=== design 1 ===
### Metal 1, design 1

Cells faint in the background.
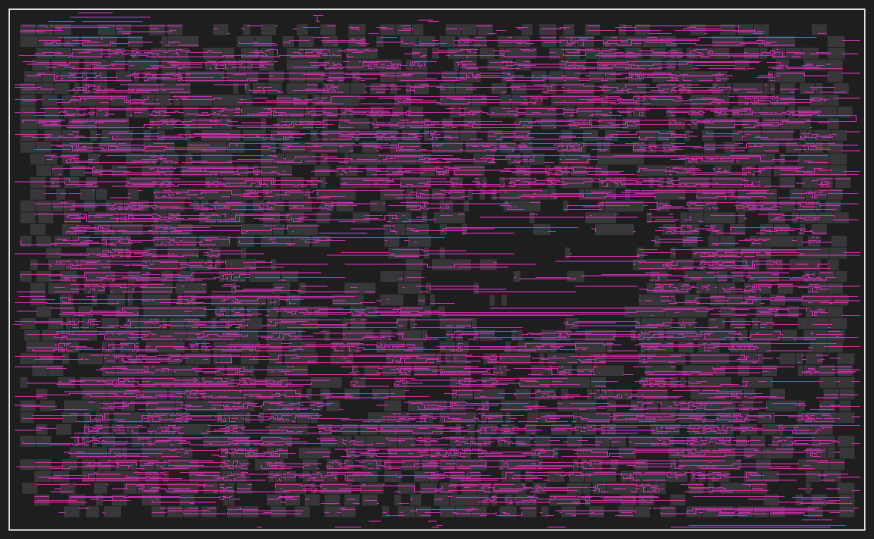

--- src/rtl/id_ex_operand_stage_pkg.sv ---
// ----------------------------------------------------------------------------
// id_ex_operand_stage_pkg
// Shared constants and types for the ID/EX operand stage.
//   - CTRL_* : bit positions inside the 5-bit control bundle
//              {rf_we, mem_we, is_load, is_branch, is_jump}
//   - ASEL_* / BSEL_* : ALU operand source selects
//   - alu_op_e / wb_sel_e : ALU op codes and writeback-select encodings
//   - upd_e : what the ID/EX register does on the next edge
//   - fwd_hit() : "does this producer supply this source register"
// ----------------------------------------------------------------------------
package id_ex_operand_stage_pkg;

    localparam int CTRL_W   = 5;
    localparam int WB_SEL_W = 2;

    localparam int CTRL_IS_JUMP   = 0;
    localparam int CTRL_IS_BRANCH = 1;
    localparam int CTRL_IS_LOAD   = 2;
    localparam int CTRL_MEM_WE    = 3;
    localparam int CTRL_RF_WE     = 4;

    localparam logic ASEL_RS1 = 1'b0;
    localparam logic ASEL_PC  = 1'b1;
    localparam logic BSEL_RS2 = 1'b0;
    localparam logic BSEL_IMM = 1'b1;

    typedef enum logic [3:0] {
        ALU_ADD  = 4'd0,
        ALU_SUB  = 4'd1,
        ALU_SLL  = 4'd2,
        ALU_SLT  = 4'd3,
        ALU_SLTU = 4'd4,
        ALU_XOR  = 4'd5,
        ALU_SRL  = 4'd6,
        ALU_SRA  = 4'd7,
        ALU_OR   = 4'd8,
        ALU_AND  = 4'd9,
        ALU_LUI  = 4'd10
    } alu_op_e;

    typedef enum logic [1:0] {
        WB_SEL_ALU = 2'd0,
        WB_SEL_MEM = 2'd1,
        WB_SEL_PC4 = 2'd2
    } wb_sel_e;

    typedef enum logic [1:0] {
        UPD_CAPTURE = 2'd0,
        UPD_HOLD    = 2'd1,
        UPD_BUBBLE  = 2'd2
    } upd_e;

    // Register indices are passed zero-extended to 32 bits so the helper
    // works for any RA_W. x0 is hard-wired zero and is never a producer.
    function automatic logic fwd_hit(input logic        we,
                                     input logic [31:0] src_rd,
                                     input logic [31:0] rs);
        return we && (src_rd != 32'd0) && (src_rd == rs);
    endfunction

endpackage

--- src/rtl/id_ex_operand_stage_fwd_mux.sv ---
// ----------------------------------------------------------------------------
// id_ex_operand_stage_fwd_mux
// Selects the freshest value of one source register for the EX stage.
// Ports:
//   en_i           forwarding enable; 0 passes raw_i straight through
//   rs_i           source register index held in ID/EX
//   raw_i          regfile data captured with the instruction
//   exmem_*_i      youngest producer (EX/MEM write-enable, rd, ALU result)
//   memwb_*_i      older producer (MEM/WB write-enable, rd, writeback data)
//   data_o         operand value
// ----------------------------------------------------------------------------
module id_ex_operand_stage_fwd_mux
    import id_ex_operand_stage_pkg::*;
#(
    parameter int XLEN = 32,
    parameter int RA_W = 5
) (
    input  logic            en_i,
    input  logic [RA_W-1:0] rs_i,
    input  logic [XLEN-1:0] raw_i,
    input  logic            exmem_we_i,
    input  logic [RA_W-1:0] exmem_rd_i,
    input  logic [XLEN-1:0] exmem_res_i,
    input  logic            memwb_we_i,
    input  logic [RA_W-1:0] memwb_rd_i,
    input  logic [XLEN-1:0] memwb_wdata_i,
    output logic [XLEN-1:0] data_o
);

    always_comb begin
        data_o = raw_i;
        if (en_i) begin
            // EX/MEM is younger than MEM/WB, so it wins when both match.
            if (fwd_hit(exmem_we_i, 32'(exmem_rd_i), 32'(rs_i))) begin
                data_o = exmem_res_i;
            end else if (fwd_hit(memwb_we_i, 32'(memwb_rd_i), 32'(rs_i))) begin
                data_o = memwb_wdata_i;
            end
        end
    end

endmodule

--- src/rtl/id_ex_operand_stage.sv ---
// ----------------------------------------------------------------------------
// id_ex_operand_stage
// ID/EX pipeline register with EX-side operand forwarding, load-use hazard
// detection, global stall and branch/jump flush.
// Ports:
//   clk, rst_n        clock; synchronous active-low reset
//   stall_i, flush_i  global hold / kill of the instruction entering EX
//   id_*_i            decoded instruction and regfile read data
//   exmem_*_i         EX/MEM producer for forwarding
//   memwb_*_i         MEM/WB producer for forwarding
//   ld_use_stall_o    combinational; PC and IF/ID must hold this cycle
//   ex_*_o            registered EX slot and forwarded ALU operands
// ----------------------------------------------------------------------------
module id_ex_operand_stage
    import id_ex_operand_stage_pkg::*;
#(
    parameter int XLEN    = 32,
    parameter int RA_W    = 5,
    parameter int ALUOP_W = 4,
    parameter int FWD_EN  = 1
) (
    input  logic                clk,
    input  logic                rst_n,
    input  logic                stall_i,
    input  logic                flush_i,
    input  logic                id_valid_i,
    input  logic [XLEN-1:0]     id_pc_i,
    input  logic [RA_W-1:0]     id_rs1_i,
    input  logic [RA_W-1:0]     id_rs2_i,
    input  logic [RA_W-1:0]     id_rd_i,
    input  logic [XLEN-1:0]     id_rs1_data_i,
    input  logic [XLEN-1:0]     id_rs2_data_i,
    input  logic [XLEN-1:0]     id_imm_i,
    input  logic [ALUOP_W-1:0]  id_alu_op_i,
    input  logic                id_asel_i,
    input  logic                id_bsel_i,
    input  logic [CTRL_W-1:0]   id_ctrl_i,
    input  logic [WB_SEL_W-1:0] id_wb_sel_i,
    input  logic                exmem_rf_we_i,
    input  logic [RA_W-1:0]     exmem_rd_i,
    input  logic [XLEN-1:0]     exmem_res_i,
    input  logic                memwb_rf_we_i,
    input  logic [RA_W-1:0]     memwb_rd_i,
    input  logic [XLEN-1:0]     memwb_wdata_i,
    output logic                ld_use_stall_o,
    output logic                ex_valid_o,
    output logic [XLEN-1:0]     ex_pc_o,
    output logic [XLEN-1:0]     ex_alu_a_o,
    output logic [XLEN-1:0]     ex_alu_b_o,
    output logic [ALUOP_W-1:0]  ex_alu_op_o,
    output logic [XLEN-1:0]     ex_store_o,
    output logic [XLEN-1:0]     ex_imm_o,
    output logic [RA_W-1:0]     ex_rd_o,
    output logic [CTRL_W-1:0]   ex_ctrl_o,
    output logic [WB_SEL_W-1:0] ex_wb_sel_o
);

    // ID/EX register: index 0 = rs1 operand, index 1 = rs2 operand.
    logic                valid_q,   valid_d;
    logic [XLEN-1:0]     pc_q,      pc_d;
    logic [RA_W-1:0]     rs_q    [2];
    logic [RA_W-1:0]     rs_d    [2];
    logic [XLEN-1:0]     rdata_q [2];
    logic [XLEN-1:0]     rdata_d [2];
    logic [RA_W-1:0]     rd_q,      rd_d;
    logic [XLEN-1:0]     imm_q,     imm_d;
    logic [ALUOP_W-1:0]  alu_op_q,  alu_op_d;
    logic                asel_q,    asel_d;
    logic                bsel_q,    bsel_d;
    logic [CTRL_W-1:0]   ctrl_q,    ctrl_d;
    logic [WB_SEL_W-1:0] wb_sel_q,  wb_sel_d;

    logic [XLEN-1:0]     fwd_data [2];
    logic                ld_use;
    upd_e                upd;

    // A load still in EX cannot supply its data yet; the consumer in ID
    // waits one cycle so the load reaches MEM/WB. rs2 is matched even when
    // the consumer uses the immediate: conservative but harmless.
    assign ld_use = valid_q && ctrl_q[CTRL_IS_LOAD] && (rd_q != '0) &&
                    id_valid_i && ((rd_q == id_rs1_i) || (rd_q == id_rs2_i));
    assign ld_use_stall_o = ld_use;

    // Flush beats stall (the instruction is dead anyway); stall beats the
    // load-use bubble because ID is frozen too and nothing is lost.
    always_comb begin
        upd = UPD_CAPTURE;
        if (flush_i) begin
            upd = UPD_BUBBLE;
        end else if (stall_i) begin
            upd = UPD_HOLD;
        end else if (ld_use) begin
            upd = UPD_BUBBLE;
        end
    end

    always_comb begin
        valid_d    = valid_q;
        pc_d       = pc_q;
        rs_d[0]    = rs_q[0];
        rs_d[1]    = rs_q[1];
        rdata_d[0] = rdata_q[0];
        rdata_d[1] = rdata_q[1];
        rd_d       = rd_q;
        imm_d      = imm_q;
        alu_op_d   = alu_op_q;
        asel_d     = asel_q;
        bsel_d     = bsel_q;
        ctrl_d     = ctrl_q;
        wb_sel_d   = wb_sel_q;
        case (upd)
            UPD_BUBBLE: begin
                valid_d    = 1'b0;
                pc_d       = '0;
                rs_d[0]    = '0;
                rs_d[1]    = '0;
                rdata_d[0] = '0;
                rdata_d[1] = '0;
                rd_d       = '0;
                imm_d      = '0;
                alu_op_d   = '0;
                asel_d     = 1'b0;
                bsel_d     = 1'b0;
                ctrl_d     = '0;
                wb_sel_d   = '0;
            end
            UPD_CAPTURE: begin
                valid_d    = id_valid_i;
                pc_d       = id_pc_i;
                rs_d[0]    = id_rs1_i;
                rs_d[1]    = id_rs2_i;
                rdata_d[0] = id_rs1_data_i;
                rdata_d[1] = id_rs2_data_i;
                rd_d       = id_rd_i;
                imm_d      = id_imm_i;
                alu_op_d   = id_alu_op_i;
                asel_d     = id_asel_i;
                bsel_d     = id_bsel_i;
                // An empty decode slot must never cause side effects.
                ctrl_d     = id_valid_i ? id_ctrl_i : '0;
                wb_sel_d   = id_wb_sel_i;
            end
            default: ;
        endcase
    end

    always_ff @(posedge clk) begin
        if (!rst_n) begin
            valid_q    <= 1'b0;
            pc_q       <= '0;
            rs_q[0]    <= '0;
            rs_q[1]    <= '0;
            rdata_q[0] <= '0;
            rdata_q[1] <= '0;
            rd_q       <= '0;
            imm_q      <= '0;
            alu_op_q   <= '0;
            asel_q     <= 1'b0;
            bsel_q     <= 1'b0;
            ctrl_q     <= '0;
            wb_sel_q   <= '0;
        end else begin
            valid_q    <= valid_d;
            pc_q       <= pc_d;
            rs_q[0]    <= rs_d[0];
            rs_q[1]    <= rs_d[1];
            rdata_q[0] <= rdata_d[0];
            rdata_q[1] <= rdata_d[1];
            rd_q       <= rd_d;
            imm_q      <= imm_d;
            alu_op_q   <= alu_op_d;
            asel_q     <= asel_d;
            bsel_q     <= bsel_d;
            ctrl_q     <= ctrl_d;
            wb_sel_q   <= wb_sel_d;
        end
    end

    generate
        for (genvar gi = 0; gi < 2; gi++) begin : g_fwd
            id_ex_operand_stage_fwd_mux #(
                .XLEN (XLEN),
                .RA_W (RA_W)
            ) u_fwd_mux (
                .en_i          (FWD_EN != 0),
                .rs_i          (rs_q[gi]),
                .raw_i         (rdata_q[gi]),
                .exmem_we_i    (exmem_rf_we_i),
                .exmem_rd_i    (exmem_rd_i),
                .exmem_res_i   (exmem_res_i),
                .memwb_we_i    (memwb_rf_we_i),
                .memwb_rd_i    (memwb_rd_i),
                .memwb_wdata_i (memwb_wdata_i),
                .data_o        (fwd_data[gi])
            );
        end
    endgenerate

    assign ex_valid_o  = valid_q;
    assign ex_pc_o     = pc_q;
    assign ex_alu_a_o  = (asel_q == ASEL_PC)  ? pc_q  : fwd_data[0];
    assign ex_alu_b_o  = (bsel_q == BSEL_IMM) ? imm_q : fwd_data[1];
    assign ex_alu_op_o = alu_op_q;
    assign ex_store_o  = fwd_data[1];
    assign ex_imm_o    = imm_q;
    assign ex_rd_o     = rd_q;
    assign ex_ctrl_o   = ctrl_q;
    assign ex_wb_sel_o = wb_sel_q;

endmodule
--- config.mk ---
export PLATFORM = sky130hd
export DESIGN_NAME = id_ex_operand_stage
export DESIGN_NICKNAME = d
export VERILOG_FILES = /design/src/rtl/id_ex_operand_stage_pkg.sv /design/src/rtl/id_ex_operand_stage_fwd_mux.sv /design/src/rtl/id_ex_operand_stage.sv
export SDC_FILE = /design/constraint.sdc
export NUM_CORES = 1
export LEC_CHECK = 0
export ABC_AREA = 0
export CORE_ASPECT_RATIO = 0.6
export CORE_MARGIN = 2
export CORE_UTILIZATION = 40
export DETAILED_ROUTE_END_ITERATION = 10
export GPL_TIMING_DRIVEN = 0
export HOLD_SLACK_MARGIN = 0.02
export PLACE_DENSITY = 0.75
export RECOVER_POWER = 100
export SYNTH_ARGS = -nofsm -noshare
export SYNTH_HDL_FRONTEND = slang
export SYNTH_HIERARCHICAL = 1
export SYNTH_SLANG_ARGS = --single-unit
export TNS_END_PERCENT = 30
--- constraint.sdc ---
create_clock -name clk -period 2.65 [get_ports clk]
set_input_delay 0.3975 -clock clk [delete_from_list [all_inputs] [get_ports clk]]
set_output_delay 0.3975 -clock clk [all_outputs]
set_load 0.02 [all_outputs]
=== design 2 ===
$ cat config.mk
export PLATFORM = sky130hd
export DESIGN_NAME = muxcont_pkt
export DESIGN_NICKNAME = d
export VERILOG_FILES = /design/src/rtl/muxcont_pkt_pkg.sv /design/src/rtl/muxcont_pkt_rr_arb.sv /design/src/rtl/muxcont_pkt.sv
export SDC_FILE = /design/constraint.sdc
export NUM_CORES = 1
export LEC_CHECK = 0
export CAP_MARGIN = 5
export CORE_ASPECT_RATIO = 0.75
export CORE_UTILIZATION = 55
export DETAILED_ROUTE_END_ITERATION = 6
export PLACE_DENSITY = 0.87
export SLEW_MARGIN = 0
export SYNTH_ARGS = -nofsm -noshare
export SYNTH_HDL_FRONTEND = slang
export SYNTH_SLANG_ARGS = --single-unit
$ cat constraint.sdc
create_clock -name clk -period 6.3 [get_ports clk]
set_input_delay 1.575 -clock clk [delete_from_list [all_inputs] [get_ports clk]]
set_output_delay 1.575 -clock clk [all_outputs]
set_load 0.01 [all_outputs]
$ cat src/rtl/muxcont_pkt_pkg.sv
// Shared types and helpers for the mesh-router output-port mux controller.
// Port-index constants name the router's five inputs; onehot_idx decodes a one-hot grant.
package muxcont_pkt_pkg;

    localparam int NPORT_DEF = 5;
    localparam int PORTW_DEF = 3;

    localparam int PORT_INJ = 0;
    localparam int PORT_W   = 1;
    localparam int PORT_S   = 2;
    localparam int PORT_E   = 3;
    localparam int PORT_N   = 4;

    typedef enum logic [0:0] {
        IDLE   = 1'b0,
        LOCKED = 1'b1
    } state_e;

    // Index of the highest set bit; callers only pass one-hot or zero vectors.
    function automatic int onehot_idx(input logic [31:0] v);
        int r;
        r = 0;
        for (int i = 0; i < 32; i++) begin
            if (v[i]) r = i;
        end
        return r;
    endfunction

endpackage

$ cat src/rtl/muxcont_pkt_rr_arb.sv
// Round-robin arbiter: combinational one-hot grant, priority starts at ptr_i and wraps.
// Zero latency; no backpressure of its own (the caller decides whether a grant transfers).
module muxcont_pkt_rr_arb #(
    parameter int NPORT = 5,
    parameter int PTRW  = 3
) (
    input  logic [NPORT-1:0] req_i,
    input  logic [PTRW-1:0]  ptr_i,
    output logic [NPORT-1:0] grt_o
);

    int   idx;
    logic found;

    always_comb begin
        grt_o = '0;
        found = 1'b0;
        idx   = 0;
        for (int off = 0; off < NPORT; off++) begin
            idx = int'(ptr_i) + off;
            if (idx >= NPORT) idx = idx - NPORT;
            if (!found && req_i[idx]) begin
                grt_o[idx] = 1'b1;
                found      = 1'b1;
            end
        end
    end

endmodule

$ cat src/rtl/muxcont_pkt.sv
// Output-port mux controller: filters by destination, round-robin arbitrates, locks for a packet, gates on credits.
// Grant is zero-latency from req; MUXCONT_MCAST_PRIO_EN gives eligible multicast requests priority in IDLE.
module muxcont_pkt
    import muxcont_pkt_pkg::*;
#(
    parameter int NPORT   = NPORT_DEF,
    parameter int PORTW   = PORTW_DEF,
    parameter int PORTID  = 0,
    parameter int CREDITS = 4
) (
    input  logic                         clk,
    input  logic                         rst,
    input  logic [NPORT-1:0]             req,
    input  logic [NPORT*PORTW-1:0]       dst,
    input  logic [NPORT-1:0]             tail,
    input  logic [NPORT-1:0]             mcast,
    input  logic                         credit_ret,
    output logic [NPORT-1:0]             grt,
    output logic [NPORT-1:0]             sel,
    output logic                         fire,
    output logic [$clog2(CREDITS+1)-1:0] credit_cnt,
    output logic                         cred_err
);

    localparam int PTRW = (NPORT > 1) ? $clog2(NPORT) : 1;
    localparam int CNTW = $clog2(CREDITS + 1);
    localparam logic [CNTW-1:0] CNT_MAX = CNTW'(CREDITS);

    state_e            state_q, state_d;
    logic [NPORT-1:0]  sel_q, sel_d;
    logic [PTRW-1:0]   ptr_q, ptr_d;
    logic [CNTW-1:0]   cnt_q, cnt_d;
    logic              err_q, err_d;

    logic [NPORT-1:0]  elig;
    logic [NPORT-1:0]  arb_req;
    logic [NPORT-1:0]  arb_grt;
    logic [PTRW-1:0]   win_idx;
    logic [PTRW-1:0]   ptr_inc;
    logic              tail_win;
    logic              cred_ok;

    always_comb begin
        elig = '0;
        for (int i = 0; i < NPORT; i++) begin
            elig[i] = req[i] && (dst[i*PORTW +: PORTW] == PORTW'(PORTID));
        end
    end

`ifdef MUXCONT_MCAST_PRIO_EN
    // Unicast inputs are masked out while any eligible multicast request is pending.
    assign arb_req = (|(elig & mcast)) ? (elig & mcast) : elig;
`else
    logic unused_mcast;
    assign unused_mcast = ^mcast;
    assign arb_req      = elig;
`endif

    muxcont_pkt_rr_arb #(
        .NPORT (NPORT),
        .PTRW  (PTRW)
    ) u_rr_arb (
        .req_i (arb_req),
        .ptr_i (ptr_q),
        .grt_o (arb_grt)
    );

    assign cred_ok = (cnt_q != '0);

    always_comb begin
        grt = '0;
        if (!rst) grt = (state_q == LOCKED) ? sel_q : arb_grt;
    end

    assign fire     = (|(grt & req)) && cred_ok;
    assign tail_win = |(grt & tail);
    assign win_idx  = PTRW'(onehot_idx(32'(grt)));
    assign ptr_inc  = (int'(win_idx) == NPORT - 1) ? '0 : win_idx + PTRW'(1);

    always_comb begin
        state_d = state_q;
        sel_d   = sel_q;
        ptr_d   = ptr_q;
        case (state_q)
            IDLE: begin
                if (fire) begin
                    if (tail_win) begin
                        ptr_d = ptr_inc;
                    end else begin
                        state_d = LOCKED;
                        sel_d   = grt;
                    end
                end
            end
            LOCKED: begin
                if (fire && tail_win) begin
                    state_d = IDLE;
                    sel_d   = '0;
                    ptr_d   = ptr_inc;
                end
            end
            default: state_d = IDLE;
        endcase
    end

    // A same-cycle fire and return cancel; a return into a full counter is a protocol error.
    always_comb begin
        cnt_d = cnt_q;
        err_d = err_q;
        if (fire && !credit_ret) begin
            cnt_d = cnt_q - CNTW'(1);
        end else if (!fire && credit_ret) begin
            if (cnt_q == CNT_MAX) err_d = 1'b1;
            else                  cnt_d = cnt_q + CNTW'(1);
        end
    end

    always_ff @(posedge clk) begin
        if (rst) begin
            state_q <= IDLE;
            sel_q   <= '0;
            ptr_q   <= '0;
            cnt_q   <= CNT_MAX;
            err_q   <= 1'b0;
        end else begin
            state_q <= state_d;
            sel_q   <= sel_d;
            ptr_q   <= ptr_d;
            cnt_q   <= cnt_d;
            err_q   <= err_d;
        end
    end

    assign sel        = sel_q;
    assign credit_cnt = cnt_q;
    assign cred_err   = err_q;

endmodule


==> screenshots <==
Signal wires on met2.
(a)
Bar = 20 um.
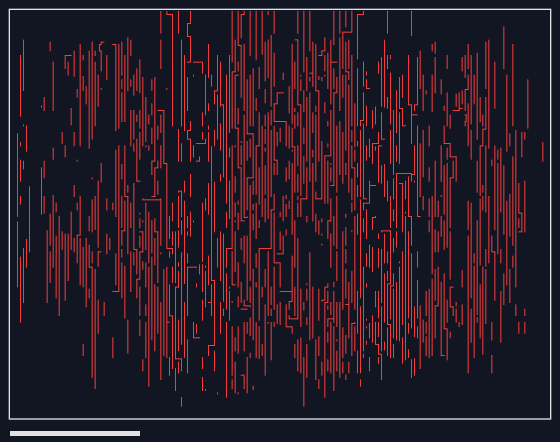
(b)
Bar = 50 um.
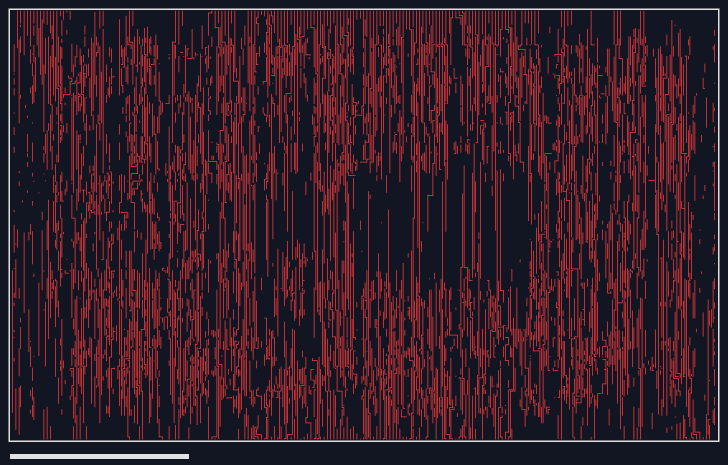
design 1: (b)
design 2: (a)
Of these, largest die: (b)

### M3 wires, design 2

Bar = 20 um.
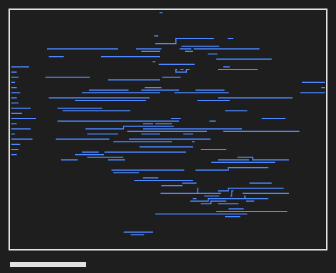
longest straight run: 31.7 um
nets with wire on the layer: 85

==> results.toml, design 2 <==
# implementation run metrics
[power_and_ir_drop]
pwr_density_cell_nw_per_um2 = 419
share_seq_of_total_power = 0.087

[placement]
detailed_place.area_um2 = 3410
finalWeightedCongestion = 0.914

[cells_and_area]
lay_top_count = "sky130_fd_sc_hd__buf_4"
non_clock_inverter_count = 22
buffers = 90

[synth]
synth_top_area_share = 0.110
xor_and_xnor_fraction_of_the_mapped_netlist_area = 0.0225
topCellsByArea = "sky130_fd_sc_hd__ha_1 11%, sky130_fd_sc_hd__dfxtp_1 9.6%, sky130_fd_sc_hd__nor2_1 5.4%"
synth_area_per_cell_um2 = 7.54

[critical_path]
crit_slowest_cell = "sky130_fd_sc_hd__clkdlybuf4s50_1"
critical_path_class = "in2out"
worst_r2r_dst = "credit_cnt[2]"
timing.reg2reg.setup_slack_ns = 1.02

[global_route]
first_pass_grt_wire_length_um = 14000
first_global_vias = 2894

[routing]
num_vias = 3209

[floorplan]
tap-cell-count = 57
core_area_um2 = 4600

[run_status]
status = "completed"
### The metal 4 layer, design 1

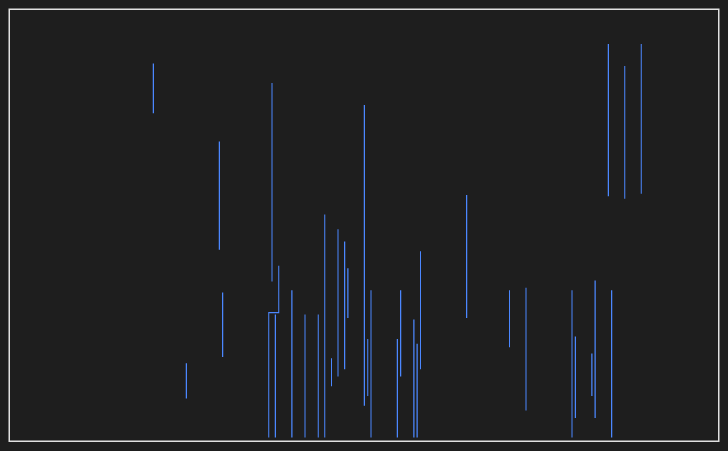
wire length on this layer: 1120 um
share of all routed wire: 2.5%
nets with wire on the layer: 31

About 'Metal 1' of design 1:
wire length on this layer: 18500 um
nets with wire on the layer: 1535
share of all routed wire: 42%
longest straight run: 73.1 um

==> results.toml, design 1 <==
# implementation run metrics
[worst_hold_path]
whs_endpoint = "ex_alu_op_o[0]"

[critical_path]
timing.reg2reg.setup_slack_ns = 0.06

[cells_and_area]
seq_share = 0.214
n_clock_buffer = 20
finalInstanceArea_um2 = 14800
largest_register_ffs = 64

[final_timing]
timing.final.setup_violations = 100
post-route-min-period_ns = 2.98
postLayoutSetupSlackWorst_ns = -0.328

[synth]
ys_warns = 6
synth_top_area_share = 0.349
common_cells = "158 x sky130_fd_sc_hd__nand2_1, 157 x sky130_fd_sc_hd__dfxtp_1, 152 x sky130_fd_sc_hd__a32oi_1, 106 x sky130_fd_sc_hd__o21ai_0, 79 x sky130_fd_sc_hd__clkbuf_1"

[routing]
routed.top_layer = "met4"

[clocking]
cts_max_path_buffers = 2

[floorplan]
die_area_um2 = 23700

[run_status]
status = "finished with violations"
failed_checks = "setup timing"

[placement]
finalWeightedCongestion = 0.931
detailed_place.area_um2 = 13500

[global_route]
globalRoute.totalOverflow = 0

=== design 3 ===
### The clock network, design 3

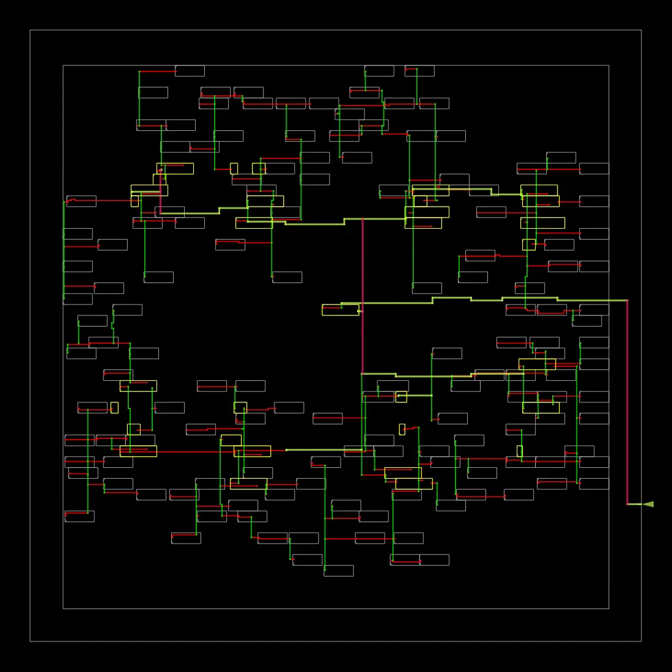

## src/rtl/try.sv

```systemverilog
// ---------------------------------------------------------------------------
// try -- free-running, bit-serial CRC-16 encoder.
//
// Each 36-cycle frame has three parts. LOAD takes one cycle and captures
// data_in. SHIFT takes DATA_W cycles and feeds the message through the CRC
// register one bit per cycle, MSB first. DONE takes one cycle and publishes
// {message, crc} on data_out. Then the next frame begins. There is no idle
// state and no start strobe. data_out is a register, and it changes only
// in DONE.
//
// The CRC is a plain MSB-first polynomial division with INIT preset. It uses
// no reflection and no final XOR.
//
// Ports
//   clk       in   1                single clock, rising-edge active
//   reset     in   1                synchronous active-low reset
//   data_in   in   DATA_W           message word, sampled only in LOAD
//   data_out  out  DATA_W+CRC_W     registered codeword {message, crc}
// ---------------------------------------------------------------------------
module try #(
  parameter int                 DATA_W = 34,
  parameter int                 CRC_W  = 16,
  parameter logic [CRC_W-1:0]   POLY   = 16'h1021,
  parameter logic [CRC_W-1:0]   INIT   = 16'h0000
) (
  input  logic                      clk,
  input  logic                      reset,
  input  logic [DATA_W-1:0]         data_in,
  output logic [DATA_W+CRC_W-1:0]   data_out
);

  localparam int CNT_W = $clog2(DATA_W);

  typedef enum logic [1:0] {
    LOAD  = 2'd0,
    SHIFT = 2'd1,
    DONE  = 2'd2
  } state_t;

  state_t             state_q, state_d;
  logic [DATA_W-1:0]  hold_q;
  logic [DATA_W-1:0]  shift_q;
  logic [CRC_W-1:0]   crc_q;
  logic [CRC_W-1:0]   crc_next;
  logic [CNT_W-1:0]   cnt_q;
  logic               last_bit;
  logic               fb;

  // This is the cycle that processes message bit 0.
  assign last_bit = (cnt_q == CNT_W'(DATA_W - 1));

  // One step of the serial division. The implicit x^16 term is the XOR of
  // the bit leaving the register with the incoming message bit.
  assign fb       = crc_q[CRC_W-1] ^ shift_q[DATA_W-1];
  assign crc_next = {crc_q[CRC_W-2:0], 1'b0} ^ (fb ? POLY : '0);

  // State register.
  // NOTE: sequential state uses non-blocking (<=) assignments only. All
  // flops then update together on the edge, with no dependence on the
  // order in which the statements run.
  always_ff @(posedge clk) begin
    if (!reset) state_q <= LOAD;
    else        state_q <= state_d;
  end

  // Next-state logic. The unused encoding falls back to LOAD.
  // NOTE: state_d gets its value before the case statement. Every path
  // through the block therefore assigns it, so no latch is inferred.
  always_comb begin
    state_d = LOAD;
    case (state_q)
      LOAD:    state_d = SHIFT;
      SHIFT:   state_d = last_bit ? DONE : SHIFT;
      DONE:    state_d = LOAD;
      default: state_d = LOAD;
    endcase
  end

  // Datapath. A reset in mid-frame clears every register, so no partial
  // CRC can be published later.
  // NOTE: every register here is a flop, not a memory. Each one is cleared
  // by the synchronous reset.
  always_ff @(posedge clk) begin
    if (!reset) begin
      hold_q   <= '0;
      shift_q  <= '0;
      crc_q    <= INIT;
      cnt_q    <= '0;
      data_out <= '0;
    end else begin
      case (state_q)
        LOAD: begin
          hold_q  <= data_in;
          shift_q <= data_in;
          crc_q   <= INIT;
          cnt_q   <= '0;
        end
        SHIFT: begin
          crc_q   <= crc_next;
          shift_q <= shift_q << 1;
          // Wrap to zero instead of counting past the last bit index.
          cnt_q   <= last_bit ? '0 : cnt_q + CNT_W'(1);
        end
        DONE: begin
          data_out <= {hold_q, crc_q};
        end
        default: ;
      endcase
    end
  end

endmodule

```

## config.mk

```make
export PLATFORM = sky130hd
export DESIGN_NAME = try
export DESIGN_NICKNAME = d
export VERILOG_FILES = /design/src/rtl/try.sv
export SDC_FILE = /design/constraint.sdc
export NUM_CORES = 1
export LEC_CHECK = 0
export CORE_MARGIN = 8
export CORE_UTILIZATION = 30
export CTS_CLUSTER_DIAMETER = 150
export DETAILED_ROUTE_END_ITERATION = 12
export DONT_BUFFER_PORTS = 1
export GPL_ROUTABILITY_DRIVEN = 0
export SLEW_MARGIN = 0
export SYNTH_ARGS = -nofsm -noshare
export SYNTH_HDL_FRONTEND = slang
export SYNTH_SLANG_ARGS = --single-unit
```

## constraint.sdc

```tcl
create_clock -name clk -period 1.7 [get_ports clk]
set_input_delay 0.255 -clock clk [delete_from_list [all_inputs] [get_ports clk]]
set_output_delay 0.255 -clock clk [all_outputs]
set_load 0.02 [all_outputs]
```

=== design 4 ===
`src/rtl/fetch_buffer.sv`:
```
// fetch_buffer: instruction prefetch buffer between instruction memory and IF/ID.
// Issues one word-addressed fetch per cycle while credits are available
// (count + outstanding < DEPTH), queues {pc, instruction} pairs in a small FIFO,
// and presents the head to IF/ID. A flush discards buffered and in-flight fetches
// and restarts fetching at redirect_pc.
// Optional build macro FETCH_BUFFER_BYPASS_EN: a response arriving into an empty
// buffer is presented combinationally the same cycle and, if accepted, never
// enters the FIFO.
module fetch_buffer #(
    parameter int                    DEPTH      = 4,
    parameter int                    ADDR_WIDTH = 16,
    parameter int                    INST_WIDTH = 32,
    parameter logic [ADDR_WIDTH-1:0] RESET_PC   = {ADDR_WIDTH{1'b0}}
) (
    input  logic                  clk,
    input  logic                  reset,
    output logic                  mem_req,
    output logic [ADDR_WIDTH-1:0] mem_addr,
    input  logic                  mem_valid,
    input  logic [INST_WIDTH-1:0] mem_data,
    output logic                  inst_valid,
    output logic [INST_WIDTH-1:0] instruction,
    output logic [ADDR_WIDTH-1:0] inst_pc,
    input  logic                  stall,
    input  logic                  flush,
    input  logic [ADDR_WIDTH-1:0] redirect_pc
);

    localparam int                PTR_W   = (DEPTH > 1) ? $clog2(DEPTH) : 1;
    localparam int                CNT_W   = PTR_W + 1;
    localparam logic [CNT_W-1:0]  DEPTH_C = CNT_W'(DEPTH);

    logic [ADDR_WIDTH-1:0] fetch_pc_q, fetch_pc_d;
    logic [CNT_W-1:0]      count_q, count_d;
    logic [PTR_W-1:0]      wr_ptr_q, wr_ptr_d;
    logic [PTR_W-1:0]      rd_ptr_q, rd_ptr_d;
    // out_q marks a live request whose response arrives next cycle. Flush and
    // reset clear it (no request issues during flush), so any response to a
    // pre-flush request is squashed by simply not matching a live request.
    logic                  out_q, out_d;
    logic [ADDR_WIDTH-1:0] out_addr_q, out_addr_d;

    logic [INST_WIDTH-1:0] data_q [DEPTH];
    logic [ADDR_WIDTH-1:0] pc_q   [DEPTH];

    logic                  credit_s;
    logic                  resp_ok_s;
    logic                  head_s;
    logic                  byp_s;
    logic                  pop_s;
    logic                  fifo_pop_s;
    logic                  push_s;

    // Credit check for a new fetch and acceptance of a live response
    always_comb begin
        credit_s  = ((count_q + CNT_W'(out_q)) < DEPTH_C);
        mem_req   = ~reset & credit_s & ~flush;
        mem_addr  = fetch_pc_q;
        resp_ok_s = mem_valid & out_q & ~flush;
    end

    // Head selection (FIFO head first, else optional same-cycle bypass) and push/pop
    always_comb begin
        head_s = (count_q != {CNT_W{1'b0}});
`ifdef FETCH_BUFFER_BYPASS_EN
        byp_s  = resp_ok_s & ~head_s;
`else
        byp_s  = 1'b0;
`endif
        if (head_s) begin
            inst_valid  = 1'b1;
            instruction = data_q[rd_ptr_q];
            inst_pc     = pc_q[rd_ptr_q];
        end else if (byp_s) begin
            inst_valid  = 1'b1;
            instruction = mem_data;
            inst_pc     = out_addr_q;
        end else begin
            inst_valid  = 1'b0;
            instruction = {INST_WIDTH{1'b0}};
            inst_pc     = {ADDR_WIDTH{1'b0}};
        end
        pop_s      = inst_valid & ~stall & ~flush;
        fifo_pop_s = pop_s & head_s;
        // A bypassed response that is consumed this cycle never enters the FIFO
        push_s     = resp_ok_s & ~(byp_s & pop_s);
    end

    // Next-state for fetch PC, FIFO occupancy/pointers and the in-flight tracker
    always_comb begin
        if (flush) begin
            fetch_pc_d = redirect_pc;
            count_d    = {CNT_W{1'b0}};
            wr_ptr_d   = {PTR_W{1'b0}};
            rd_ptr_d   = {PTR_W{1'b0}};
        end else begin
            if (mem_req) begin
                fetch_pc_d = fetch_pc_q + ADDR_WIDTH'(1'b1);
            end else begin
                fetch_pc_d = fetch_pc_q;
            end
            count_d = count_q + CNT_W'(push_s) - CNT_W'(fifo_pop_s);
            if (push_s) begin
                wr_ptr_d = wr_ptr_q + PTR_W'(1'b1);
            end else begin
                wr_ptr_d = wr_ptr_q;
            end
            if (fifo_pop_s) begin
                rd_ptr_d = rd_ptr_q + PTR_W'(1'b1);
            end else begin
                rd_ptr_d = rd_ptr_q;
            end
        end
        out_d = mem_req;
        if (mem_req) begin
            out_addr_d = fetch_pc_q;
        end else begin
            out_addr_d = out_addr_q;
        end
    end

    // Control state registers with asynchronous reset
    always_ff @(posedge clk or posedge reset) begin
        if (reset) begin
            fetch_pc_q <= RESET_PC;
            count_q    <= {CNT_W{1'b0}};
            wr_ptr_q   <= {PTR_W{1'b0}};
            rd_ptr_q   <= {PTR_W{1'b0}};
            out_q      <= 1'b0;
            out_addr_q <= {ADDR_WIDTH{1'b0}};
        end else begin
            fetch_pc_q <= fetch_pc_d;
            count_q    <= count_d;
            wr_ptr_q   <= wr_ptr_d;
            rd_ptr_q   <= rd_ptr_d;
            out_q      <= out_d;
            out_addr_q <= out_addr_d;
        end
    end

    // FIFO storage: write the returned instruction and its fetch address
    always_ff @(posedge clk or posedge reset) begin
        if (reset) begin
            for (int i = 0; i < DEPTH; i++) begin
                data_q[i] <= {INST_WIDTH{1'b0}};
                pc_q[i]   <= {ADDR_WIDTH{1'b0}};
            end
        end else if (push_s) begin
            data_q[wr_ptr_q] <= mem_data;
            pc_q[wr_ptr_q]   <= out_addr_q;
        end
    end

endmodule
```
`config.mk`:
```
export PLATFORM = sky130hd
export DESIGN_NAME = fetch_buffer
export DESIGN_NICKNAME = d
export VERILOG_FILES = /design/src/rtl/fetch_buffer.sv
export SDC_FILE = /design/constraint.sdc
export NUM_CORES = 1
export LEC_CHECK = 0
export ABC_AREA = 0
export CORE_ASPECT_RATIO = 0.75
export CORE_MARGIN = 2
export CORE_UTILIZATION = 50
export CTS_CLUSTER_SIZE = 14
export DETAILED_ROUTE_END_ITERATION = 8
export HOLD_SLACK_MARGIN = 0.05
export PLACE_DENSITY = 0.83
export SETUP_SLACK_MARGIN = 0.3
export SYNTH_ARGS = -nofsm -noshare
export SYNTH_HDL_FRONTEND = slang
export SYNTH_SLANG_ARGS = --single-unit
export TNS_END_PERCENT = 30
```
`constraint.sdc`:
```
create_clock -name clk -period 11.5 [get_ports clk]
set_input_delay 1.725 -clock clk [delete_from_list [all_inputs] [get_ports clk]]
set_output_delay 1.725 -clock clk [all_outputs]
set_load 0.03 [all_outputs]
```
=== design 5 ===
$ cat config.mk
export PLATFORM = sky130hd
export DESIGN_NAME = floor_request_queue
export DESIGN_NICKNAME = d
export VERILOG_FILES = /design/src/rtl/floor_request_queue.sv
export SDC_FILE = /design/constraint.sdc
export NUM_CORES = 1
export LEC_CHECK = 0
export ABC_AREA = 1
export CAP_MARGIN = 20
export CORE_AREA = 4 4 73 75
export DETAILED_ROUTE_END_ITERATION = 16
export DIE_AREA = 0 0 77 79
export GPL_TIMING_DRIVEN = 0
export PLACE_DENSITY_LB_ADDON = 0.08
export SYNTH_ARGS = -nofsm -noshare
export SYNTH_HDL_FRONTEND = slang
export SYNTH_SLANG_ARGS = --single-unit
export TNS_END_PERCENT = 50
$ cat constraint.sdc
create_clock -name clk -period 1.3 [get_ports clk]
set_input_delay 0.13 -clock clk [delete_from_list [all_inputs] [get_ports clk]]
set_output_delay 0.13 -clock clk [all_outputs]
set_load 0.05 [all_outputs]
$ cat src/rtl/floor_request_queue.sv
// SCAN request queue: synchronizes and edge-detects floor buttons, latches pending calls and picks the next target.
// Optional feature macro: REQ_DEBOUNCE_EN (per-button consecutive-high debounce counter after the synchronizer).
module floor_request_queue #(
    parameter int FLOORS = 4
`ifdef REQ_DEBOUNCE_EN
    , parameter int DEBOUNCE_CYCLES = 3
`endif
) (
    input  logic       clk,
    input  logic       reset,
    input  logic       enable,
    input  logic [3:0] call_up,
    input  logic [3:0] call_down,
    input  logic [3:0] car_call,
    input  logic [1:0] level,
    input  logic       arrived,
    output logic [1:0] target,
    output logic       target_valid,
    output logic [1:0] dir,
    output logic [3:0] pending
);
    localparam int NB = 3 * FLOORS;

    typedef enum logic [1:0] {S_IDLE = 2'b00, S_UP = 2'b01, S_DOWN = 2'b10} dir_e;

    logic [NB-1:0] w_btn, r_sync1, r_sync2, w_level_ok, r_prev, r_edge, w_set;
    logic [3:0]    r_up_q, r_dn_q, r_car_q, w_pend;
    logic [3:0]    w_clr_up, w_clr_dn, w_clr_car;
    logic          w_above, w_below, w_here, w_up_hit, w_dn_hit;
    logic [1:0]    w_up_pri, w_up_alt, w_dn_pri, w_dn_alt, w_up_tgt, w_dn_tgt;
    dir_e          r_state;
    logic [1:0]    r_target;
    logic          r_valid;

    // Top floor has no up button and ground floor has no down button.
    assign w_btn = {car_call, call_down & 4'b1110, call_up & 4'b0111};

    // Two-flop synchronizer followed by a registered rising-edge detector
    always_ff @(posedge clk) begin
        if (reset) begin
            r_sync1 <= '0;
            r_sync2 <= '0;
            r_prev  <= '0;
            r_edge  <= '0;
        end else begin
            r_sync1 <= w_btn;
            r_sync2 <= r_sync1;
            r_prev  <= w_level_ok;
            r_edge  <= w_level_ok & ~r_prev;
        end
    end

`ifdef REQ_DEBOUNCE_EN
    localparam int CW = $clog2(DEBOUNCE_CYCLES + 1);
    logic [CW-1:0] r_cnt [NB];

    // Saturating count of consecutive high synchronized samples per button
    always_ff @(posedge clk) begin
        for (int i = 0; i < NB; i++) begin
            if (reset || !r_sync2[i]) begin
                r_cnt[i] <= '0;
            end else if (r_cnt[i] != CW'(DEBOUNCE_CYCLES)) begin
                r_cnt[i] <= r_cnt[i] + 1'b1;
            end else begin
                r_cnt[i] <= r_cnt[i];
            end
        end
    end

    // A button counts as pressed once its counter has saturated
    always_comb begin
        w_level_ok = '0;
        for (int i = 0; i < NB; i++) begin
            w_level_ok[i] = (r_cnt[i] == CW'(DEBOUNCE_CYCLES));
        end
    end
`else
    assign w_level_ok = r_sync2;
`endif

    assign w_set  = enable ? r_edge : '0;
    assign w_pend = r_up_q | r_dn_q | r_car_q;
    assign w_here = w_pend[level];

    // Arrival clears the served calls; a hall call against the travel direction survives
    always_comb begin
        w_clr_up  = 4'b0000;
        w_clr_dn  = 4'b0000;
        w_clr_car = 4'b0000;
        if (arrived) begin
            w_clr_car[level] = 1'b1;
            w_clr_up[level]  = (r_state != S_DOWN) || (level == 2'd0);
            w_clr_dn[level]  = (r_state != S_UP) || (level == 2'd3);
        end else begin
            w_clr_car = 4'b0000;
        end
    end

    // Pending request latches; clear dominates a same-cycle set
    always_ff @(posedge clk) begin
        if (reset) begin
            r_up_q  <= 4'b0000;
            r_dn_q  <= 4'b0000;
            r_car_q <= 4'b0000;
        end else begin
            r_up_q  <= (r_up_q  | w_set[3:0])  & ~w_clr_up;
            r_dn_q  <= (r_dn_q  | w_set[7:4])  & ~w_clr_dn;
            r_car_q <= (r_car_q | w_set[11:8]) & ~w_clr_car;
        end
    end

    // Ascending scan keeps the highest match, descending scan keeps the lowest
    always_comb begin
        w_above  = 1'b0;
        w_below  = 1'b0;
        w_up_pri = 2'd0;
        w_up_alt = 2'd0;
        w_dn_pri = 2'd0;
        w_dn_alt = 2'd0;
        w_up_hit = 1'b0;
        w_dn_hit = 1'b0;
        for (int f = 0; f < FLOORS; f++) begin
            w_above  = w_above | (w_pend[f] & (f > int'(level)));
            w_below  = w_below | (w_pend[f] & (f < int'(level)));
            w_up_alt = ((f > int'(level)) && r_dn_q[f]) ? 2'(f) : w_up_alt;
            w_dn_hit = w_dn_hit | ((f < int'(level)) && (r_car_q[f] || r_dn_q[f]));
            w_dn_pri = ((f < int'(level)) && (r_car_q[f] || r_dn_q[f])) ? 2'(f) : w_dn_pri;
        end
        for (int f = FLOORS - 1; f >= 0; f--) begin
            w_up_hit = w_up_hit | ((f > int'(level)) && (r_car_q[f] || r_up_q[f]));
            w_up_pri = ((f > int'(level)) && (r_car_q[f] || r_up_q[f])) ? 2'(f) : w_up_pri;
            w_dn_alt = ((f < int'(level)) && r_up_q[f]) ? 2'(f) : w_dn_alt;
        end
    end

    assign w_up_tgt = w_up_hit ? w_up_pri : w_up_alt;
    assign w_dn_tgt = w_dn_hit ? w_dn_pri : w_dn_alt;

    // SCAN direction FSM with registered target and valid
    always_ff @(posedge clk) begin
        if (reset) begin
            r_state  <= S_IDLE;
            r_target <= 2'd0;
            r_valid  <= 1'b0;
        end else begin
            case (r_state)
                S_IDLE: begin
                    if (w_here) begin
                        r_target <= level;
                        r_valid  <= 1'b1;
                    end else if (w_above) begin
                        r_state  <= S_UP;
                        r_target <= w_up_tgt;
                        r_valid  <= 1'b1;
                    end else if (w_below) begin
                        r_state  <= S_DOWN;
                        r_target <= w_dn_tgt;
                        r_valid  <= 1'b1;
                    end else begin
                        r_valid  <= 1'b0;
                    end
                end
                S_UP: begin
                    if (w_above) begin
                        r_target <= w_up_tgt;
                        r_valid  <= 1'b1;
                    end else if (w_below) begin
                        r_state  <= S_DOWN;
                        r_target <= w_dn_tgt;
                        r_valid  <= 1'b1;
                    end else begin
                        r_state  <= S_IDLE;
                        r_valid  <= 1'b0;
                    end
                end
                S_DOWN: begin
                    if (w_below) begin
                        r_target <= w_dn_tgt;
                        r_valid  <= 1'b1;
                    end else if (w_above) begin
                        r_state  <= S_UP;
                        r_target <= w_up_tgt;
                        r_valid  <= 1'b1;
                    end else begin
                        r_state  <= S_IDLE;
                        r_valid  <= 1'b0;
                    end
                end
                default: begin
                    r_state <= S_IDLE;
                    r_valid <= 1'b0;
                end
            endcase
        end
    end

    assign target       = r_target;
    assign target_valid = r_valid;
    assign dir          = r_state;
    assign pending      = w_pend;

endmodule

=== design 6 ===
===== config.mk =====
export PLATFORM = sky130hd
export DESIGN_NAME = fetch_unit
export DESIGN_NICKNAME = d
export VERILOG_FILES = /design/src/rtl/fetch_unit.sv
export SDC_FILE = /design/constraint.sdc
export NUM_CORES = 1
export LEC_CHECK = 0
export CORE_ASPECT_RATIO = 0.9
export CORE_UTILIZATION = 30
export DETAILED_ROUTE_END_ITERATION = 8
export PLACE_DENSITY = 0.6
export SYNTH_ARGS = -nofsm -noshare
export SYNTH_HDL_FRONTEND = slang
export SYNTH_SLANG_ARGS = --single-unit
export TNS_END_PERCENT = 50

===== constraint.sdc =====
create_clock -name clk -period 3.62 [get_ports clk]
set_clock_uncertainty 0.2 [all_clocks]
set_input_delay 0.362 -clock clk [delete_from_list [all_inputs] [get_ports clk]]
set_output_delay 0.362 -clock clk [all_outputs]
set_load 0.01 [all_outputs]

===== src/rtl/fetch_unit.sv =====
// fetch_unit: instruction fetch front end for the pipelined LC-3b datapath.
//
// Keeps the fetch PC and issues word reads to the instruction memory. At most
// one read is outstanding at a time. Returned words enter a 2-entry FIFO of
// {instr, pc}, and the FIFO head is offered to decode.
//
// Ports:
//   clk, rst          single clock, synchronous active-high reset
//   imem_address      word-aligned fetch address (bit 0 always 0)
//   imem_read         read request, held high until imem_resp
//   imem_resp         one-cycle response strobe, imem_rdata valid with it
//   imem_rdata        returned instruction word
//   redirect          one-cycle strobe: flush buffered work, refetch
//   redirect_pc       new fetch target (bit 0 forced to 0)
//   dec_ready         decode accepts the head instruction this cycle
//   dec_valid         FIFO head holds a valid instruction
//   dec_instr         head instruction word
//   dec_pc            address of the head instruction
//   dec_pc_plus2      dec_pc + 2, wrapping at 16 bits
//
// Handshake: decode takes the head in any cycle where dec_valid & dec_ready
// are both high. While dec_valid is high and dec_ready is low, every dec_*
// output holds its value. A redirect in the same cycle cancels the transfer.
module fetch_unit #(
   parameter logic [15:0] RESET_PC = 16'h0000
) (
   input  logic        clk,
   input  logic        rst,
   output logic [15:0] imem_address,
   output logic        imem_read,
   input  logic        imem_resp,
   input  logic [15:0] imem_rdata,
   input  logic        redirect,
   input  logic [15:0] redirect_pc,
   input  logic        dec_ready,
   output logic        dec_valid,
   output logic [15:0] dec_instr,
   output logic [15:0] dec_pc,
   output logic [15:0] dec_pc_plus2
);

   localparam logic [1:0] IDLE  = 2'd0;
   localparam logic [1:0] FETCH = 2'd1;
   localparam logic [1:0] DROP  = 2'd2;

   localparam logic [15:0] RESET_ADDR = {RESET_PC[15:1], 1'b0};

   logic [1:0]  state;
   logic [15:0] fetch_pc;
   logic [15:0] req_addr;
   logic [15:0] redirect_addr;

   logic [15:0] buf_instr [2];
   logic [15:0] buf_pc    [2];
   logic        head;
   logic        tail;
   logic [1:0]  count;
   logic [1:0]  count_next;
   logic        push;
   logic        pop;

   assign redirect_addr = {redirect_pc[15:1], 1'b0};

   // A redirect beats both push and pop: the returned word and the head
   // instruction are both thrown away in that cycle.
   assign push = (state == FETCH) & imem_resp & ~redirect;
   assign pop  = dec_valid & dec_ready & ~redirect;

   always_comb begin
      count_next = count;
      if (redirect) begin
         count_next = 2'd0;
      end else if (push & ~pop) begin
         count_next = count + 2'd1;
      end else if (pop & ~push) begin
         count_next = count - 2'd1;
      end
   end

   // Fetch FSM. req_addr freezes the address of the request in flight so a
   // redirect can retarget fetch_pc while the old request is still drained
   // in DROP.
   always_ff @(posedge clk) begin
      if (rst) begin
         state    <= IDLE;
         fetch_pc <= RESET_ADDR;
         req_addr <= RESET_ADDR;
      end else begin
         case (state)
            IDLE: begin
               if (redirect) begin
                  fetch_pc <= redirect_addr;
               end else if (count_next < 2'd2) begin
                  state    <= FETCH;
                  req_addr <= fetch_pc;
               end
            end
            FETCH: begin
               if (imem_resp) begin
                  state    <= IDLE;
                  fetch_pc <= redirect ? redirect_addr : fetch_pc + 16'd2;
               end else if (redirect) begin
                  state    <= DROP;
                  fetch_pc <= redirect_addr;
               end
            end
            DROP: begin
               if (redirect) begin
                  fetch_pc <= redirect_addr;
               end
               if (imem_resp) begin
                  state <= IDLE;
               end
            end
            default: state <= IDLE;
         endcase
      end
   end

   // Instruction FIFO. Entries reset to zero so the dec_* outputs come out
   // of reset as instr=0, pc=0.
   always_ff @(posedge clk) begin
      if (rst) begin
         buf_instr[0] <= 16'd0;
         buf_instr[1] <= 16'd0;
         buf_pc[0]    <= 16'd0;
         buf_pc[1]    <= 16'd0;
         head         <= 1'b0;
         tail         <= 1'b0;
         count        <= 2'd0;
      end else begin
         count <= count_next;
         if (redirect) begin
            head <= 1'b0;
            tail <= 1'b0;
         end else begin
            if (push) begin
               buf_instr[tail] <= imem_rdata;
               buf_pc[tail]    <= req_addr;
               tail            <= ~tail;
            end
            if (pop) begin
               head <= ~head;
            end
         end
      end
   end

   assign imem_read    = (state != IDLE);
   assign imem_address = (state == IDLE) ? fetch_pc : req_addr;

   assign dec_valid    = (count != 2'd0);
   assign dec_instr    = buf_instr[head];
   assign dec_pc       = buf_pc[head];
   assign dec_pc_plus2 = buf_pc[head] + 16'd2;

endmodule



==> gallery <==
Signal metal coverage by tile.
image #1
Bar = 50 um. 29 x 26 tiles, from dark purple (low) to yellow (high), scaled to the fullest tile. Values are wire area over tile area, all layers added.
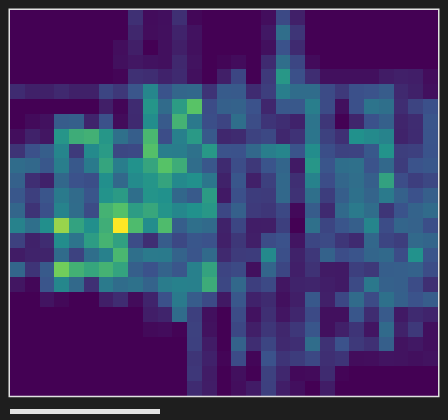
image #2
Bar = 20 um. 15 x 16 tiles, from dark purple (low) to yellow (high), scaled to the fullest tile. Values are wire area over tile area, all layers added.
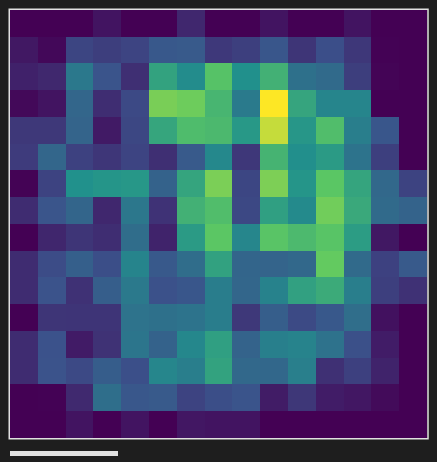
image #3
Bar = 50 um. 31 x 31 tiles, from dark purple (low) to yellow (high), scaled to the fullest tile. Values are wire area over tile area, all layers added.
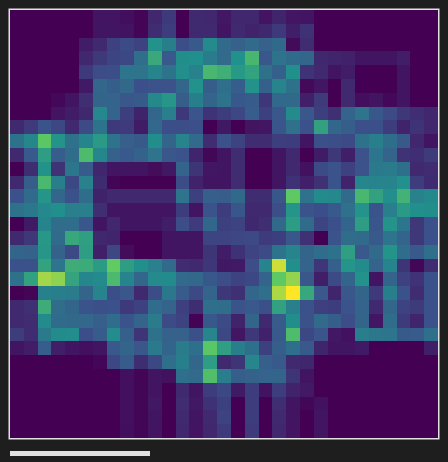
image #1 -> design 6
image #3 -> design 3
image #2 -> design 5
Of these, largest die: image #3

Key to image #2:
mean over tiles: 0.12
tiles over half the peak: 18%
nearly empty tiles: 16%

### Signal wires on met2, design 4

Bar = 50 um.
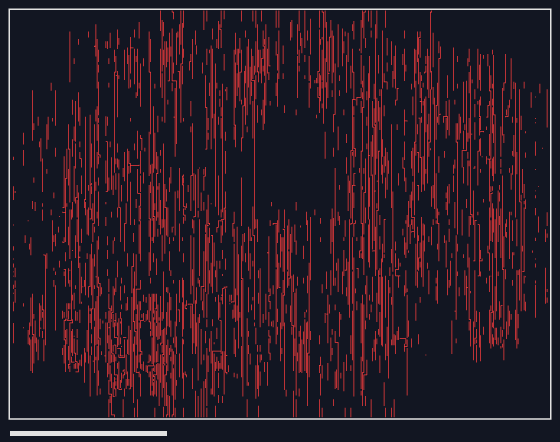
main direction: vertical
longest straight run: 47.4 um
nets with wire on the layer: 824
share of all routed wire: 48%
wire length on this layer: 10600 um

==> results.toml, design 4 <==
# implementation run metrics
[power_and_ir_drop]
power_switching_w = 0.000854
irDropWorstVdd_mv = 0.112
power_report.internal_total_w = 0.00189

[synth]
ys_area_um2 = 10600
post_synth_mux_area_share = 0.323
syn_inst = 721

[run_status]
status = "completed"

[final_timing]
fin_crit_sh = 0.461
slew_viol_final = 0

[clocking]
numCtsBuffers = 23
cts_setup_buffers = 0
cts_max_level = 1

[cells_and_area]
logic_area_um2 = 4600
finalInstanceArea_um2 = 12800
nonClkBufAreaFrac = 0.0984
layout.cells.largest_class = "flip-flops and latches"
buffers = 129

[floorplan]
core_area_um2 = 21000

[worst_hold_path]
whs_endpoint = "pc_q[31]"
holdCritStartpoint = "pc_q[31]"

[routing]
num_vias = 6391
routed.top_layer = "met4"
drc = 0

[critical_path]
path_delay_family = "buffers and inverters"
critical_path.cell_chain = "clkdlybuf4s50_1 -> buf_4 -> nor3_4 -> buf_4 -> clkdlybuf4s50_1"

[global_route]
grt.met1_usage = 0.291
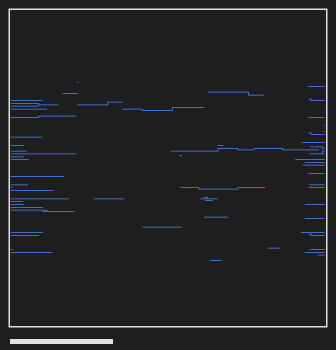
*M3 wires, design 3*
Bar = 50 um.
main direction: horizontal
share of all routed wire: 6.1%
nets with wire on the layer: 55
wire length on this layer: 833 um
longest straight run: 31.5 um

### Metal 1, design 3

Cells faint in the background.
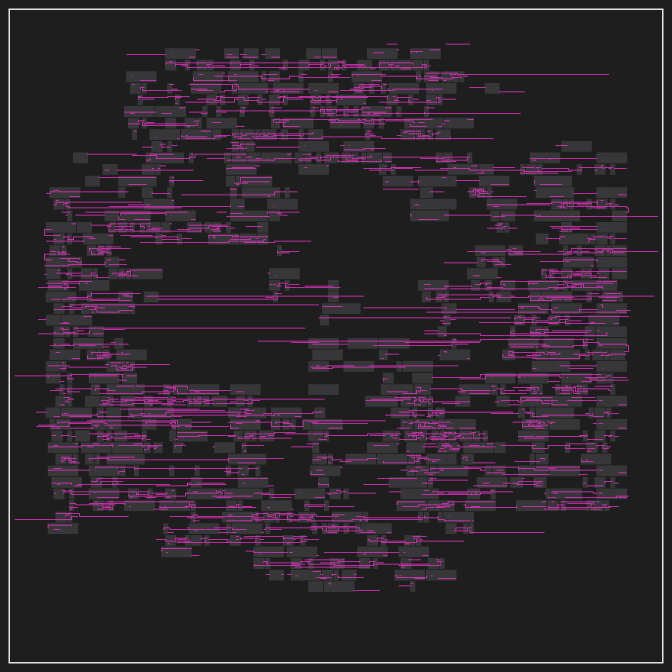
longest straight run: 58.4 um
nets with wire on the layer: 671
share of all routed wire: 47%
main direction: horizontal

## Picture notes: 'The clock network' of design 3
Clock Sinks: 142
Skew-Pair Late Insertion Delay: 0.41 ns
number of flip-flops and latches: 142

==> results.toml, design 3 <==
# implementation run metrics
[worst_hold_path]
hp-class = "in2reg"
worstHoldPathCells = 2

[routing]
drt-pass1-iter-count = 4
routed.top_layer = "met4"
routedLengthMet1_um = 6500
routed-wl-met2_um = 6210
routedWlPerCell_um = 15.1

[cells_and_area]
buffers = 52
top_regs = "data_out: 50 flops, hold_q: 34 flops, shift_q: 34 flops"
antenna_cells = 0
lay_top_count = "sky130_fd_sc_hd__nand2_1"
layout.cells.largest_class = "flip-flops and latches"
syn2layout_area_growth_pct = 21.7
non_clock_inverter_count = 2

[floorplan]
tap-cell-count = 234

[global_route]
grt.met1_usage = 0.136

[clocking]
tritoncts = "built"

[power_and_ir_drop]
post-layout-total-power_w = 0.00758

[synth]
number_of_enable_type_register_cells_in_the_synthesized_netlist = 0
synth_top_area_share = 0.505

[run_status]
status = "completed"
### Metal 1, design 6

Cells faint in the background.
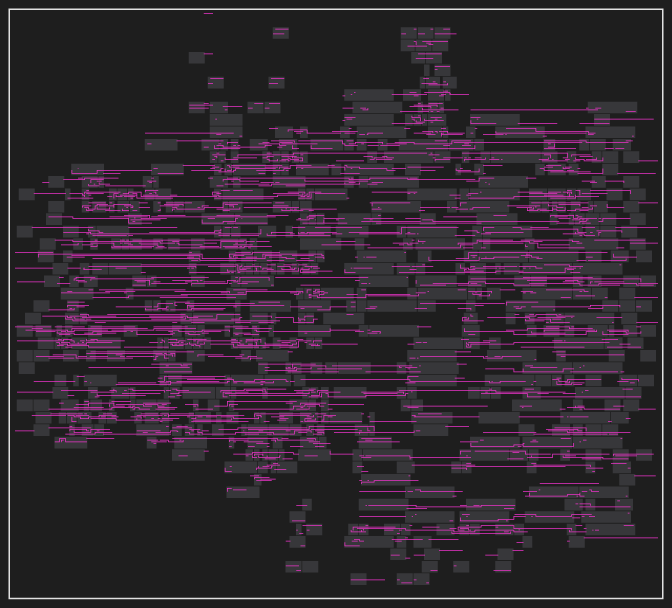
longest straight run: 45.3 um
main direction: horizontal

### M3 wires, design 6

Bar = 50 um.
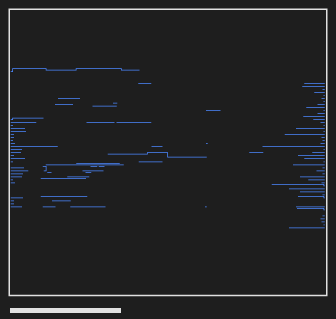
wire length on this layer: 768 um
longest straight run: 35.0 um

==> results.toml, design 6 <==
# implementation run metrics
[placement]
finalWeightedCongestion = 0.880

[floorplan]
fp-utilization = 0.312
die.size.x_um = 143
vertical_die_size_um = 129

[routing]
first_iter_violations = 338
routed.top_layer = "met4"
drc = 0

[synth]
post_synth_num_cell_types = 58
yosys.area_share.adder = 0.0117
ys_warns = 0

[power_and_ir_drop]
comb_power_w = 0.000320
post-layout-total-power_w = 0.00260
swShare = 0.253
comb_power_share = 0.123
dominant_power_group = "registers"

[cells_and_area]
layout.sequential_cells = 103
layout.cells.largest_class = "flip-flops and latches"
layout.nets = 637
area_share_clock_buf_inv = 0.0420

[clocking]
cts_max_level = 3

[run_status]
status = "completed"

[global_route]
antenna_found_initial = 0
grt.met1_usage = 0.211

[final_timing]
fin_setup_tns_ns = 0

[critical_path]
worst_setup_path_end_kind = "primary output"
critical_path_required_ns = 3.06
### M3 wires, design 5

Bar = 20 um.
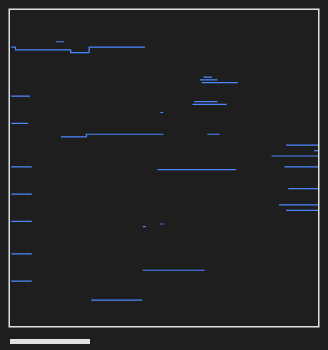
main direction: horizontal
nets with wire on the layer: 23

==> results.toml, design 5 <==
# implementation run metrics
[critical_path]
critical_path.cell_chain = "nor2_4 -> nand2_4 -> nand2_2 -> inv_2 -> nor2_4 -> o22ai_2 -> nor2_2 -> nand3_2 -> a21oi_2"
worst_r2r_dst = "dir[1]"
worst_setup_path_end_kind = "flip-flop"
worstPathBufferInverterCount = 1

[final_timing]
timing.final.setup_violations = 5
slew_headroom = 0.685
fin_setup_tns_ns = -0.632
postLayoutSetupSlackWorst_ns = -0.166
worst_hold_slack_ns = 0.300

[cells_and_area]
lay_top_count = "sky130_fd_sc_hd__dfxtp_1"
finalInstanceArea_um2 = 2910
n_multi_input_combinational_cell = 168

[synth]
synth-main-ff-cell = "sky130_fd_sc_hd__dfxtp_1"

[run_status]
failed_checks = "setup timing"
status = "finished with violations"

[global_route]
grt_util_met3 = 0.0510

[worst_hold_path]
whs_endpoint = "r_car_q[3]"

=== design 7 ===
### M3 wires, design 7

Bar = 50 um.
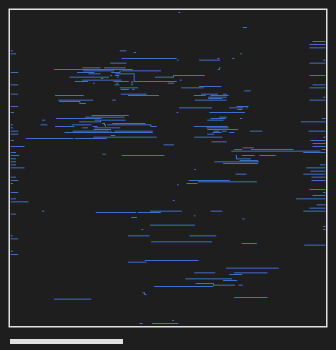

--- src/rtl/ddr2_pkg.sv ---
// Shared definitions for the DDR2 port scheduler slice.
// Holds the scheduler state encoding, the default widths/depths used as
// parameter defaults, and the grant identifiers for the round-robin.
package ddr2_pkg;

  localparam int unsigned ADDR_W_DEF   = 24;
  localparam int unsigned LEN_W_DEF    = 7;
  localparam int unsigned LVL_W_DEF    = 10;
  localparam int unsigned RD_DEPTH_DEF = 512;

  typedef enum logic [1:0] {
    IDLE,
    WR,
    RD_CMD,
    RD_WAIT
  } state_t;

  localparam logic GNT_WR = 1'b0;
  localparam logic GNT_RD = 1'b1;

endpackage

--- src/rtl/ddr2_addr_gen.sv ---
// Per-port burst address counter.
// Advances by one burst at burst end and wraps to minaddr when the following
// burst would not fit below maxaddr. A load request is held pending: it
// rewinds immediately when the port is idle, otherwise at the burst end,
// where it replaces the advance.
// Ports:
//   clk, rst          clock, synchronous active-high reset
//   minaddr, maxaddr  address window [minaddr, maxaddr)
//   size              burst length of the burst in flight
//   load              rewind request (captured into a pending flag)
//   in_flight         this port currently owns a burst
//   burst_end         the port's burst completes this cycle
//   addr              current burst start address
module ddr2_addr_gen
  import ddr2_pkg::*;
#(
  parameter int unsigned ADDR_W = ADDR_W_DEF,
  parameter int unsigned LEN_W  = LEN_W_DEF
) (
  input  logic              clk,
  input  logic              rst,
  input  logic [ADDR_W-1:0] minaddr,
  input  logic [ADDR_W-1:0] maxaddr,
  input  logic [LEN_W-1:0]  size,
  input  logic              load,
  input  logic              in_flight,
  input  logic              burst_end,
  output logic [ADDR_W-1:0] addr
);

  localparam int unsigned PAD = ADDR_W + 1 - LEN_W;

  logic              pending;
  logic              pend_any;
  logic [ADDR_W:0]   next_ext;
  logic [ADDR_W:0]   limit_ext;

  // One extra bit so the end-of-next-burst compare cannot overflow.
  always_comb begin
    pend_any  = pending | load;
    next_ext  = {1'b0, addr} + {{PAD{1'b0}}, size};
    limit_ext = next_ext + {{PAD{1'b0}}, size};
  end

  always_ff @(posedge clk) begin
    if (rst) begin
      addr    <= '0;
      pending <= 1'b0;
    end else if (burst_end) begin
      pending <= 1'b0;
      if (pend_any)
        addr <= minaddr;
      else if (limit_ext > {1'b0, maxaddr})
        addr <= minaddr;
      else
        addr <= next_ext[ADDR_W-1:0];
    end else if (pend_any && !in_flight) begin
      addr    <= minaddr;
      pending <= 1'b0;
    end else begin
      pending <= pend_any;
    end
  end

endmodule

--- src/rtl/ddr2_port_scheduler.sv ---
// DDR2 local-interface scheduler for one write FIFO and one read FIFO.
// Round-robins whole bursts between the write and read ports and issues the
// controller's local_* handshake for each burst.
// Ports:
//   clk, rst                      phy clock, synchronous active-high reset
//   init_done                     controller calibration complete
//   burst_len                     words per burst (0 parks the scheduler)
//   wr_/rd_minaddr, _maxaddr      per-port address windows
//   wr_load, rd_load              rewind a port to its minaddr
//   wr_fifo_used, rd_fifo_used    FIFO fill levels
//   wr_fifo_rden, rd_fifo_wren    FIFO pop / push strobes
//   local_*                       controller local interface
//   busy                          a burst is in flight
module ddr2_port_scheduler
  import ddr2_pkg::*;
#(
  parameter int unsigned ADDR_W   = ADDR_W_DEF,
  parameter int unsigned LEN_W    = LEN_W_DEF,
  parameter int unsigned LVL_W    = LVL_W_DEF,
  parameter int unsigned RD_DEPTH = RD_DEPTH_DEF
) (
  input  logic              clk,
  input  logic              rst,
  input  logic              init_done,
  input  logic [LEN_W-1:0]  burst_len,
  input  logic [ADDR_W-1:0] wr_minaddr,
  input  logic [ADDR_W-1:0] wr_maxaddr,
  input  logic [ADDR_W-1:0] rd_minaddr,
  input  logic [ADDR_W-1:0] rd_maxaddr,
  input  logic              wr_load,
  input  logic              rd_load,
  input  logic [LVL_W-1:0]  wr_fifo_used,
  input  logic [LVL_W-1:0]  rd_fifo_used,
  output logic              wr_fifo_rden,
  output logic              rd_fifo_wren,
  input  logic              local_ready,
  input  logic              local_rdata_valid,
  output logic [ADDR_W-1:0] local_address,
  output logic [LEN_W-1:0]  local_size,
  output logic              local_burstbegin,
  output logic              local_write_req,
  output logic              local_read_req,
  output logic              busy
);

  localparam logic [LVL_W:0] DEPTH_V = RD_DEPTH[LVL_W:0];

  state_t            state, state_nxt;
  logic              last_gnt, last_gnt_nxt;
  logic [LEN_W-1:0]  size_q, size_nxt;
  logic [LEN_W-1:0]  cnt, cnt_nxt;
  logic              first, first_nxt;
  logic              wr_ok, rd_ok;
  logic              wr_end, rd_end;
  logic [LVL_W:0]    rd_free;
  logic [ADDR_W-1:0] wr_addr, rd_addr;

  always_comb begin
    rd_free = DEPTH_V - {1'b0, rd_fifo_used};
    wr_ok   = init_done && (burst_len != '0) &&
              (wr_fifo_used >= {{(LVL_W-LEN_W){1'b0}}, burst_len});
    rd_ok   = init_done && (burst_len != '0) &&
              (rd_free >= {{(LVL_W+1-LEN_W){1'b0}}, burst_len});
  end

  always_ff @(posedge clk) begin
    if (rst) begin
      state    <= IDLE;
      last_gnt <= GNT_RD;
      size_q   <= '0;
      cnt      <= '0;
      first    <= 1'b0;
    end else begin
      state    <= state_nxt;
      last_gnt <= last_gnt_nxt;
      size_q   <= size_nxt;
      cnt      <= cnt_nxt;
      first    <= first_nxt;
    end
  end

  always_comb begin
    state_nxt        = state;
    last_gnt_nxt     = last_gnt;
    size_nxt         = size_q;
    cnt_nxt          = cnt;
    first_nxt        = first;
    wr_end           = 1'b0;
    rd_end           = 1'b0;
    local_write_req  = 1'b0;
    local_read_req   = 1'b0;
    local_burstbegin = 1'b0;
    local_address    = '0;
    unique case (state)
      IDLE: begin
        // Write wins a tie only if read had the previous grant.
        if (wr_ok && (!rd_ok || last_gnt == GNT_RD)) begin
          state_nxt    = WR;
          last_gnt_nxt = GNT_WR;
          size_nxt     = burst_len;
          cnt_nxt      = '0;
          first_nxt    = 1'b1;
        end else if (rd_ok) begin
          state_nxt    = RD_CMD;
          last_gnt_nxt = GNT_RD;
          size_nxt     = burst_len;
          cnt_nxt      = '0;
        end
      end
      WR: begin
        local_write_req  = 1'b1;
        local_burstbegin = first;
        local_address    = wr_addr;
        if (local_ready) begin
          first_nxt = 1'b0;
          cnt_nxt   = cnt + 1'b1;
          if (cnt + 1'b1 == size_q) begin
            wr_end    = 1'b1;
            state_nxt = IDLE;
          end
        end
      end
      RD_CMD: begin
        local_read_req   = 1'b1;
        local_burstbegin = 1'b1;
        local_address    = rd_addr;
        if (local_ready) state_nxt = RD_WAIT;
      end
      RD_WAIT: begin
        local_address = rd_addr;
        if (local_rdata_valid) begin
          cnt_nxt = cnt + 1'b1;
          if (cnt + 1'b1 == size_q) begin
            rd_end    = 1'b1;
            state_nxt = IDLE;
          end
        end
      end
      default: state_nxt = IDLE;
    endcase
  end

  assign wr_fifo_rden = local_write_req & local_ready;
  assign rd_fifo_wren = local_rdata_valid;
  assign local_size   = size_q;
  assign busy         = (state != IDLE);

  ddr2_addr_gen #(.ADDR_W(ADDR_W), .LEN_W(LEN_W)) u_wr_addr (
    .clk       (clk),
    .rst       (rst),
    .minaddr   (wr_minaddr),
    .maxaddr   (wr_maxaddr),
    .size      (size_q),
    .load      (wr_load),
    .in_flight (state == WR),
    .burst_end (wr_end),
    .addr      (wr_addr)
  );

  ddr2_addr_gen #(.ADDR_W(ADDR_W), .LEN_W(LEN_W)) u_rd_addr (
    .clk       (clk),
    .rst       (rst),
    .minaddr   (rd_minaddr),
    .maxaddr   (rd_maxaddr),
    .size      (size_q),
    .load      (rd_load),
    .in_flight ((state == RD_CMD) || (state == RD_WAIT)),
    .burst_end (rd_end),
    .addr      (rd_addr)
  );

endmodule

--- config.mk ---
export PLATFORM = sky130hd
export DESIGN_NAME = ddr2_port_scheduler
export DESIGN_NICKNAME = d
export VERILOG_FILES = /design/src/rtl/ddr2_pkg.sv /design/src/rtl/ddr2_addr_gen.sv /design/src/rtl/ddr2_port_scheduler.sv
export SDC_FILE = /design/constraint.sdc
export NUM_CORES = 1
export LEC_CHECK = 0
export CORE_MARGIN = 2
export CORE_UTILIZATION = 48
export DETAILED_ROUTE_END_ITERATION = 16
export GPL_ROUTABILITY_DRIVEN = 0
export HOLD_SLACK_MARGIN = 0.05
export PLACE_DENSITY_LB_ADDON = 0.15
export SYNTH_ARGS = -nofsm -noshare
export SYNTH_HDL_FRONTEND = slang
export SYNTH_HIERARCHICAL = 1
export SYNTH_SLANG_ARGS = --single-unit
--- constraint.sdc ---
create_clock -name clk -period 7.6 [get_ports clk]
set_input_delay 2.28 -clock clk [delete_from_list [all_inputs] [get_ports clk]]
set_output_delay 2.28 -clock clk [all_outputs]
set_load 0.02 [all_outputs]
=== design 8 ===
--- src/rtl/ycrcb_pkg.sv ---
// ycrcb_pkg: shared widths and fixed-point coefficients for the RGB<->YCrCb blocks.
// Coefficient rows are packed {R, G, B}, magnitudes scaled by 2^6 with a per-term negate flag.
package ycrcb_pkg;
    localparam int FRAC_DEF = 6;
    localparam int CH_W     = 8;
    localparam int COEF_W   = 6;
    localparam int PROD_W   = CH_W + COEF_W;
    localparam int SUM_W    = 17;
    localparam int OUT_W    = 10;

    localparam logic [3*COEF_W-1:0] Y_MAG  = {6'd19, 6'd38, 6'd7};
    localparam logic [2:0]          Y_NEG  = 3'b000;
    localparam logic [3*COEF_W-1:0] CB_MAG = {6'd11, 6'd21, 6'd32};
    localparam logic [2:0]          CB_NEG = 3'b110;
    localparam logic [3*COEF_W-1:0] CR_MAG = {6'd32, 6'd27, 6'd5};
    localparam logic [2:0]          CR_NEG = 3'b011;

    function automatic logic signed [SUM_W-1:0] sterm(input logic [PROD_W-1:0] p, input logic neg);
        sterm = neg ? -$signed({{(SUM_W-PROD_W){1'b0}}, p}) : $signed({{(SUM_W-PROD_W){1'b0}}, p});
    endfunction
endpackage

--- src/rtl/ycc_dot3.sv ---
// ycc_dot3: two-stage signed dot product of (r,g,b) with one coefficient row.
// Stage 1 registers unsigned products, stage 2 the signed sum; each stage has its own load enable.
module ycc_dot3 import ycrcb_pkg::*; #(
    parameter logic [3*COEF_W-1:0] MAG = Y_MAG,
    parameter logic [2:0]          NEG = Y_NEG
) (
    input  logic                    clk,
    input  logic                    reset,
    input  logic                    i_en1,
    input  logic                    i_en2,
    input  logic [CH_W-1:0]         i_r,
    input  logic [CH_W-1:0]         i_g,
    input  logic [CH_W-1:0]         i_b,
    output logic signed [SUM_W-1:0] o_sum
);
    logic [PROD_W-1:0]        r_pr, r_pg, r_pb;
    logic signed [SUM_W-1:0]  r_sum;

    always_ff @(posedge clk) begin
        if (reset) begin
            r_pr  <= '0;
            r_pg  <= '0;
            r_pb  <= '0;
            r_sum <= '0;
        end else begin
            if (i_en1) begin
                r_pr <= PROD_W'(i_r) * PROD_W'(MAG[3*COEF_W-1 -: COEF_W]);
                r_pg <= PROD_W'(i_g) * PROD_W'(MAG[2*COEF_W-1 -: COEF_W]);
                r_pb <= PROD_W'(i_b) * PROD_W'(MAG[COEF_W-1 -: COEF_W]);
            end
            if (i_en2)
                r_sum <= sterm(r_pr, NEG[2]) + sterm(r_pg, NEG[1]) + sterm(r_pb, NEG[0]);
        end
    end

    assign o_sum = r_sum;
endmodule

--- src/rtl/rgb2ycrcb_pipe.sv ---
// rgb2ycrcb_pipe: three-stage streaming RGB -> YCrCb converter with valid/ready and sideband tag.
// Ready ripples back combinationally so bubbles collapse and a full pipe restarts without loss.
module rgb2ycrcb_pipe import ycrcb_pkg::*; #(
    parameter int TAG_W = 20,
    parameter int FRAC  = FRAC_DEF
) (
    input  logic             clk,
    input  logic             reset,
    input  logic             in_valid,
    output logic             in_ready,
    input  logic [CH_W-1:0]  r,
    input  logic [CH_W-1:0]  g,
    input  logic [CH_W-1:0]  b,
    input  logic [TAG_W-1:0] in_tag,
    output logic             out_valid,
    input  logic             out_ready,
    output logic [OUT_W-1:0] y,
    output logic [OUT_W-1:0] cr,
    output logic [OUT_W-1:0] cb,
    output logic [TAG_W-1:0] out_tag
);
    logic                    r_v1, r_v2, r_v3;
    logic [TAG_W-1:0]        r_t1, r_t2, r_t3;
    logic [OUT_W-1:0]        r_y, r_cr, r_cb;
    logic                    w_rdy1, w_rdy2, w_rdy3;
    logic                    w_ld1, w_ld2, w_ld3;
    logic signed [SUM_W-1:0] w_sy, w_scb, w_scr;

    assign w_rdy3 = ~r_v3 | out_ready;
    assign w_rdy2 = ~r_v2 | w_rdy3;
    assign w_rdy1 = ~r_v1 | w_rdy2;
    // Data only moves on a real transfer so held stages never see stale inputs.
    assign w_ld1  = in_valid & w_rdy1;
    assign w_ld2  = r_v1 & w_rdy2;
    assign w_ld3  = r_v2 & w_rdy3;

    ycc_dot3 #(.MAG(Y_MAG),  .NEG(Y_NEG))  u_y  (.clk(clk), .reset(reset), .i_en1(w_ld1), .i_en2(w_ld2),
                                                 .i_r(r), .i_g(g), .i_b(b), .o_sum(w_sy));
    ycc_dot3 #(.MAG(CB_MAG), .NEG(CB_NEG)) u_cb (.clk(clk), .reset(reset), .i_en1(w_ld1), .i_en2(w_ld2),
                                                 .i_r(r), .i_g(g), .i_b(b), .o_sum(w_scb));
    ycc_dot3 #(.MAG(CR_MAG), .NEG(CR_NEG)) u_cr (.clk(clk), .reset(reset), .i_en1(w_ld1), .i_en2(w_ld2),
                                                 .i_r(r), .i_g(g), .i_b(b), .o_sum(w_scr));

    always_ff @(posedge clk) begin
        if (reset) begin
            r_v1 <= 1'b0;
            r_v2 <= 1'b0;
            r_v3 <= 1'b0;
            r_t1 <= '0;
            r_t2 <= '0;
            r_t3 <= '0;
            r_y  <= '0;
            r_cr <= '0;
            r_cb <= '0;
        end else begin
            if (w_rdy1) r_v1 <= in_valid;
            if (w_rdy2) r_v2 <= r_v1;
            if (w_rdy3) r_v3 <= r_v2;
            if (w_ld1)  r_t1 <= in_tag;
            if (w_ld2)  r_t2 <= r_t1;
            if (w_ld3) begin
                r_t3 <= r_t2;
                r_y  <= OUT_W'(w_sy >>> FRAC);
                r_cb <= OUT_W'(w_scb >>> FRAC);
                r_cr <= OUT_W'(w_scr >>> FRAC);
            end
        end
    end

    assign in_ready  = w_rdy1;
    assign out_valid = r_v3;
    assign out_tag   = r_t3;
    assign y         = r_y;
    assign cr        = r_cr;
    assign cb        = r_cb;
endmodule

--- config.mk ---
export PLATFORM = sky130hd
export DESIGN_NAME = rgb2ycrcb_pipe
export DESIGN_NICKNAME = d
export VERILOG_FILES = /design/src/rtl/ycrcb_pkg.sv /design/src/rtl/ycc_dot3.sv /design/src/rtl/rgb2ycrcb_pipe.sv
export SDC_FILE = /design/constraint.sdc
export NUM_CORES = 1
export LEC_CHECK = 0
export CAP_MARGIN = 10
export CORE_ASPECT_RATIO = 1.5
export CORE_UTILIZATION = 57
export CTS_CLUSTER_SIZE = 25
export DETAILED_ROUTE_END_ITERATION = 10
export PLACE_DENSITY = 0.77
export SYNTH_ARGS = -nofsm -noshare
export SYNTH_HDL_FRONTEND = slang
export SYNTH_HIERARCHICAL = 1
export SYNTH_SLANG_ARGS = --single-unit
--- constraint.sdc ---
create_clock -name clk -period 4.8 [get_ports clk]
set_clock_uncertainty 0.1 [all_clocks]
set_input_delay 0.96 -clock clk [delete_from_list [all_inputs] [get_ports clk]]
set_output_delay 0.96 -clock clk [all_outputs]
set_load 0.005 [all_outputs]
=== design 9 ===
===== config.mk =====
export PLATFORM = sky130hd
export DESIGN_NAME = mem_access_unit
export DESIGN_NICKNAME = d
export VERILOG_FILES = /design/src/rtl/mem_access_unit.sv
export SDC_FILE = /design/constraint.sdc
export NUM_CORES = 1
export LEC_CHECK = 0
export CORE_MARGIN = 2
export CORE_UTILIZATION = 42
export CTS_CLUSTER_DIAMETER = 150
export CTS_CLUSTER_SIZE = 40
export DETAILED_ROUTE_END_ITERATION = 8
export PLACE_DENSITY = 0.87
export SYNTH_ARGS = -nofsm -noshare
export SYNTH_HDL_FRONTEND = slang
export SYNTH_SLANG_ARGS = --single-unit

===== constraint.sdc =====
create_clock -name clk_i -period 3.2 [get_ports clk_i]
set_clock_uncertainty 0.15 [all_clocks]
set_input_delay 0.8 -clock clk_i [delete_from_list [all_inputs] [get_ports clk_i]]
set_output_delay 0.8 -clock clk_i [all_outputs]
set_load 0.02 [all_outputs]

===== src/rtl/mem_access_unit.sv =====
// MEM-stage data memory controller: issues one word access per load/store over a
// req/ack handshake, stalls the pipeline while it is in flight, and flags errors.
module mem_access_unit #(
    parameter int ADDR_W  = 32,
    parameter int DATA_W  = 32,
    parameter int TIMEOUT = 16
) (
    input  logic              clk_i,
    input  logic              rst_n_i,
    input  logic              MemRead_i,
    input  logic              MemWrite_i,
    input  logic [ADDR_W-1:0] addr_i,
    input  logic [DATA_W-1:0] wdata_i,
    output logic              stall_o,
    output logic [DATA_W-1:0] rdata_o,
    output logic              mem_req_o,
    output logic              mem_we_o,
    output logic [ADDR_W-1:0] mem_addr_o,
    output logic [DATA_W-1:0] mem_wdata_o,
    input  logic              mem_ack_i,
    input  logic [DATA_W-1:0] mem_rdata_i,
    output logic              err_o,
    output logic [1:0]        err_code_o
);

    localparam int CNT_W = $clog2(TIMEOUT) + 1;
    localparam logic [CNT_W-1:0] CNT_LAST = CNT_W'(TIMEOUT - 1);

    localparam logic [1:0] ST_IDLE = 2'b00;
    localparam logic [1:0] ST_REQ  = 2'b01;
    localparam logic [1:0] ST_DONE = 2'b10;

    localparam logic [1:0] ERR_MISALIGN = 2'b01;
    localparam logic [1:0] ERR_TIMEOUT  = 2'b10;

    logic [1:0]        state_q,  state_d;
    logic [CNT_W-1:0]  cnt_q,    cnt_d;
    logic [ADDR_W-1:0] addr_q,   addr_d;
    logic [DATA_W-1:0] wdata_q,  wdata_d;
    logic              we_q,     we_d;
    logic [DATA_W-1:0] rdata_q,  rdata_d;
    logic              err_q,    err_d;
    logic [1:0]        code_q,   code_d;

    logic access_s;
    logic aligned_s;

    assign access_s  = MemRead_i | MemWrite_i;
    assign aligned_s = (addr_i[1:0] == 2'b00);

    // Next-state and datapath update for the IDLE/REQ/DONE access sequence.
    always_comb begin
        state_d = state_q;
        cnt_d   = cnt_q;
        addr_d  = addr_q;
        wdata_d = wdata_q;
        we_d    = we_q;
        rdata_d = rdata_q;
        err_d   = err_q;
        code_d  = code_q;
        case (state_q)
            ST_IDLE: begin
                if (access_s && aligned_s) begin
                    // A simultaneous read+write is treated as a write.
                    addr_d  = {addr_i[ADDR_W-1:2], 2'b00};
                    wdata_d = wdata_i;
                    we_d    = MemWrite_i;
                    cnt_d   = '0;
                    state_d = ST_REQ;
                end else if (access_s) begin
                    err_d = 1'b1;
                    if (!err_q) begin
                        code_d = ERR_MISALIGN;
                    end else begin
                        code_d = code_q;
                    end
                end else begin
                    state_d = ST_IDLE;
                end
            end
            ST_REQ: begin
                cnt_d = cnt_q + {{(CNT_W-1){1'b0}}, 1'b1};
                if (mem_ack_i) begin
                    rdata_d = we_q ? '0 : mem_rdata_i;
                    state_d = ST_DONE;
                end else if (cnt_q == CNT_LAST) begin
                    rdata_d = '0;
                    err_d   = 1'b1;
                    state_d = ST_DONE;
                    if (!err_q) begin
                        code_d = ERR_TIMEOUT;
                    end else begin
                        code_d = code_q;
                    end
                end else begin
                    state_d = ST_REQ;
                end
            end
            ST_DONE: begin
                state_d = ST_IDLE;
            end
            default: begin
                state_d = ST_IDLE;
            end
        endcase
    end

    // Stall covers the issuing IDLE cycle and every REQ cycle, never DONE.
    always_comb begin
        stall_o = 1'b0;
        if (state_q == ST_REQ) begin
            stall_o = 1'b1;
        end else if (state_q == ST_IDLE) begin
            stall_o = access_s & aligned_s;
        end else begin
            stall_o = 1'b0;
        end
    end

    // State and datapath registers with synchronous active-low reset.
    always_ff @(posedge clk_i) begin
        if (!rst_n_i) begin
            state_q <= ST_IDLE;
            cnt_q   <= '0;
            addr_q  <= '0;
            wdata_q <= '0;
            we_q    <= 1'b0;
            rdata_q <= '0;
            err_q   <= 1'b0;
            code_q  <= 2'b00;
        end else begin
            state_q <= state_d;
            cnt_q   <= cnt_d;
            addr_q  <= addr_d;
            wdata_q <= wdata_d;
            we_q    <= we_d;
            rdata_q <= rdata_d;
            err_q   <= err_d;
            code_q  <= code_d;
        end
    end

    assign mem_req_o   = (state_q == ST_REQ);
    assign mem_we_o    = we_q;
    assign mem_addr_o  = addr_q;
    assign mem_wdata_o = wdata_q;
    assign rdata_o     = rdata_q;
    assign err_o       = err_q;
    assign err_code_o  = code_q;

endmodule



==> notes/layouts.md <==
Pictures saved along the way, in no particular order.

Metal 1.
Cells faint in the background.
shot_01.png
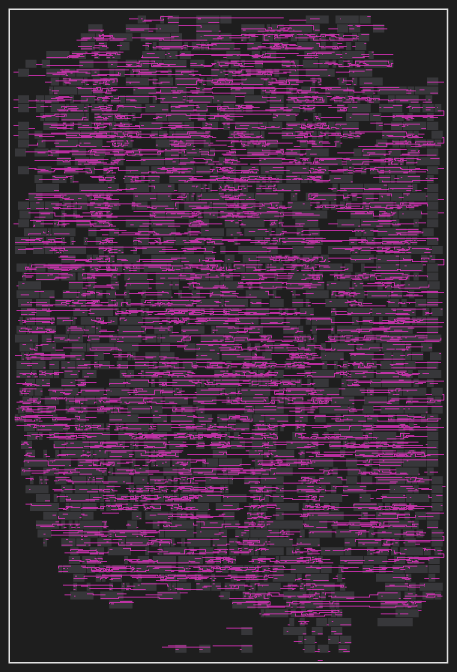
shot_02.png
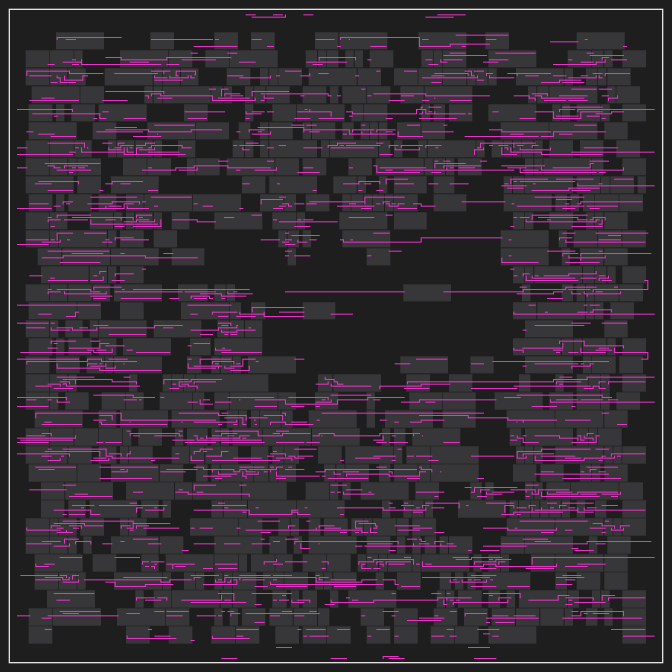
shot_03.png
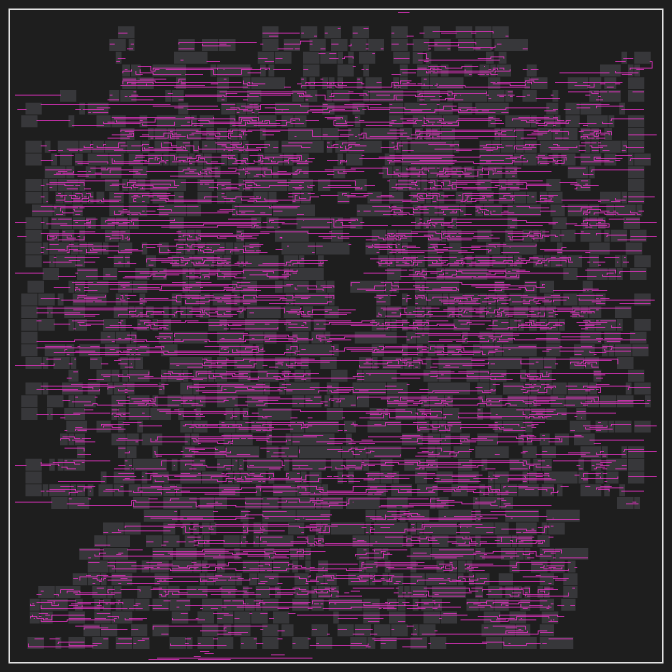
design 8: shot_01.png
design 7: shot_03.png
design 9: shot_02.png

### M3 wires, design 8

Bar = 50 um.
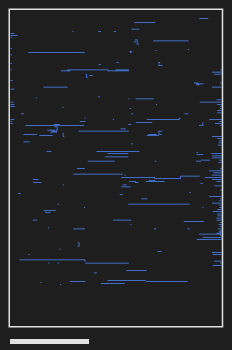
main direction: horizontal
longest straight run: 41.2 um
wire length on this layer: 1110 um
nets with wire on the layer: 149

==> results.toml, design 8 <==
# implementation run metrics
[critical_path]
timing.reg2reg.setup_slack_ns = 1.87
worst_setup_path_end_kind = "flip-flop"
critical_path_required_ns = 5.11

[cells_and_area]
n_clock_buffer = 30
layout.cells.non_filler = 2059

[final_timing]
postLayoutSetupSlackWorst_ns = 0.467
final-hold-violation-count = 0

[run_status]
status = "completed"

[placement]
placed_cells = 2018
placement.setup.worst_slack_ns = -0.0111
detailed_place.area_um2 = 16200

[routing]
routed-wl-met2_um = 17500
routedWlPerCell_um = 16.9

[power_and_ir_drop]
swShare = 0.344

[run]
timing.max_cap.violations = 0
### The metal 4 layer, design 7

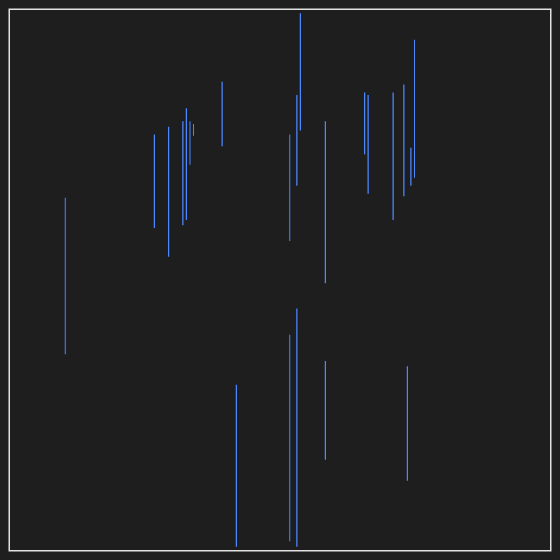
wire length on this layer: 661 um
longest straight run: 61.2 um

Notes on 'M3 wires' of design 7 above:
longest straight run: 39.1 um
main direction: horizontal
share of all routed wire: 5.9%
wire length on this layer: 1630 um

==> results.toml, design 7 <==
# implementation run metrics
[global_route]
groute.layer.met2.usage = 0.450
first_pass_grt_wire_length_um = 44500
globalRoute.totalOverflow = 0

[clocking]
cts_sinks = 68
numCtsBuffers = 9
clk_pin_slew_ns = 0.06

[placement]
detailedPlacementHpwl_um = 21300
detailed_place.area_um2 = 10600

[power_and_ir_drop]
pwr_density_cell_nw_per_um2 = 225
comb_power_w = 0.00141
comb_power_share = 0.576

[cells_and_area]
area.sequential_um2 = 1360

[synth]
syn_inst = 1153
ys_warns = 6
ys_area_um2 = 8800
number_of_enable_type_register_cells_in_the_synthesized_netlist = 0
synth_area_per_cell_um2 = 7.63
floorplan.nets = 1386
synth.yosys.seq_area_share = 0.155

[critical_path]
critical_path_depth = 27
critical_path.endpoint = "u_wr_addr/addr[19]"

[run_status]
status = "completed"
### Signal wires on met2, design 9

Bar = 20 um.
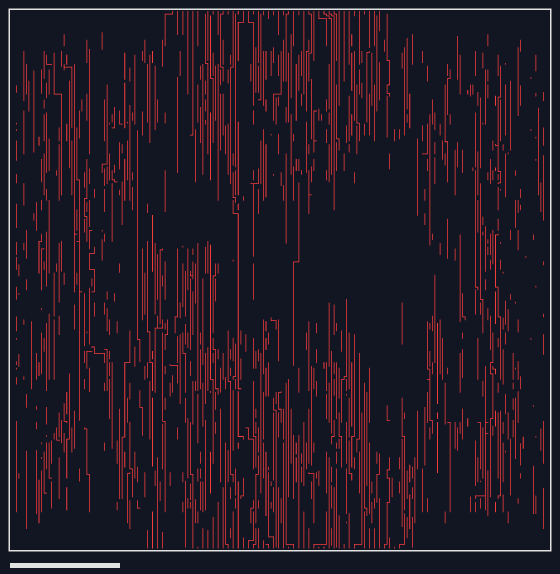
share of all routed wire: 50%
longest straight run: 43.9 um
wire length on this layer: 5400 um
nets with wire on the layer: 618
main direction: vertical

==> results.toml, design 9 <==
# implementation run metrics
[power_and_ir_drop]
dominant_power_group = "registers"
cellLeakagePower_nw = 2.14

[critical_path]
critical_path.reg2reg.startpoint = "cnt_q[0]"
worst_r2r_dst = "rdata_o[6]"
critical_path.endpoint = "stall_o"

[global_route]
globalRoute.totalOverflow = 0
grt.met1_usage = 0.241
first_pass_grt_wire_length_um = 17300

[run_status]
status = "completed"

[final_timing]
slew_headroom = 0.551
timing.fmax_ghz = 0.337
timing.final.setup_violations = 0

[clocking]
clk_pin_slew_ns = 0.10

[cells_and_area]
logic_area_um2 = 1430
non_clock_inverter_count = 3
most-common-layout-cells = "199 x sky130_fd_sc_hd__clkdlybuf4s50_1, 128 x sky130_fd_sc_hd__nand2_1, 105 x sky130_fd_sc_hd__dfxtp_1"

[synth]
ys_area_um2 = 3750

[floorplan]
vertical_die_size_um = 98.5
placement_rows = 34
die.size.x_um = 98.5

[routing]
drc = 0
via_per_inst = 5.07

=== design 10 ===
### The clock network, design 10

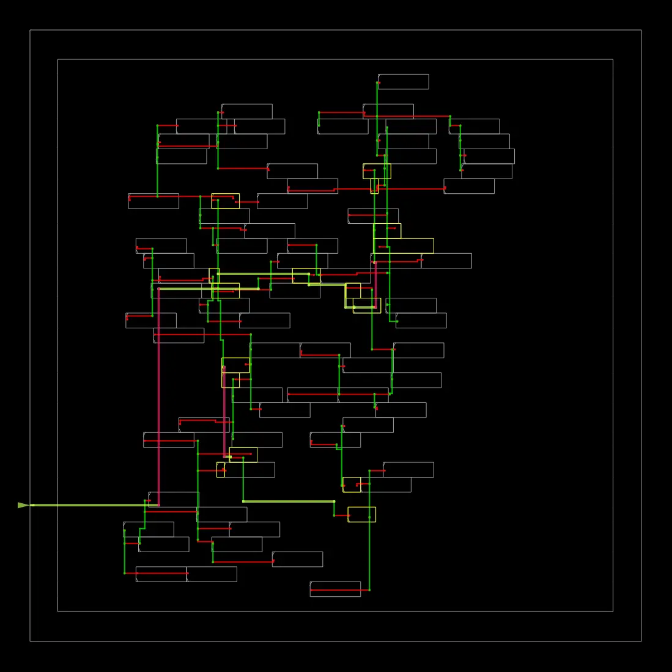

### src/rtl/riscy_pkg.sv
// Shared defaults and requester identifiers for the write-back path.
// Revision: 1.0
`default_nettype none
package riscy_pkg;
  localparam int DATAWIDTH_DEF = 32;
  localparam int REGISTERS_DEF = 32;

  typedef enum logic {
    REQ_A = 1'b0,
    REQ_B = 1'b1
  } req_id_e;
endpackage
`default_nettype wire

### src/rtl/regfile_scoreboard.sv
// Pending-write scoreboard: one busy bit per register, set on reservation, cleared on write-back.
// Revision: 1.0
`default_nettype none
module regfile_scoreboard #(
  parameter int REGISTERS = 32,
  parameter int INDEX     = $clog2(REGISTERS)
) (
  input  logic             clk,
  input  logic             rst_n,
  input  logic             set_en,
  input  logic [INDEX-1:0] set_addr,
  input  logic             clr_en,
  input  logic [INDEX-1:0] clr_addr,
  input  logic [INDEX-1:0] chk_addr_1,
  input  logic [INDEX-1:0] chk_addr_2,
  output logic             chk_busy_1,
  output logic             chk_busy_2
);

  logic [REGISTERS-1:0] busy_q;
  logic [REGISTERS-1:0] busy_d;

  // Set is applied after clear so a same-cycle reservation wins.
  always_comb begin
    busy_d = busy_q;
    if (clr_en) busy_d[clr_addr] = 1'b0;
    if (set_en && (set_addr != '0)) busy_d[set_addr] = 1'b1;
  end

  always_ff @(posedge clk or negedge rst_n) begin
    if (!rst_n) busy_q <= '0;
    else        busy_q <= busy_d;
  end

  assign chk_busy_1 = (chk_addr_1 != '0) && busy_q[chk_addr_1];
  assign chk_busy_2 = (chk_addr_2 != '0) && busy_q[chk_addr_2];

endmodule
`default_nettype wire

### src/rtl/regfile_wb_arbiter.sv
// Two-requester register-file write-back arbiter with a hazard scoreboard.
// Define WB_ROUND_ROBIN_EN for round-robin contention; otherwise A has fixed priority.
// Revision: 1.0
`default_nettype none
module regfile_wb_arbiter
  import riscy_pkg::*;
#(
  parameter int DATAWIDTH = DATAWIDTH_DEF,
  parameter int REGISTERS = REGISTERS_DEF,
  parameter int INDEX     = $clog2(REGISTERS)
) (
  input  logic                 clk,
  input  logic                 rst_n,
  input  logic                 a_valid,
  output logic                 a_ready,
  input  logic [INDEX-1:0]     a_addr,
  input  logic [DATAWIDTH-1:0] a_data,
  input  logic                 b_valid,
  output logic                 b_ready,
  input  logic [INDEX-1:0]     b_addr,
  input  logic [DATAWIDTH-1:0] b_data,
  input  logic                 rsv_valid,
  input  logic [INDEX-1:0]     rsv_addr,
  input  logic [INDEX-1:0]     chk_addr_1,
  input  logic [INDEX-1:0]     chk_addr_2,
  output logic                 chk_busy_1,
  output logic                 chk_busy_2,
  output logic                 werf,
  output logic [INDEX-1:0]     wa,
  output logic [DATAWIDTH-1:0] wd
);

  logic                 werf_q, werf_d;
  logic [INDEX-1:0]     wa_q, wa_d;
  logic [DATAWIDTH-1:0] wd_q, wd_d;
  req_id_e              sel;
  logic                 xfer;

`ifdef WB_ROUND_ROBIN_EN
  // Pointer names the requester that wins the next contention.
  req_id_e prio_q, prio_d;

  always_comb begin
    a_ready = 1'b0;
    b_ready = 1'b0;
    if (rst_n) begin
      a_ready = a_valid && (!b_valid || (prio_q == REQ_A));
      b_ready = b_valid && (!a_valid || (prio_q == REQ_B));
    end
  end

  always_comb begin
    prio_d = prio_q;
    if (a_ready)      prio_d = REQ_B;
    else if (b_ready) prio_d = REQ_A;
  end

  always_ff @(posedge clk or negedge rst_n) begin
    if (!rst_n) prio_q <= REQ_A;
    else        prio_q <= prio_d;
  end
`else
  always_comb begin
    a_ready = 1'b0;
    b_ready = 1'b0;
    if (rst_n) begin
      a_ready = a_valid;
      b_ready = b_valid && !a_valid;
    end
  end
`endif

  assign sel  = a_ready ? REQ_A : REQ_B;
  assign xfer = a_ready || b_ready;

  always_comb begin
    werf_d = 1'b0;
    wa_d   = wa_q;
    wd_d   = wd_q;
    if (xfer) begin
      wa_d   = (sel == REQ_A) ? a_addr : b_addr;
      wd_d   = (sel == REQ_A) ? a_data : b_data;
      werf_d = (wa_d != '0);
    end
  end

  always_ff @(posedge clk or negedge rst_n) begin
    if (!rst_n) begin
      werf_q <= 1'b0;
      wa_q   <= '0;
      wd_q   <= '0;
    end else begin
      werf_q <= werf_d;
      wa_q   <= wa_d;
      wd_q   <= wd_d;
    end
  end

  assign werf = werf_q;
  assign wa   = wa_q;
  assign wd   = wd_q;

  regfile_scoreboard #(
    .REGISTERS (REGISTERS),
    .INDEX     (INDEX)
  ) u_scoreboard (
    .clk        (clk),
    .rst_n      (rst_n),
    .set_en     (rsv_valid),
    .set_addr   (rsv_addr),
    .clr_en     (werf_q),
    .clr_addr   (wa_q),
    .chk_addr_1 (chk_addr_1),
    .chk_addr_2 (chk_addr_2),
    .chk_busy_1 (chk_busy_1),
    .chk_busy_2 (chk_busy_2)
  );

endmodule
`default_nettype wire
### config.mk
export PLATFORM = sky130hd
export DESIGN_NAME = regfile_wb_arbiter
export DESIGN_NICKNAME = d
export VERILOG_FILES = /design/src/rtl/riscy_pkg.sv /design/src/rtl/regfile_scoreboard.sv /design/src/rtl/regfile_wb_arbiter.sv
export SDC_FILE = /design/constraint.sdc
export NUM_CORES = 1
export LEC_CHECK = 0
export CAP_MARGIN = 20
export CORE_MARGIN = 5
export CORE_UTILIZATION = 36
export DETAILED_ROUTE_END_ITERATION = 10
export PLACE_DENSITY = 0.67
export SYNTH_ARGS = -nofsm -noshare
export SYNTH_HDL_FRONTEND = slang
export SYNTH_SLANG_ARGS = --single-unit
### constraint.sdc
create_clock -name clk -period 2.5 [get_ports clk]
set_clock_uncertainty 0.2 [all_clocks]
set_input_delay 0.25 -clock clk [delete_from_list [all_inputs] [get_ports clk]]
set_output_delay 0.25 -clock clk [all_outputs]
set_load 0.05 [all_outputs]
=== design 11 ===
**src/rtl/snake_pkg.sv**
```systemverilog
// Shared definitions for the snake command scheduler: command codes, register map,
// status bit positions and issue FSM states.
package snake_pkg;

  typedef enum logic [2:0] {
    CMD_NOP     = 3'd0,
    CMD_UP      = 3'd1,
    CMD_DOWN    = 3'd2,
    CMD_LEFT    = 3'd3,
    CMD_RIGHT   = 3'd4,
    CMD_PAUSE   = 3'd5,
    CMD_RESTART = 3'd6,
    CMD_RSVD    = 3'd7
  } cmd_t;

  localparam logic ADDR_CMD  = 1'b0;  // write: enqueue, read: status
  localparam logic ADDR_CTRL = 1'b1;  // write: flag clear, read: tick count

  localparam int ST_OVF_BIT   = 3;
  localparam int ST_MISS_BIT  = 4;
  localparam int ST_VALID_BIT = 5;

  typedef enum logic {
    S_IDLE,
    S_ISSUE
  } state_t;

  // Lowest key index wins when several keys edge together.
  function automatic logic [2:0] key_to_cmd(input logic [3:0] fall);
    logic [2:0] c;
    c = CMD_NOP;
    if (fall[0])      c = CMD_RIGHT;
    else if (fall[1]) c = CMD_DOWN;
    else if (fall[2]) c = CMD_UP;
    else if (fall[3]) c = CMD_LEFT;
    return c;
  endfunction

endpackage

```
**src/rtl/snake_cmd_fifo.sv**
```systemverilog
// Small synchronous command FIFO with occupancy count and a single-cycle flush.
module snake_cmd_fifo #(
  parameter int DEPTH = 4,
  parameter int W     = 3
) (
  input  logic                       clk,
  input  logic                       rst_ni,
  input  logic                       push_i,
  input  logic [W-1:0]               data_i,
  input  logic                       pop_i,
  input  logic                       flush_i,
  output logic [W-1:0]               data_o,
  output logic                       full_o,
  output logic                       empty_o,
  output logic [$clog2(DEPTH):0]     count_o
);

  localparam int AW = $clog2(DEPTH);
  localparam int CW = AW + 1;

  logic [W-1:0]  mem [DEPTH];
  logic [AW-1:0] wr_q, wr_d, rd_q, rd_d;
  logic [CW-1:0] count_q, count_d;
  logic          do_push, do_pop;

  assign empty_o = (count_q == '0);
  assign full_o  = (count_q == CW'(DEPTH));
  assign count_o = count_q;
  assign data_o  = mem[rd_q];

  // A push into a full FIFO is accepted only when a pop frees the slot this cycle.
  assign do_pop  = pop_i && !empty_o;
  assign do_push = push_i && (!full_o || do_pop);

  always_comb begin
    wr_d    = wr_q;
    rd_d    = rd_q;
    count_d = count_q;
    if (flush_i) begin
      wr_d    = '0;
      rd_d    = '0;
      count_d = '0;
    end else begin
      if (do_push) wr_d = wr_q + 1'b1;
      if (do_pop)  rd_d = rd_q + 1'b1;
      case ({do_push, do_pop})
        2'b10:   count_d = count_q + 1'b1;
        2'b01:   count_d = count_q - 1'b1;
        default: count_d = count_q;
      endcase
    end
  end

  always_ff @(posedge clk or negedge rst_ni) begin
    if (!rst_ni) begin
      wr_q    <= '0;
      rd_q    <= '0;
      count_q <= '0;
    end else begin
      wr_q    <= wr_d;
      rd_q    <= rd_d;
      count_q <= count_d;
    end
  end

  always_ff @(posedge clk) begin
    if (do_push) mem[wr_q] <= data_i;
  end

endmodule

```
**src/rtl/snake_cmd_scheduler.sv**
```systemverilog
// Merges pushbutton and HPS direction commands into a FIFO and issues one command
// (FIFO head or NOP) per game tick to the snake datapath over valid/ready.
module snake_cmd_scheduler
  import snake_pkg::*;
#(
  parameter int TICK_CYCLES = 5_000_000,
  parameter int FIFO_DEPTH  = 4
) (
  input  logic        clk,
  input  logic        reset_n,
  input  logic [3:0]  key_n,
  input  logic        avs_address,
  input  logic        avs_write,
  input  logic [31:0] avs_writedata,
  input  logic        avs_read,
  output logic [31:0] avs_readdata,
  output logic        cmd_valid,
  output logic [2:0]  cmd_data,
  input  logic        cmd_ready,
  output logic        tick
);

  localparam int TW = $clog2(TICK_CYCLES);
  localparam int CW = $clog2(FIFO_DEPTH) + 1;

  logic [3:0]    key_s1_q, key_s2_q, key_s3_q, key_fall;
  logic          key_evt_q, key_evt_d;
  logic [2:0]    key_cmd_q, key_cmd_d;
  logic          pend_vld_q, pend_vld_d;
  logic [2:0]    pend_cmd_q, pend_cmd_d;
  logic [TW-1:0] tick_cnt_q, tick_cnt_d;
  logic          tick_q, tick_d;
  logic [31:0]   ticks_q, ticks_d;
  logic          ovf_q, ovf_d, miss_q, miss_d;
  state_t        state_q, state_d;
  logic [2:0]    cmd_data_q, cmd_data_d;
  logic [31:0]   rdata_q, rdata_d;

  logic          hps_push, key_vld, push, pop, flush, miss_set;
  logic [2:0]    key_sel, push_data, fifo_head;
  logic          fifo_full, fifo_empty;
  logic [CW-1:0] fifo_count;
  logic [31:0]   status;
  logic          unused_wdata;

  assign unused_wdata = ^avs_writedata[31:3];

  // Falling edge on the synchronized key is a press.
  assign key_fall  = key_s3_q & ~key_s2_q;
  assign key_evt_d = |key_fall;
  assign key_cmd_d = key_to_cmd(key_fall);

  assign hps_push = avs_write && (avs_address == ADDR_CMD) &&
                    (avs_writedata[2:0] != CMD_NOP) && (avs_writedata[2:0] != CMD_RSVD);
  assign key_vld  = key_evt_q || pend_vld_q;
  assign key_sel  = key_evt_q ? key_cmd_q : pend_cmd_q;
  assign push      = !flush && (hps_push || key_vld);
  assign push_data = hps_push ? avs_writedata[2:0] : key_sel;

  // A key losing to HPS is parked; the newest key event always replaces it.
  always_comb begin
    pend_vld_d = 1'b0;
    pend_cmd_d = pend_cmd_q;
    if (!flush && hps_push && key_vld) begin
      pend_vld_d = 1'b1;
      pend_cmd_d = key_sel;
    end
  end

  assign tick_d     = (tick_cnt_q == TW'(TICK_CYCLES - 1));
  assign tick_cnt_d = tick_d ? '0 : tick_cnt_q + 1'b1;
  assign ticks_d    = ticks_q + 32'(tick_q);

  always_comb begin
    state_d    = state_q;
    cmd_data_d = cmd_data_q;
    pop        = 1'b0;
    miss_set   = 1'b0;
    case (state_q)
      S_IDLE: begin
        if (tick_q) begin
          pop        = !fifo_empty;
          cmd_data_d = fifo_empty ? CMD_NOP : fifo_head;
          state_d    = S_ISSUE;
        end
      end
      S_ISSUE: begin
        miss_set = tick_q;
        if (cmd_ready) state_d = S_IDLE;
      end
      default: state_d = S_IDLE;
    endcase
  end

  assign flush = pop && (fifo_head == CMD_RESTART);

  always_comb begin
    ovf_d  = ovf_q;
    miss_d = miss_q;
    if (avs_write && (avs_address == ADDR_CTRL)) begin
      if (avs_writedata[0]) ovf_d  = 1'b0;
      if (avs_writedata[1]) miss_d = 1'b0;
    end
    if (push && fifo_full && !pop) ovf_d = 1'b1;
    if (miss_set) miss_d = 1'b1;
  end

  always_comb begin
    status               = '0;
    status[2:0]          = 3'(fifo_count);
    status[ST_OVF_BIT]   = ovf_q;
    status[ST_MISS_BIT]  = miss_q;
    status[ST_VALID_BIT] = cmd_valid;
    rdata_d              = '0;
    if (avs_read) rdata_d = (avs_address == ADDR_CTRL) ? ticks_q : status;
  end

  always_ff @(posedge clk or negedge reset_n) begin
    if (!reset_n) begin
      key_s1_q   <= '1;
      key_s2_q   <= '1;
      key_s3_q   <= '1;
      key_evt_q  <= 1'b0;
      key_cmd_q  <= '0;
      pend_vld_q <= 1'b0;
      pend_cmd_q <= '0;
      tick_cnt_q <= '0;
      tick_q     <= 1'b0;
      ticks_q    <= '0;
      ovf_q      <= 1'b0;
      miss_q     <= 1'b0;
      state_q    <= S_IDLE;
      cmd_data_q <= '0;
      rdata_q    <= '0;
    end else begin
      key_s1_q   <= key_n;
      key_s2_q   <= key_s1_q;
      key_s3_q   <= key_s2_q;
      key_evt_q  <= key_evt_d;
      key_cmd_q  <= key_cmd_d;
      pend_vld_q <= pend_vld_d;
      pend_cmd_q <= pend_cmd_d;
      tick_cnt_q <= tick_cnt_d;
      tick_q     <= tick_d;
      ticks_q    <= ticks_d;
      ovf_q      <= ovf_d;
      miss_q     <= miss_d;
      state_q    <= state_d;
      cmd_data_q <= cmd_data_d;
      rdata_q    <= rdata_d;
    end
  end

  snake_cmd_fifo #(
    .DEPTH (FIFO_DEPTH),
    .W     (3)
  ) u_fifo (
    .clk     (clk),
    .rst_ni  (reset_n),
    .push_i  (push),
    .data_i  (push_data),
    .pop_i   (pop),
    .flush_i (flush),
    .data_o  (fifo_head),
    .full_o  (fifo_full),
    .empty_o (fifo_empty),
    .count_o (fifo_count)
  );

  assign cmd_valid    = (state_q == S_ISSUE);
  assign cmd_data     = cmd_data_q;
  assign tick         = tick_q;
  assign avs_readdata = rdata_q;

endmodule

```
**config.mk**
```make
export PLATFORM = sky130hd
export DESIGN_NAME = snake_cmd_scheduler
export DESIGN_NICKNAME = d
export VERILOG_FILES = /design/src/rtl/snake_pkg.sv /design/src/rtl/snake_cmd_fifo.sv /design/src/rtl/snake_cmd_scheduler.sv
export SDC_FILE = /design/constraint.sdc
export NUM_CORES = 1
export LEC_CHECK = 0
export CAP_MARGIN = 20
export CELL_PAD_IN_SITES_DETAIL_PLACEMENT = 0
export CELL_PAD_IN_SITES_GLOBAL_PLACEMENT = 1
export CORE_MARGIN = 5
export CORE_UTILIZATION = 47
export DETAILED_ROUTE_END_ITERATION = 10
export GPL_ROUTABILITY_DRIVEN = 0
export GPL_TIMING_DRIVEN = 0
export PLACE_DENSITY = 0.95
export RECOVER_POWER = 100
export SKIP_CTS_REPAIR_TIMING = 1
export SLEW_MARGIN = 10
export SYNTH_ARGS = -nofsm -noshare
export SYNTH_HDL_FRONTEND = slang
export SYNTH_SLANG_ARGS = --single-unit
```
**constraint.sdc**
```tcl
create_clock -name clk -period 7.5 [get_ports clk]
set_input_delay 1.875 -clock clk [delete_from_list [all_inputs] [get_ports clk]]
set_output_delay 1.875 -clock clk [all_outputs]
set_load 0.02 [all_outputs]
```

==> notes/layouts.md <==
Pictures saved along the way, in no particular order.

M3 wires.
Bar = 20 um.
panel A
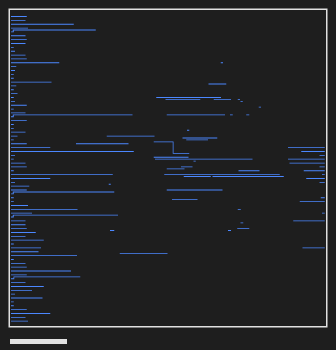
panel B
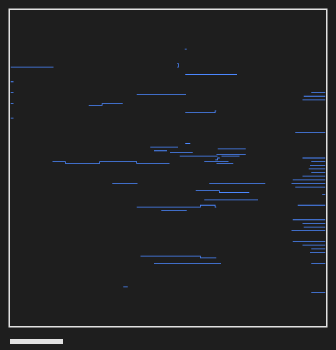
Panel B comes from design 11.
Panel A comes from design 10.

Key to panel A:
longest straight run: 43.0 um
share of all routed wire: 9.7%
nets with wire on the layer: 115

### Signal wires on met2, design 10

Bar = 20 um.
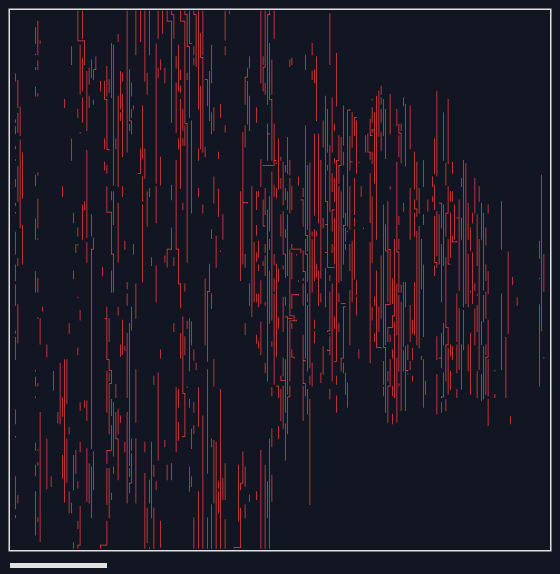
longest straight run: 42.3 um
main direction: vertical
nets with wire on the layer: 471
share of all routed wire: 44%
wire length on this layer: 4960 um

About 'The clock network' of design 10:
number of buffers created by CTS: 9
Skew-Pair Late Insertion Delay: 0.33 ns
Clock Sinks: 69
number of flip-flops and latches: 69
total clock network power: 0.000886 W

==> results.toml, design 10 <==
# implementation run metrics
[run_status]
status = "completed"

[final_timing]
max_slew.worst_pin.slew_ns = 0.564
fin_setup_tns_ns = 0

[global_route]
groute.layer.met2.usage = 0.285
grt_util_met3 = 0.0609

[synth]
synth-main-ff-cell = "sky130_fd_sc_hd__dfrtp_1"
synth_area_per_cell_um2 = 9.98
syn_inst = 371
synthArstFlopShare = 1.00
topCellsByArea = "sky130_fd_sc_hd__dfrtp_1 47%, sky130_fd_sc_hd__mux2i_1 15%, sky130_fd_sc_hd__o21ai_1 11%"

[cells_and_area]
fraction_of_area_in_multi_input_gates = 0.343
layout.cells.non_filler = 646

[critical_path]
critical_path.cell_chain = "dlygate4sd2_1 -> buf_4 -> nor2b_1 -> a2111oi_1 -> a221oi_1 -> nand4b_1 -> nand3_1 -> buf_4"
worstPathBufferInverterCount = 3
timing.critical_path.fanout_max = 11
timing.critical_path.from_type = "input pin"
critical_path_required_ns = 2.05
cpPeakStageDelay_ns = 0.40

[placement]
placement.setup.worst_slack_ns = -0.0456
finalWeightedCongestion = 0.919
placed_cells = 629

[clocking]
cts.repair.resized = 1

[worst_hold_path]
holdCritStartpoint = "wd[31]"

[floorplan]
die.size.x_um = 111
### The clock network, design 11

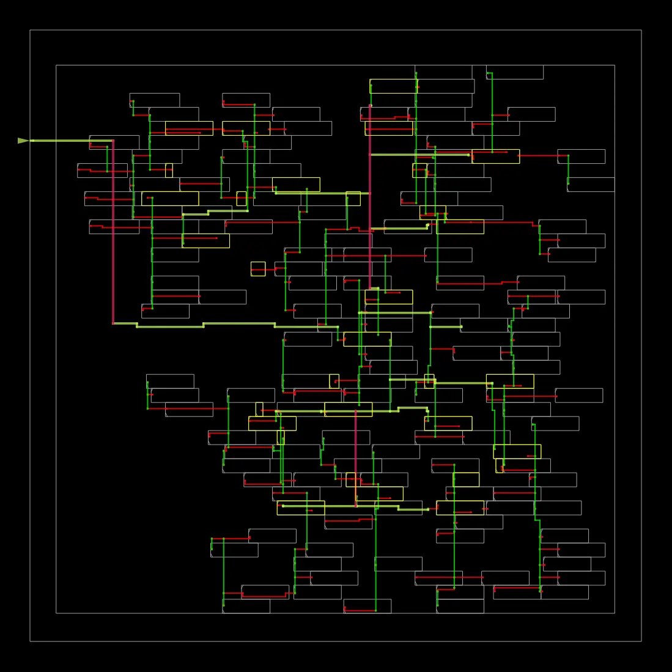
Clock Sinks: 133
largest clock skew in the final design: 0.00591 ns

### Signal wires on met2, design 11

Bar = 20 um.
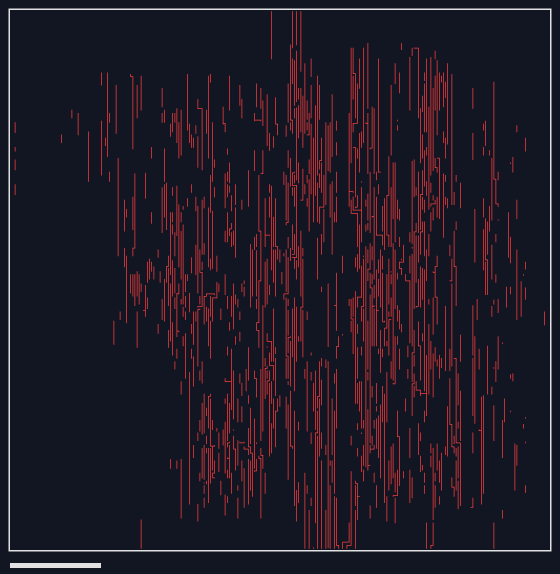
main direction: vertical
nets with wire on the layer: 471

==> results.toml, design 11 <==
# implementation run metrics
[run_status]
status = "finished with violations"
failed_checks = "capacitance limit, slew limit"

[run]
timing.max_cap.violations = 1

[cells_and_area]
area.sequential_um2 = 3400
layout.cells.largest_class = "flip-flops and latches"
layout.sequential_cells = 133
layout.cells.non_filler = 672
n_clock_buffer = 24

[clocking]
numCtsBuffers = 17

[critical_path]
timing.critical_path.fanout_max = 8
critical_path_class = "in2reg"
critical_path_required_ns = 7.82

[floorplan]
die.size.x_um = 118

[final_timing]
postLayoutSetupSlackWorst_ns = 2.41
worst_hold_slack_ns = 0.349
slew_viol_final = 53

[routing]
number_of_nets_with_antenna_violations_after_routing = 0
drt-pass1-iter-count = 4

[global_route]
groute.layer.met2.usage = 0.254

[power_and_ir_drop]
pwr_density_cell_nw_per_um2 = 262
irDropWorstVdd_mv = 0.139

[synth]
synth_stat.cells = 448
synth_top_area_share = 0.495
xor_and_xnor_fraction_of_the_mapped_netlist_area = 0.0810
post_synth_num_cell_types = 52

[placement]
number_of_input_and_output_port_buffers_inserted = 48

[worst_hold_path]
worstHoldPathCells = 0


==> notes/layouts.md <==
Pictures saved along the way, in no particular order.

The clock network.
picture 1
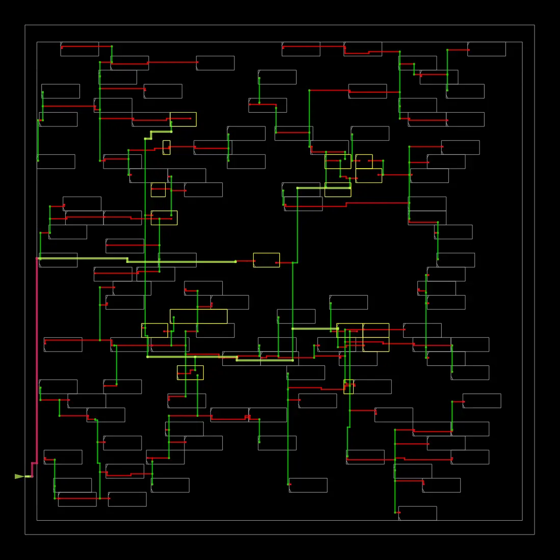
picture 2
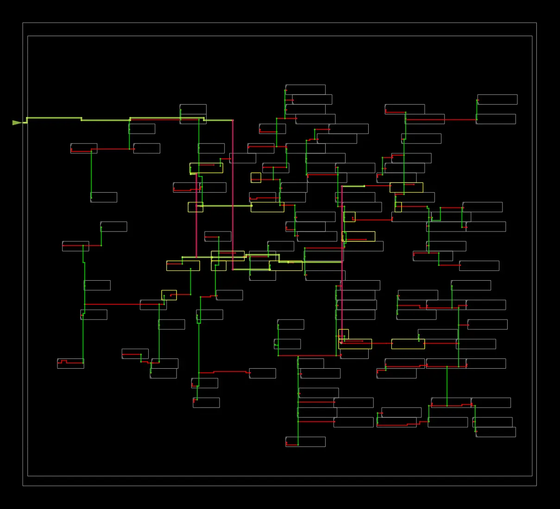
picture 3
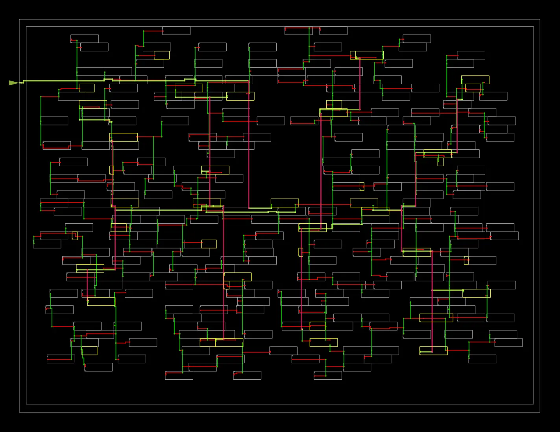
picture 4
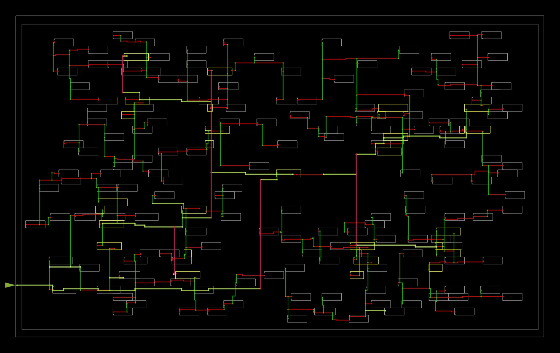
picture 5
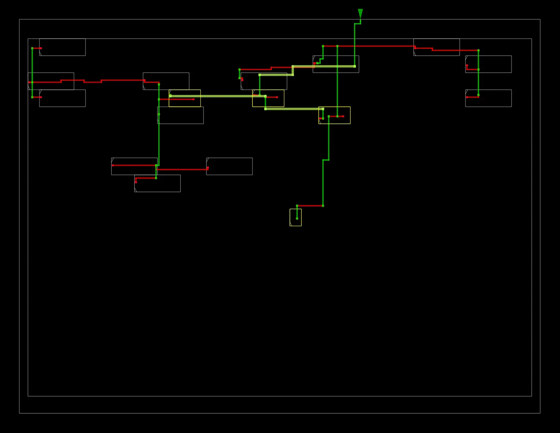
picture 6
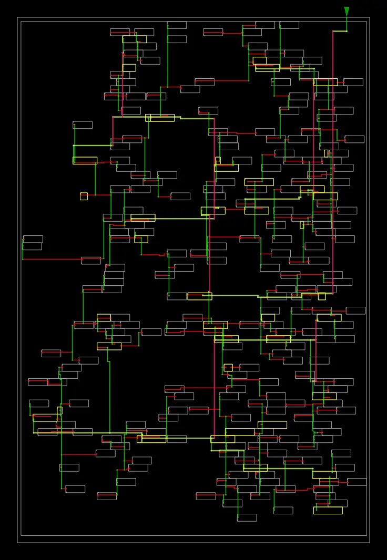
Of these, fewest clock buffers: picture 5
Design 4 is picture 3.
Design 8 is picture 6.
Design 2 is picture 5.
Design 9 is picture 1.
Design 1 is picture 4.
Design 6 is picture 2.


==> gallery <==
Metal 1.
Cells faint in the background.
Plate I
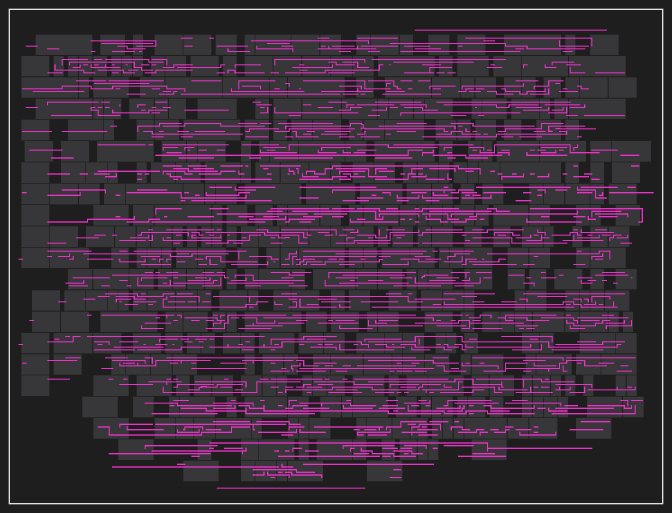
Plate II
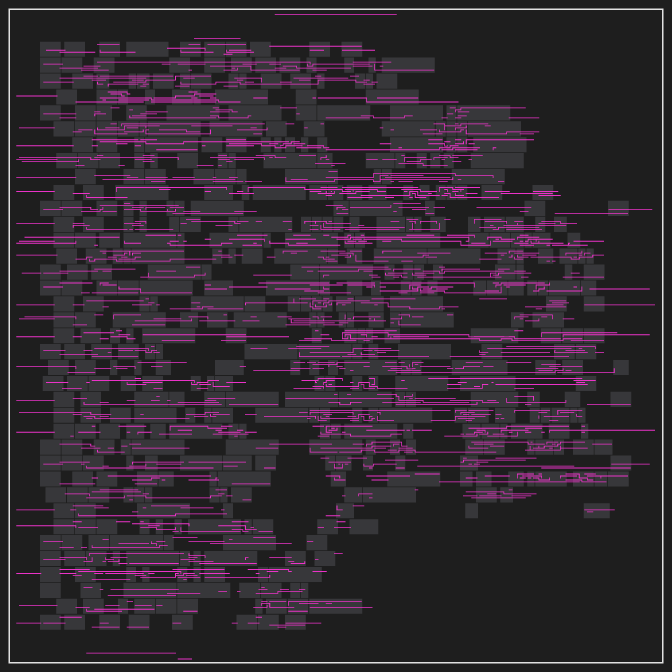
Plate III
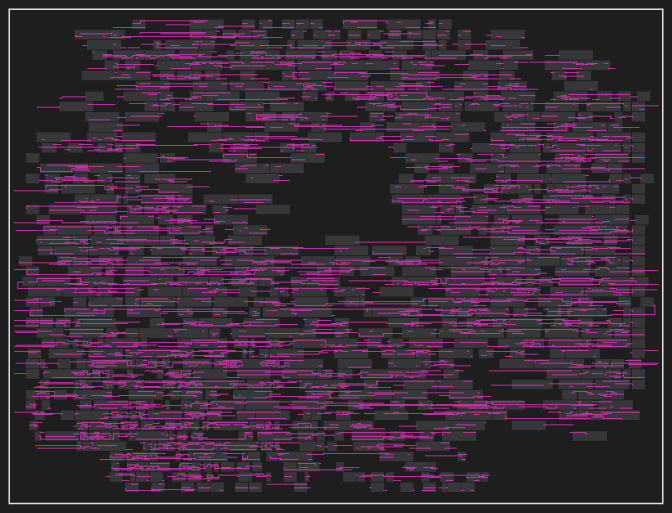
Plate IV
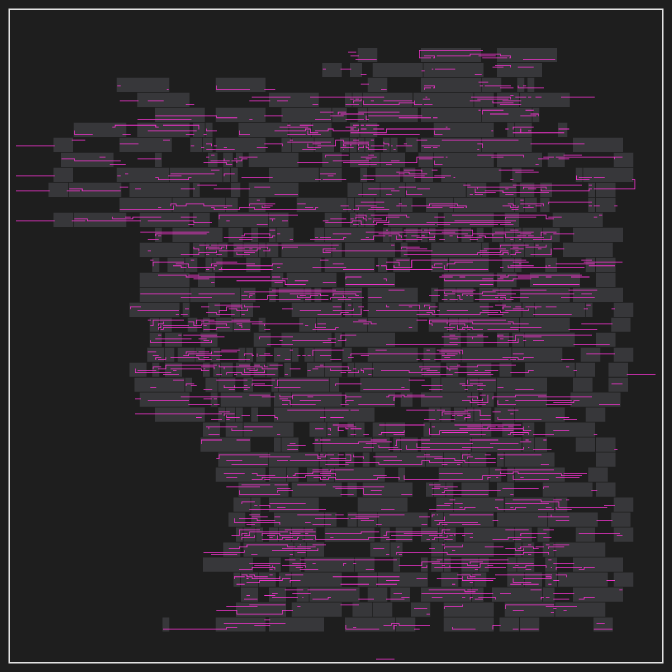
Plate V
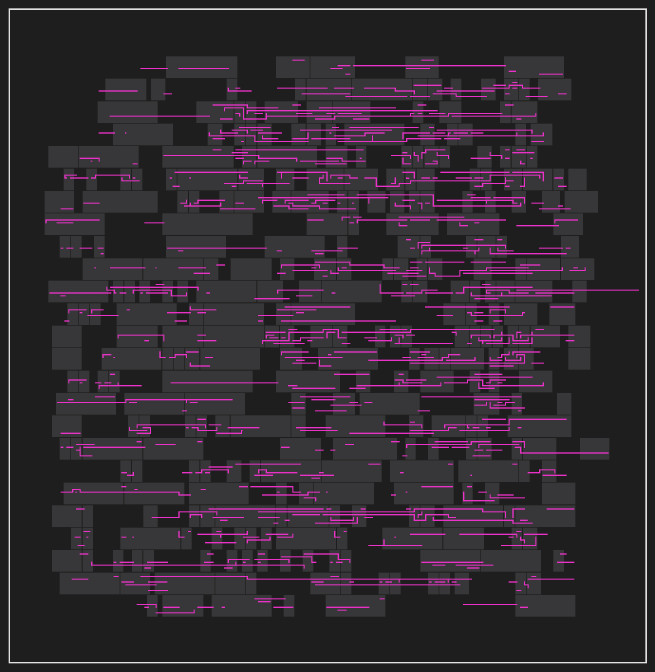
Plate III is design 4.
Plate II is design 10.
Plate I is design 2.
Plate IV is design 11.
Plate V is design 5.

Key to Plate III:
share of all routed wire: 47%
main direction: horizontal
nets with wire on the layer: 811
longest straight run: 43.2 um

Power figures rest on the tool's default switching activity, not on a simulated workload.
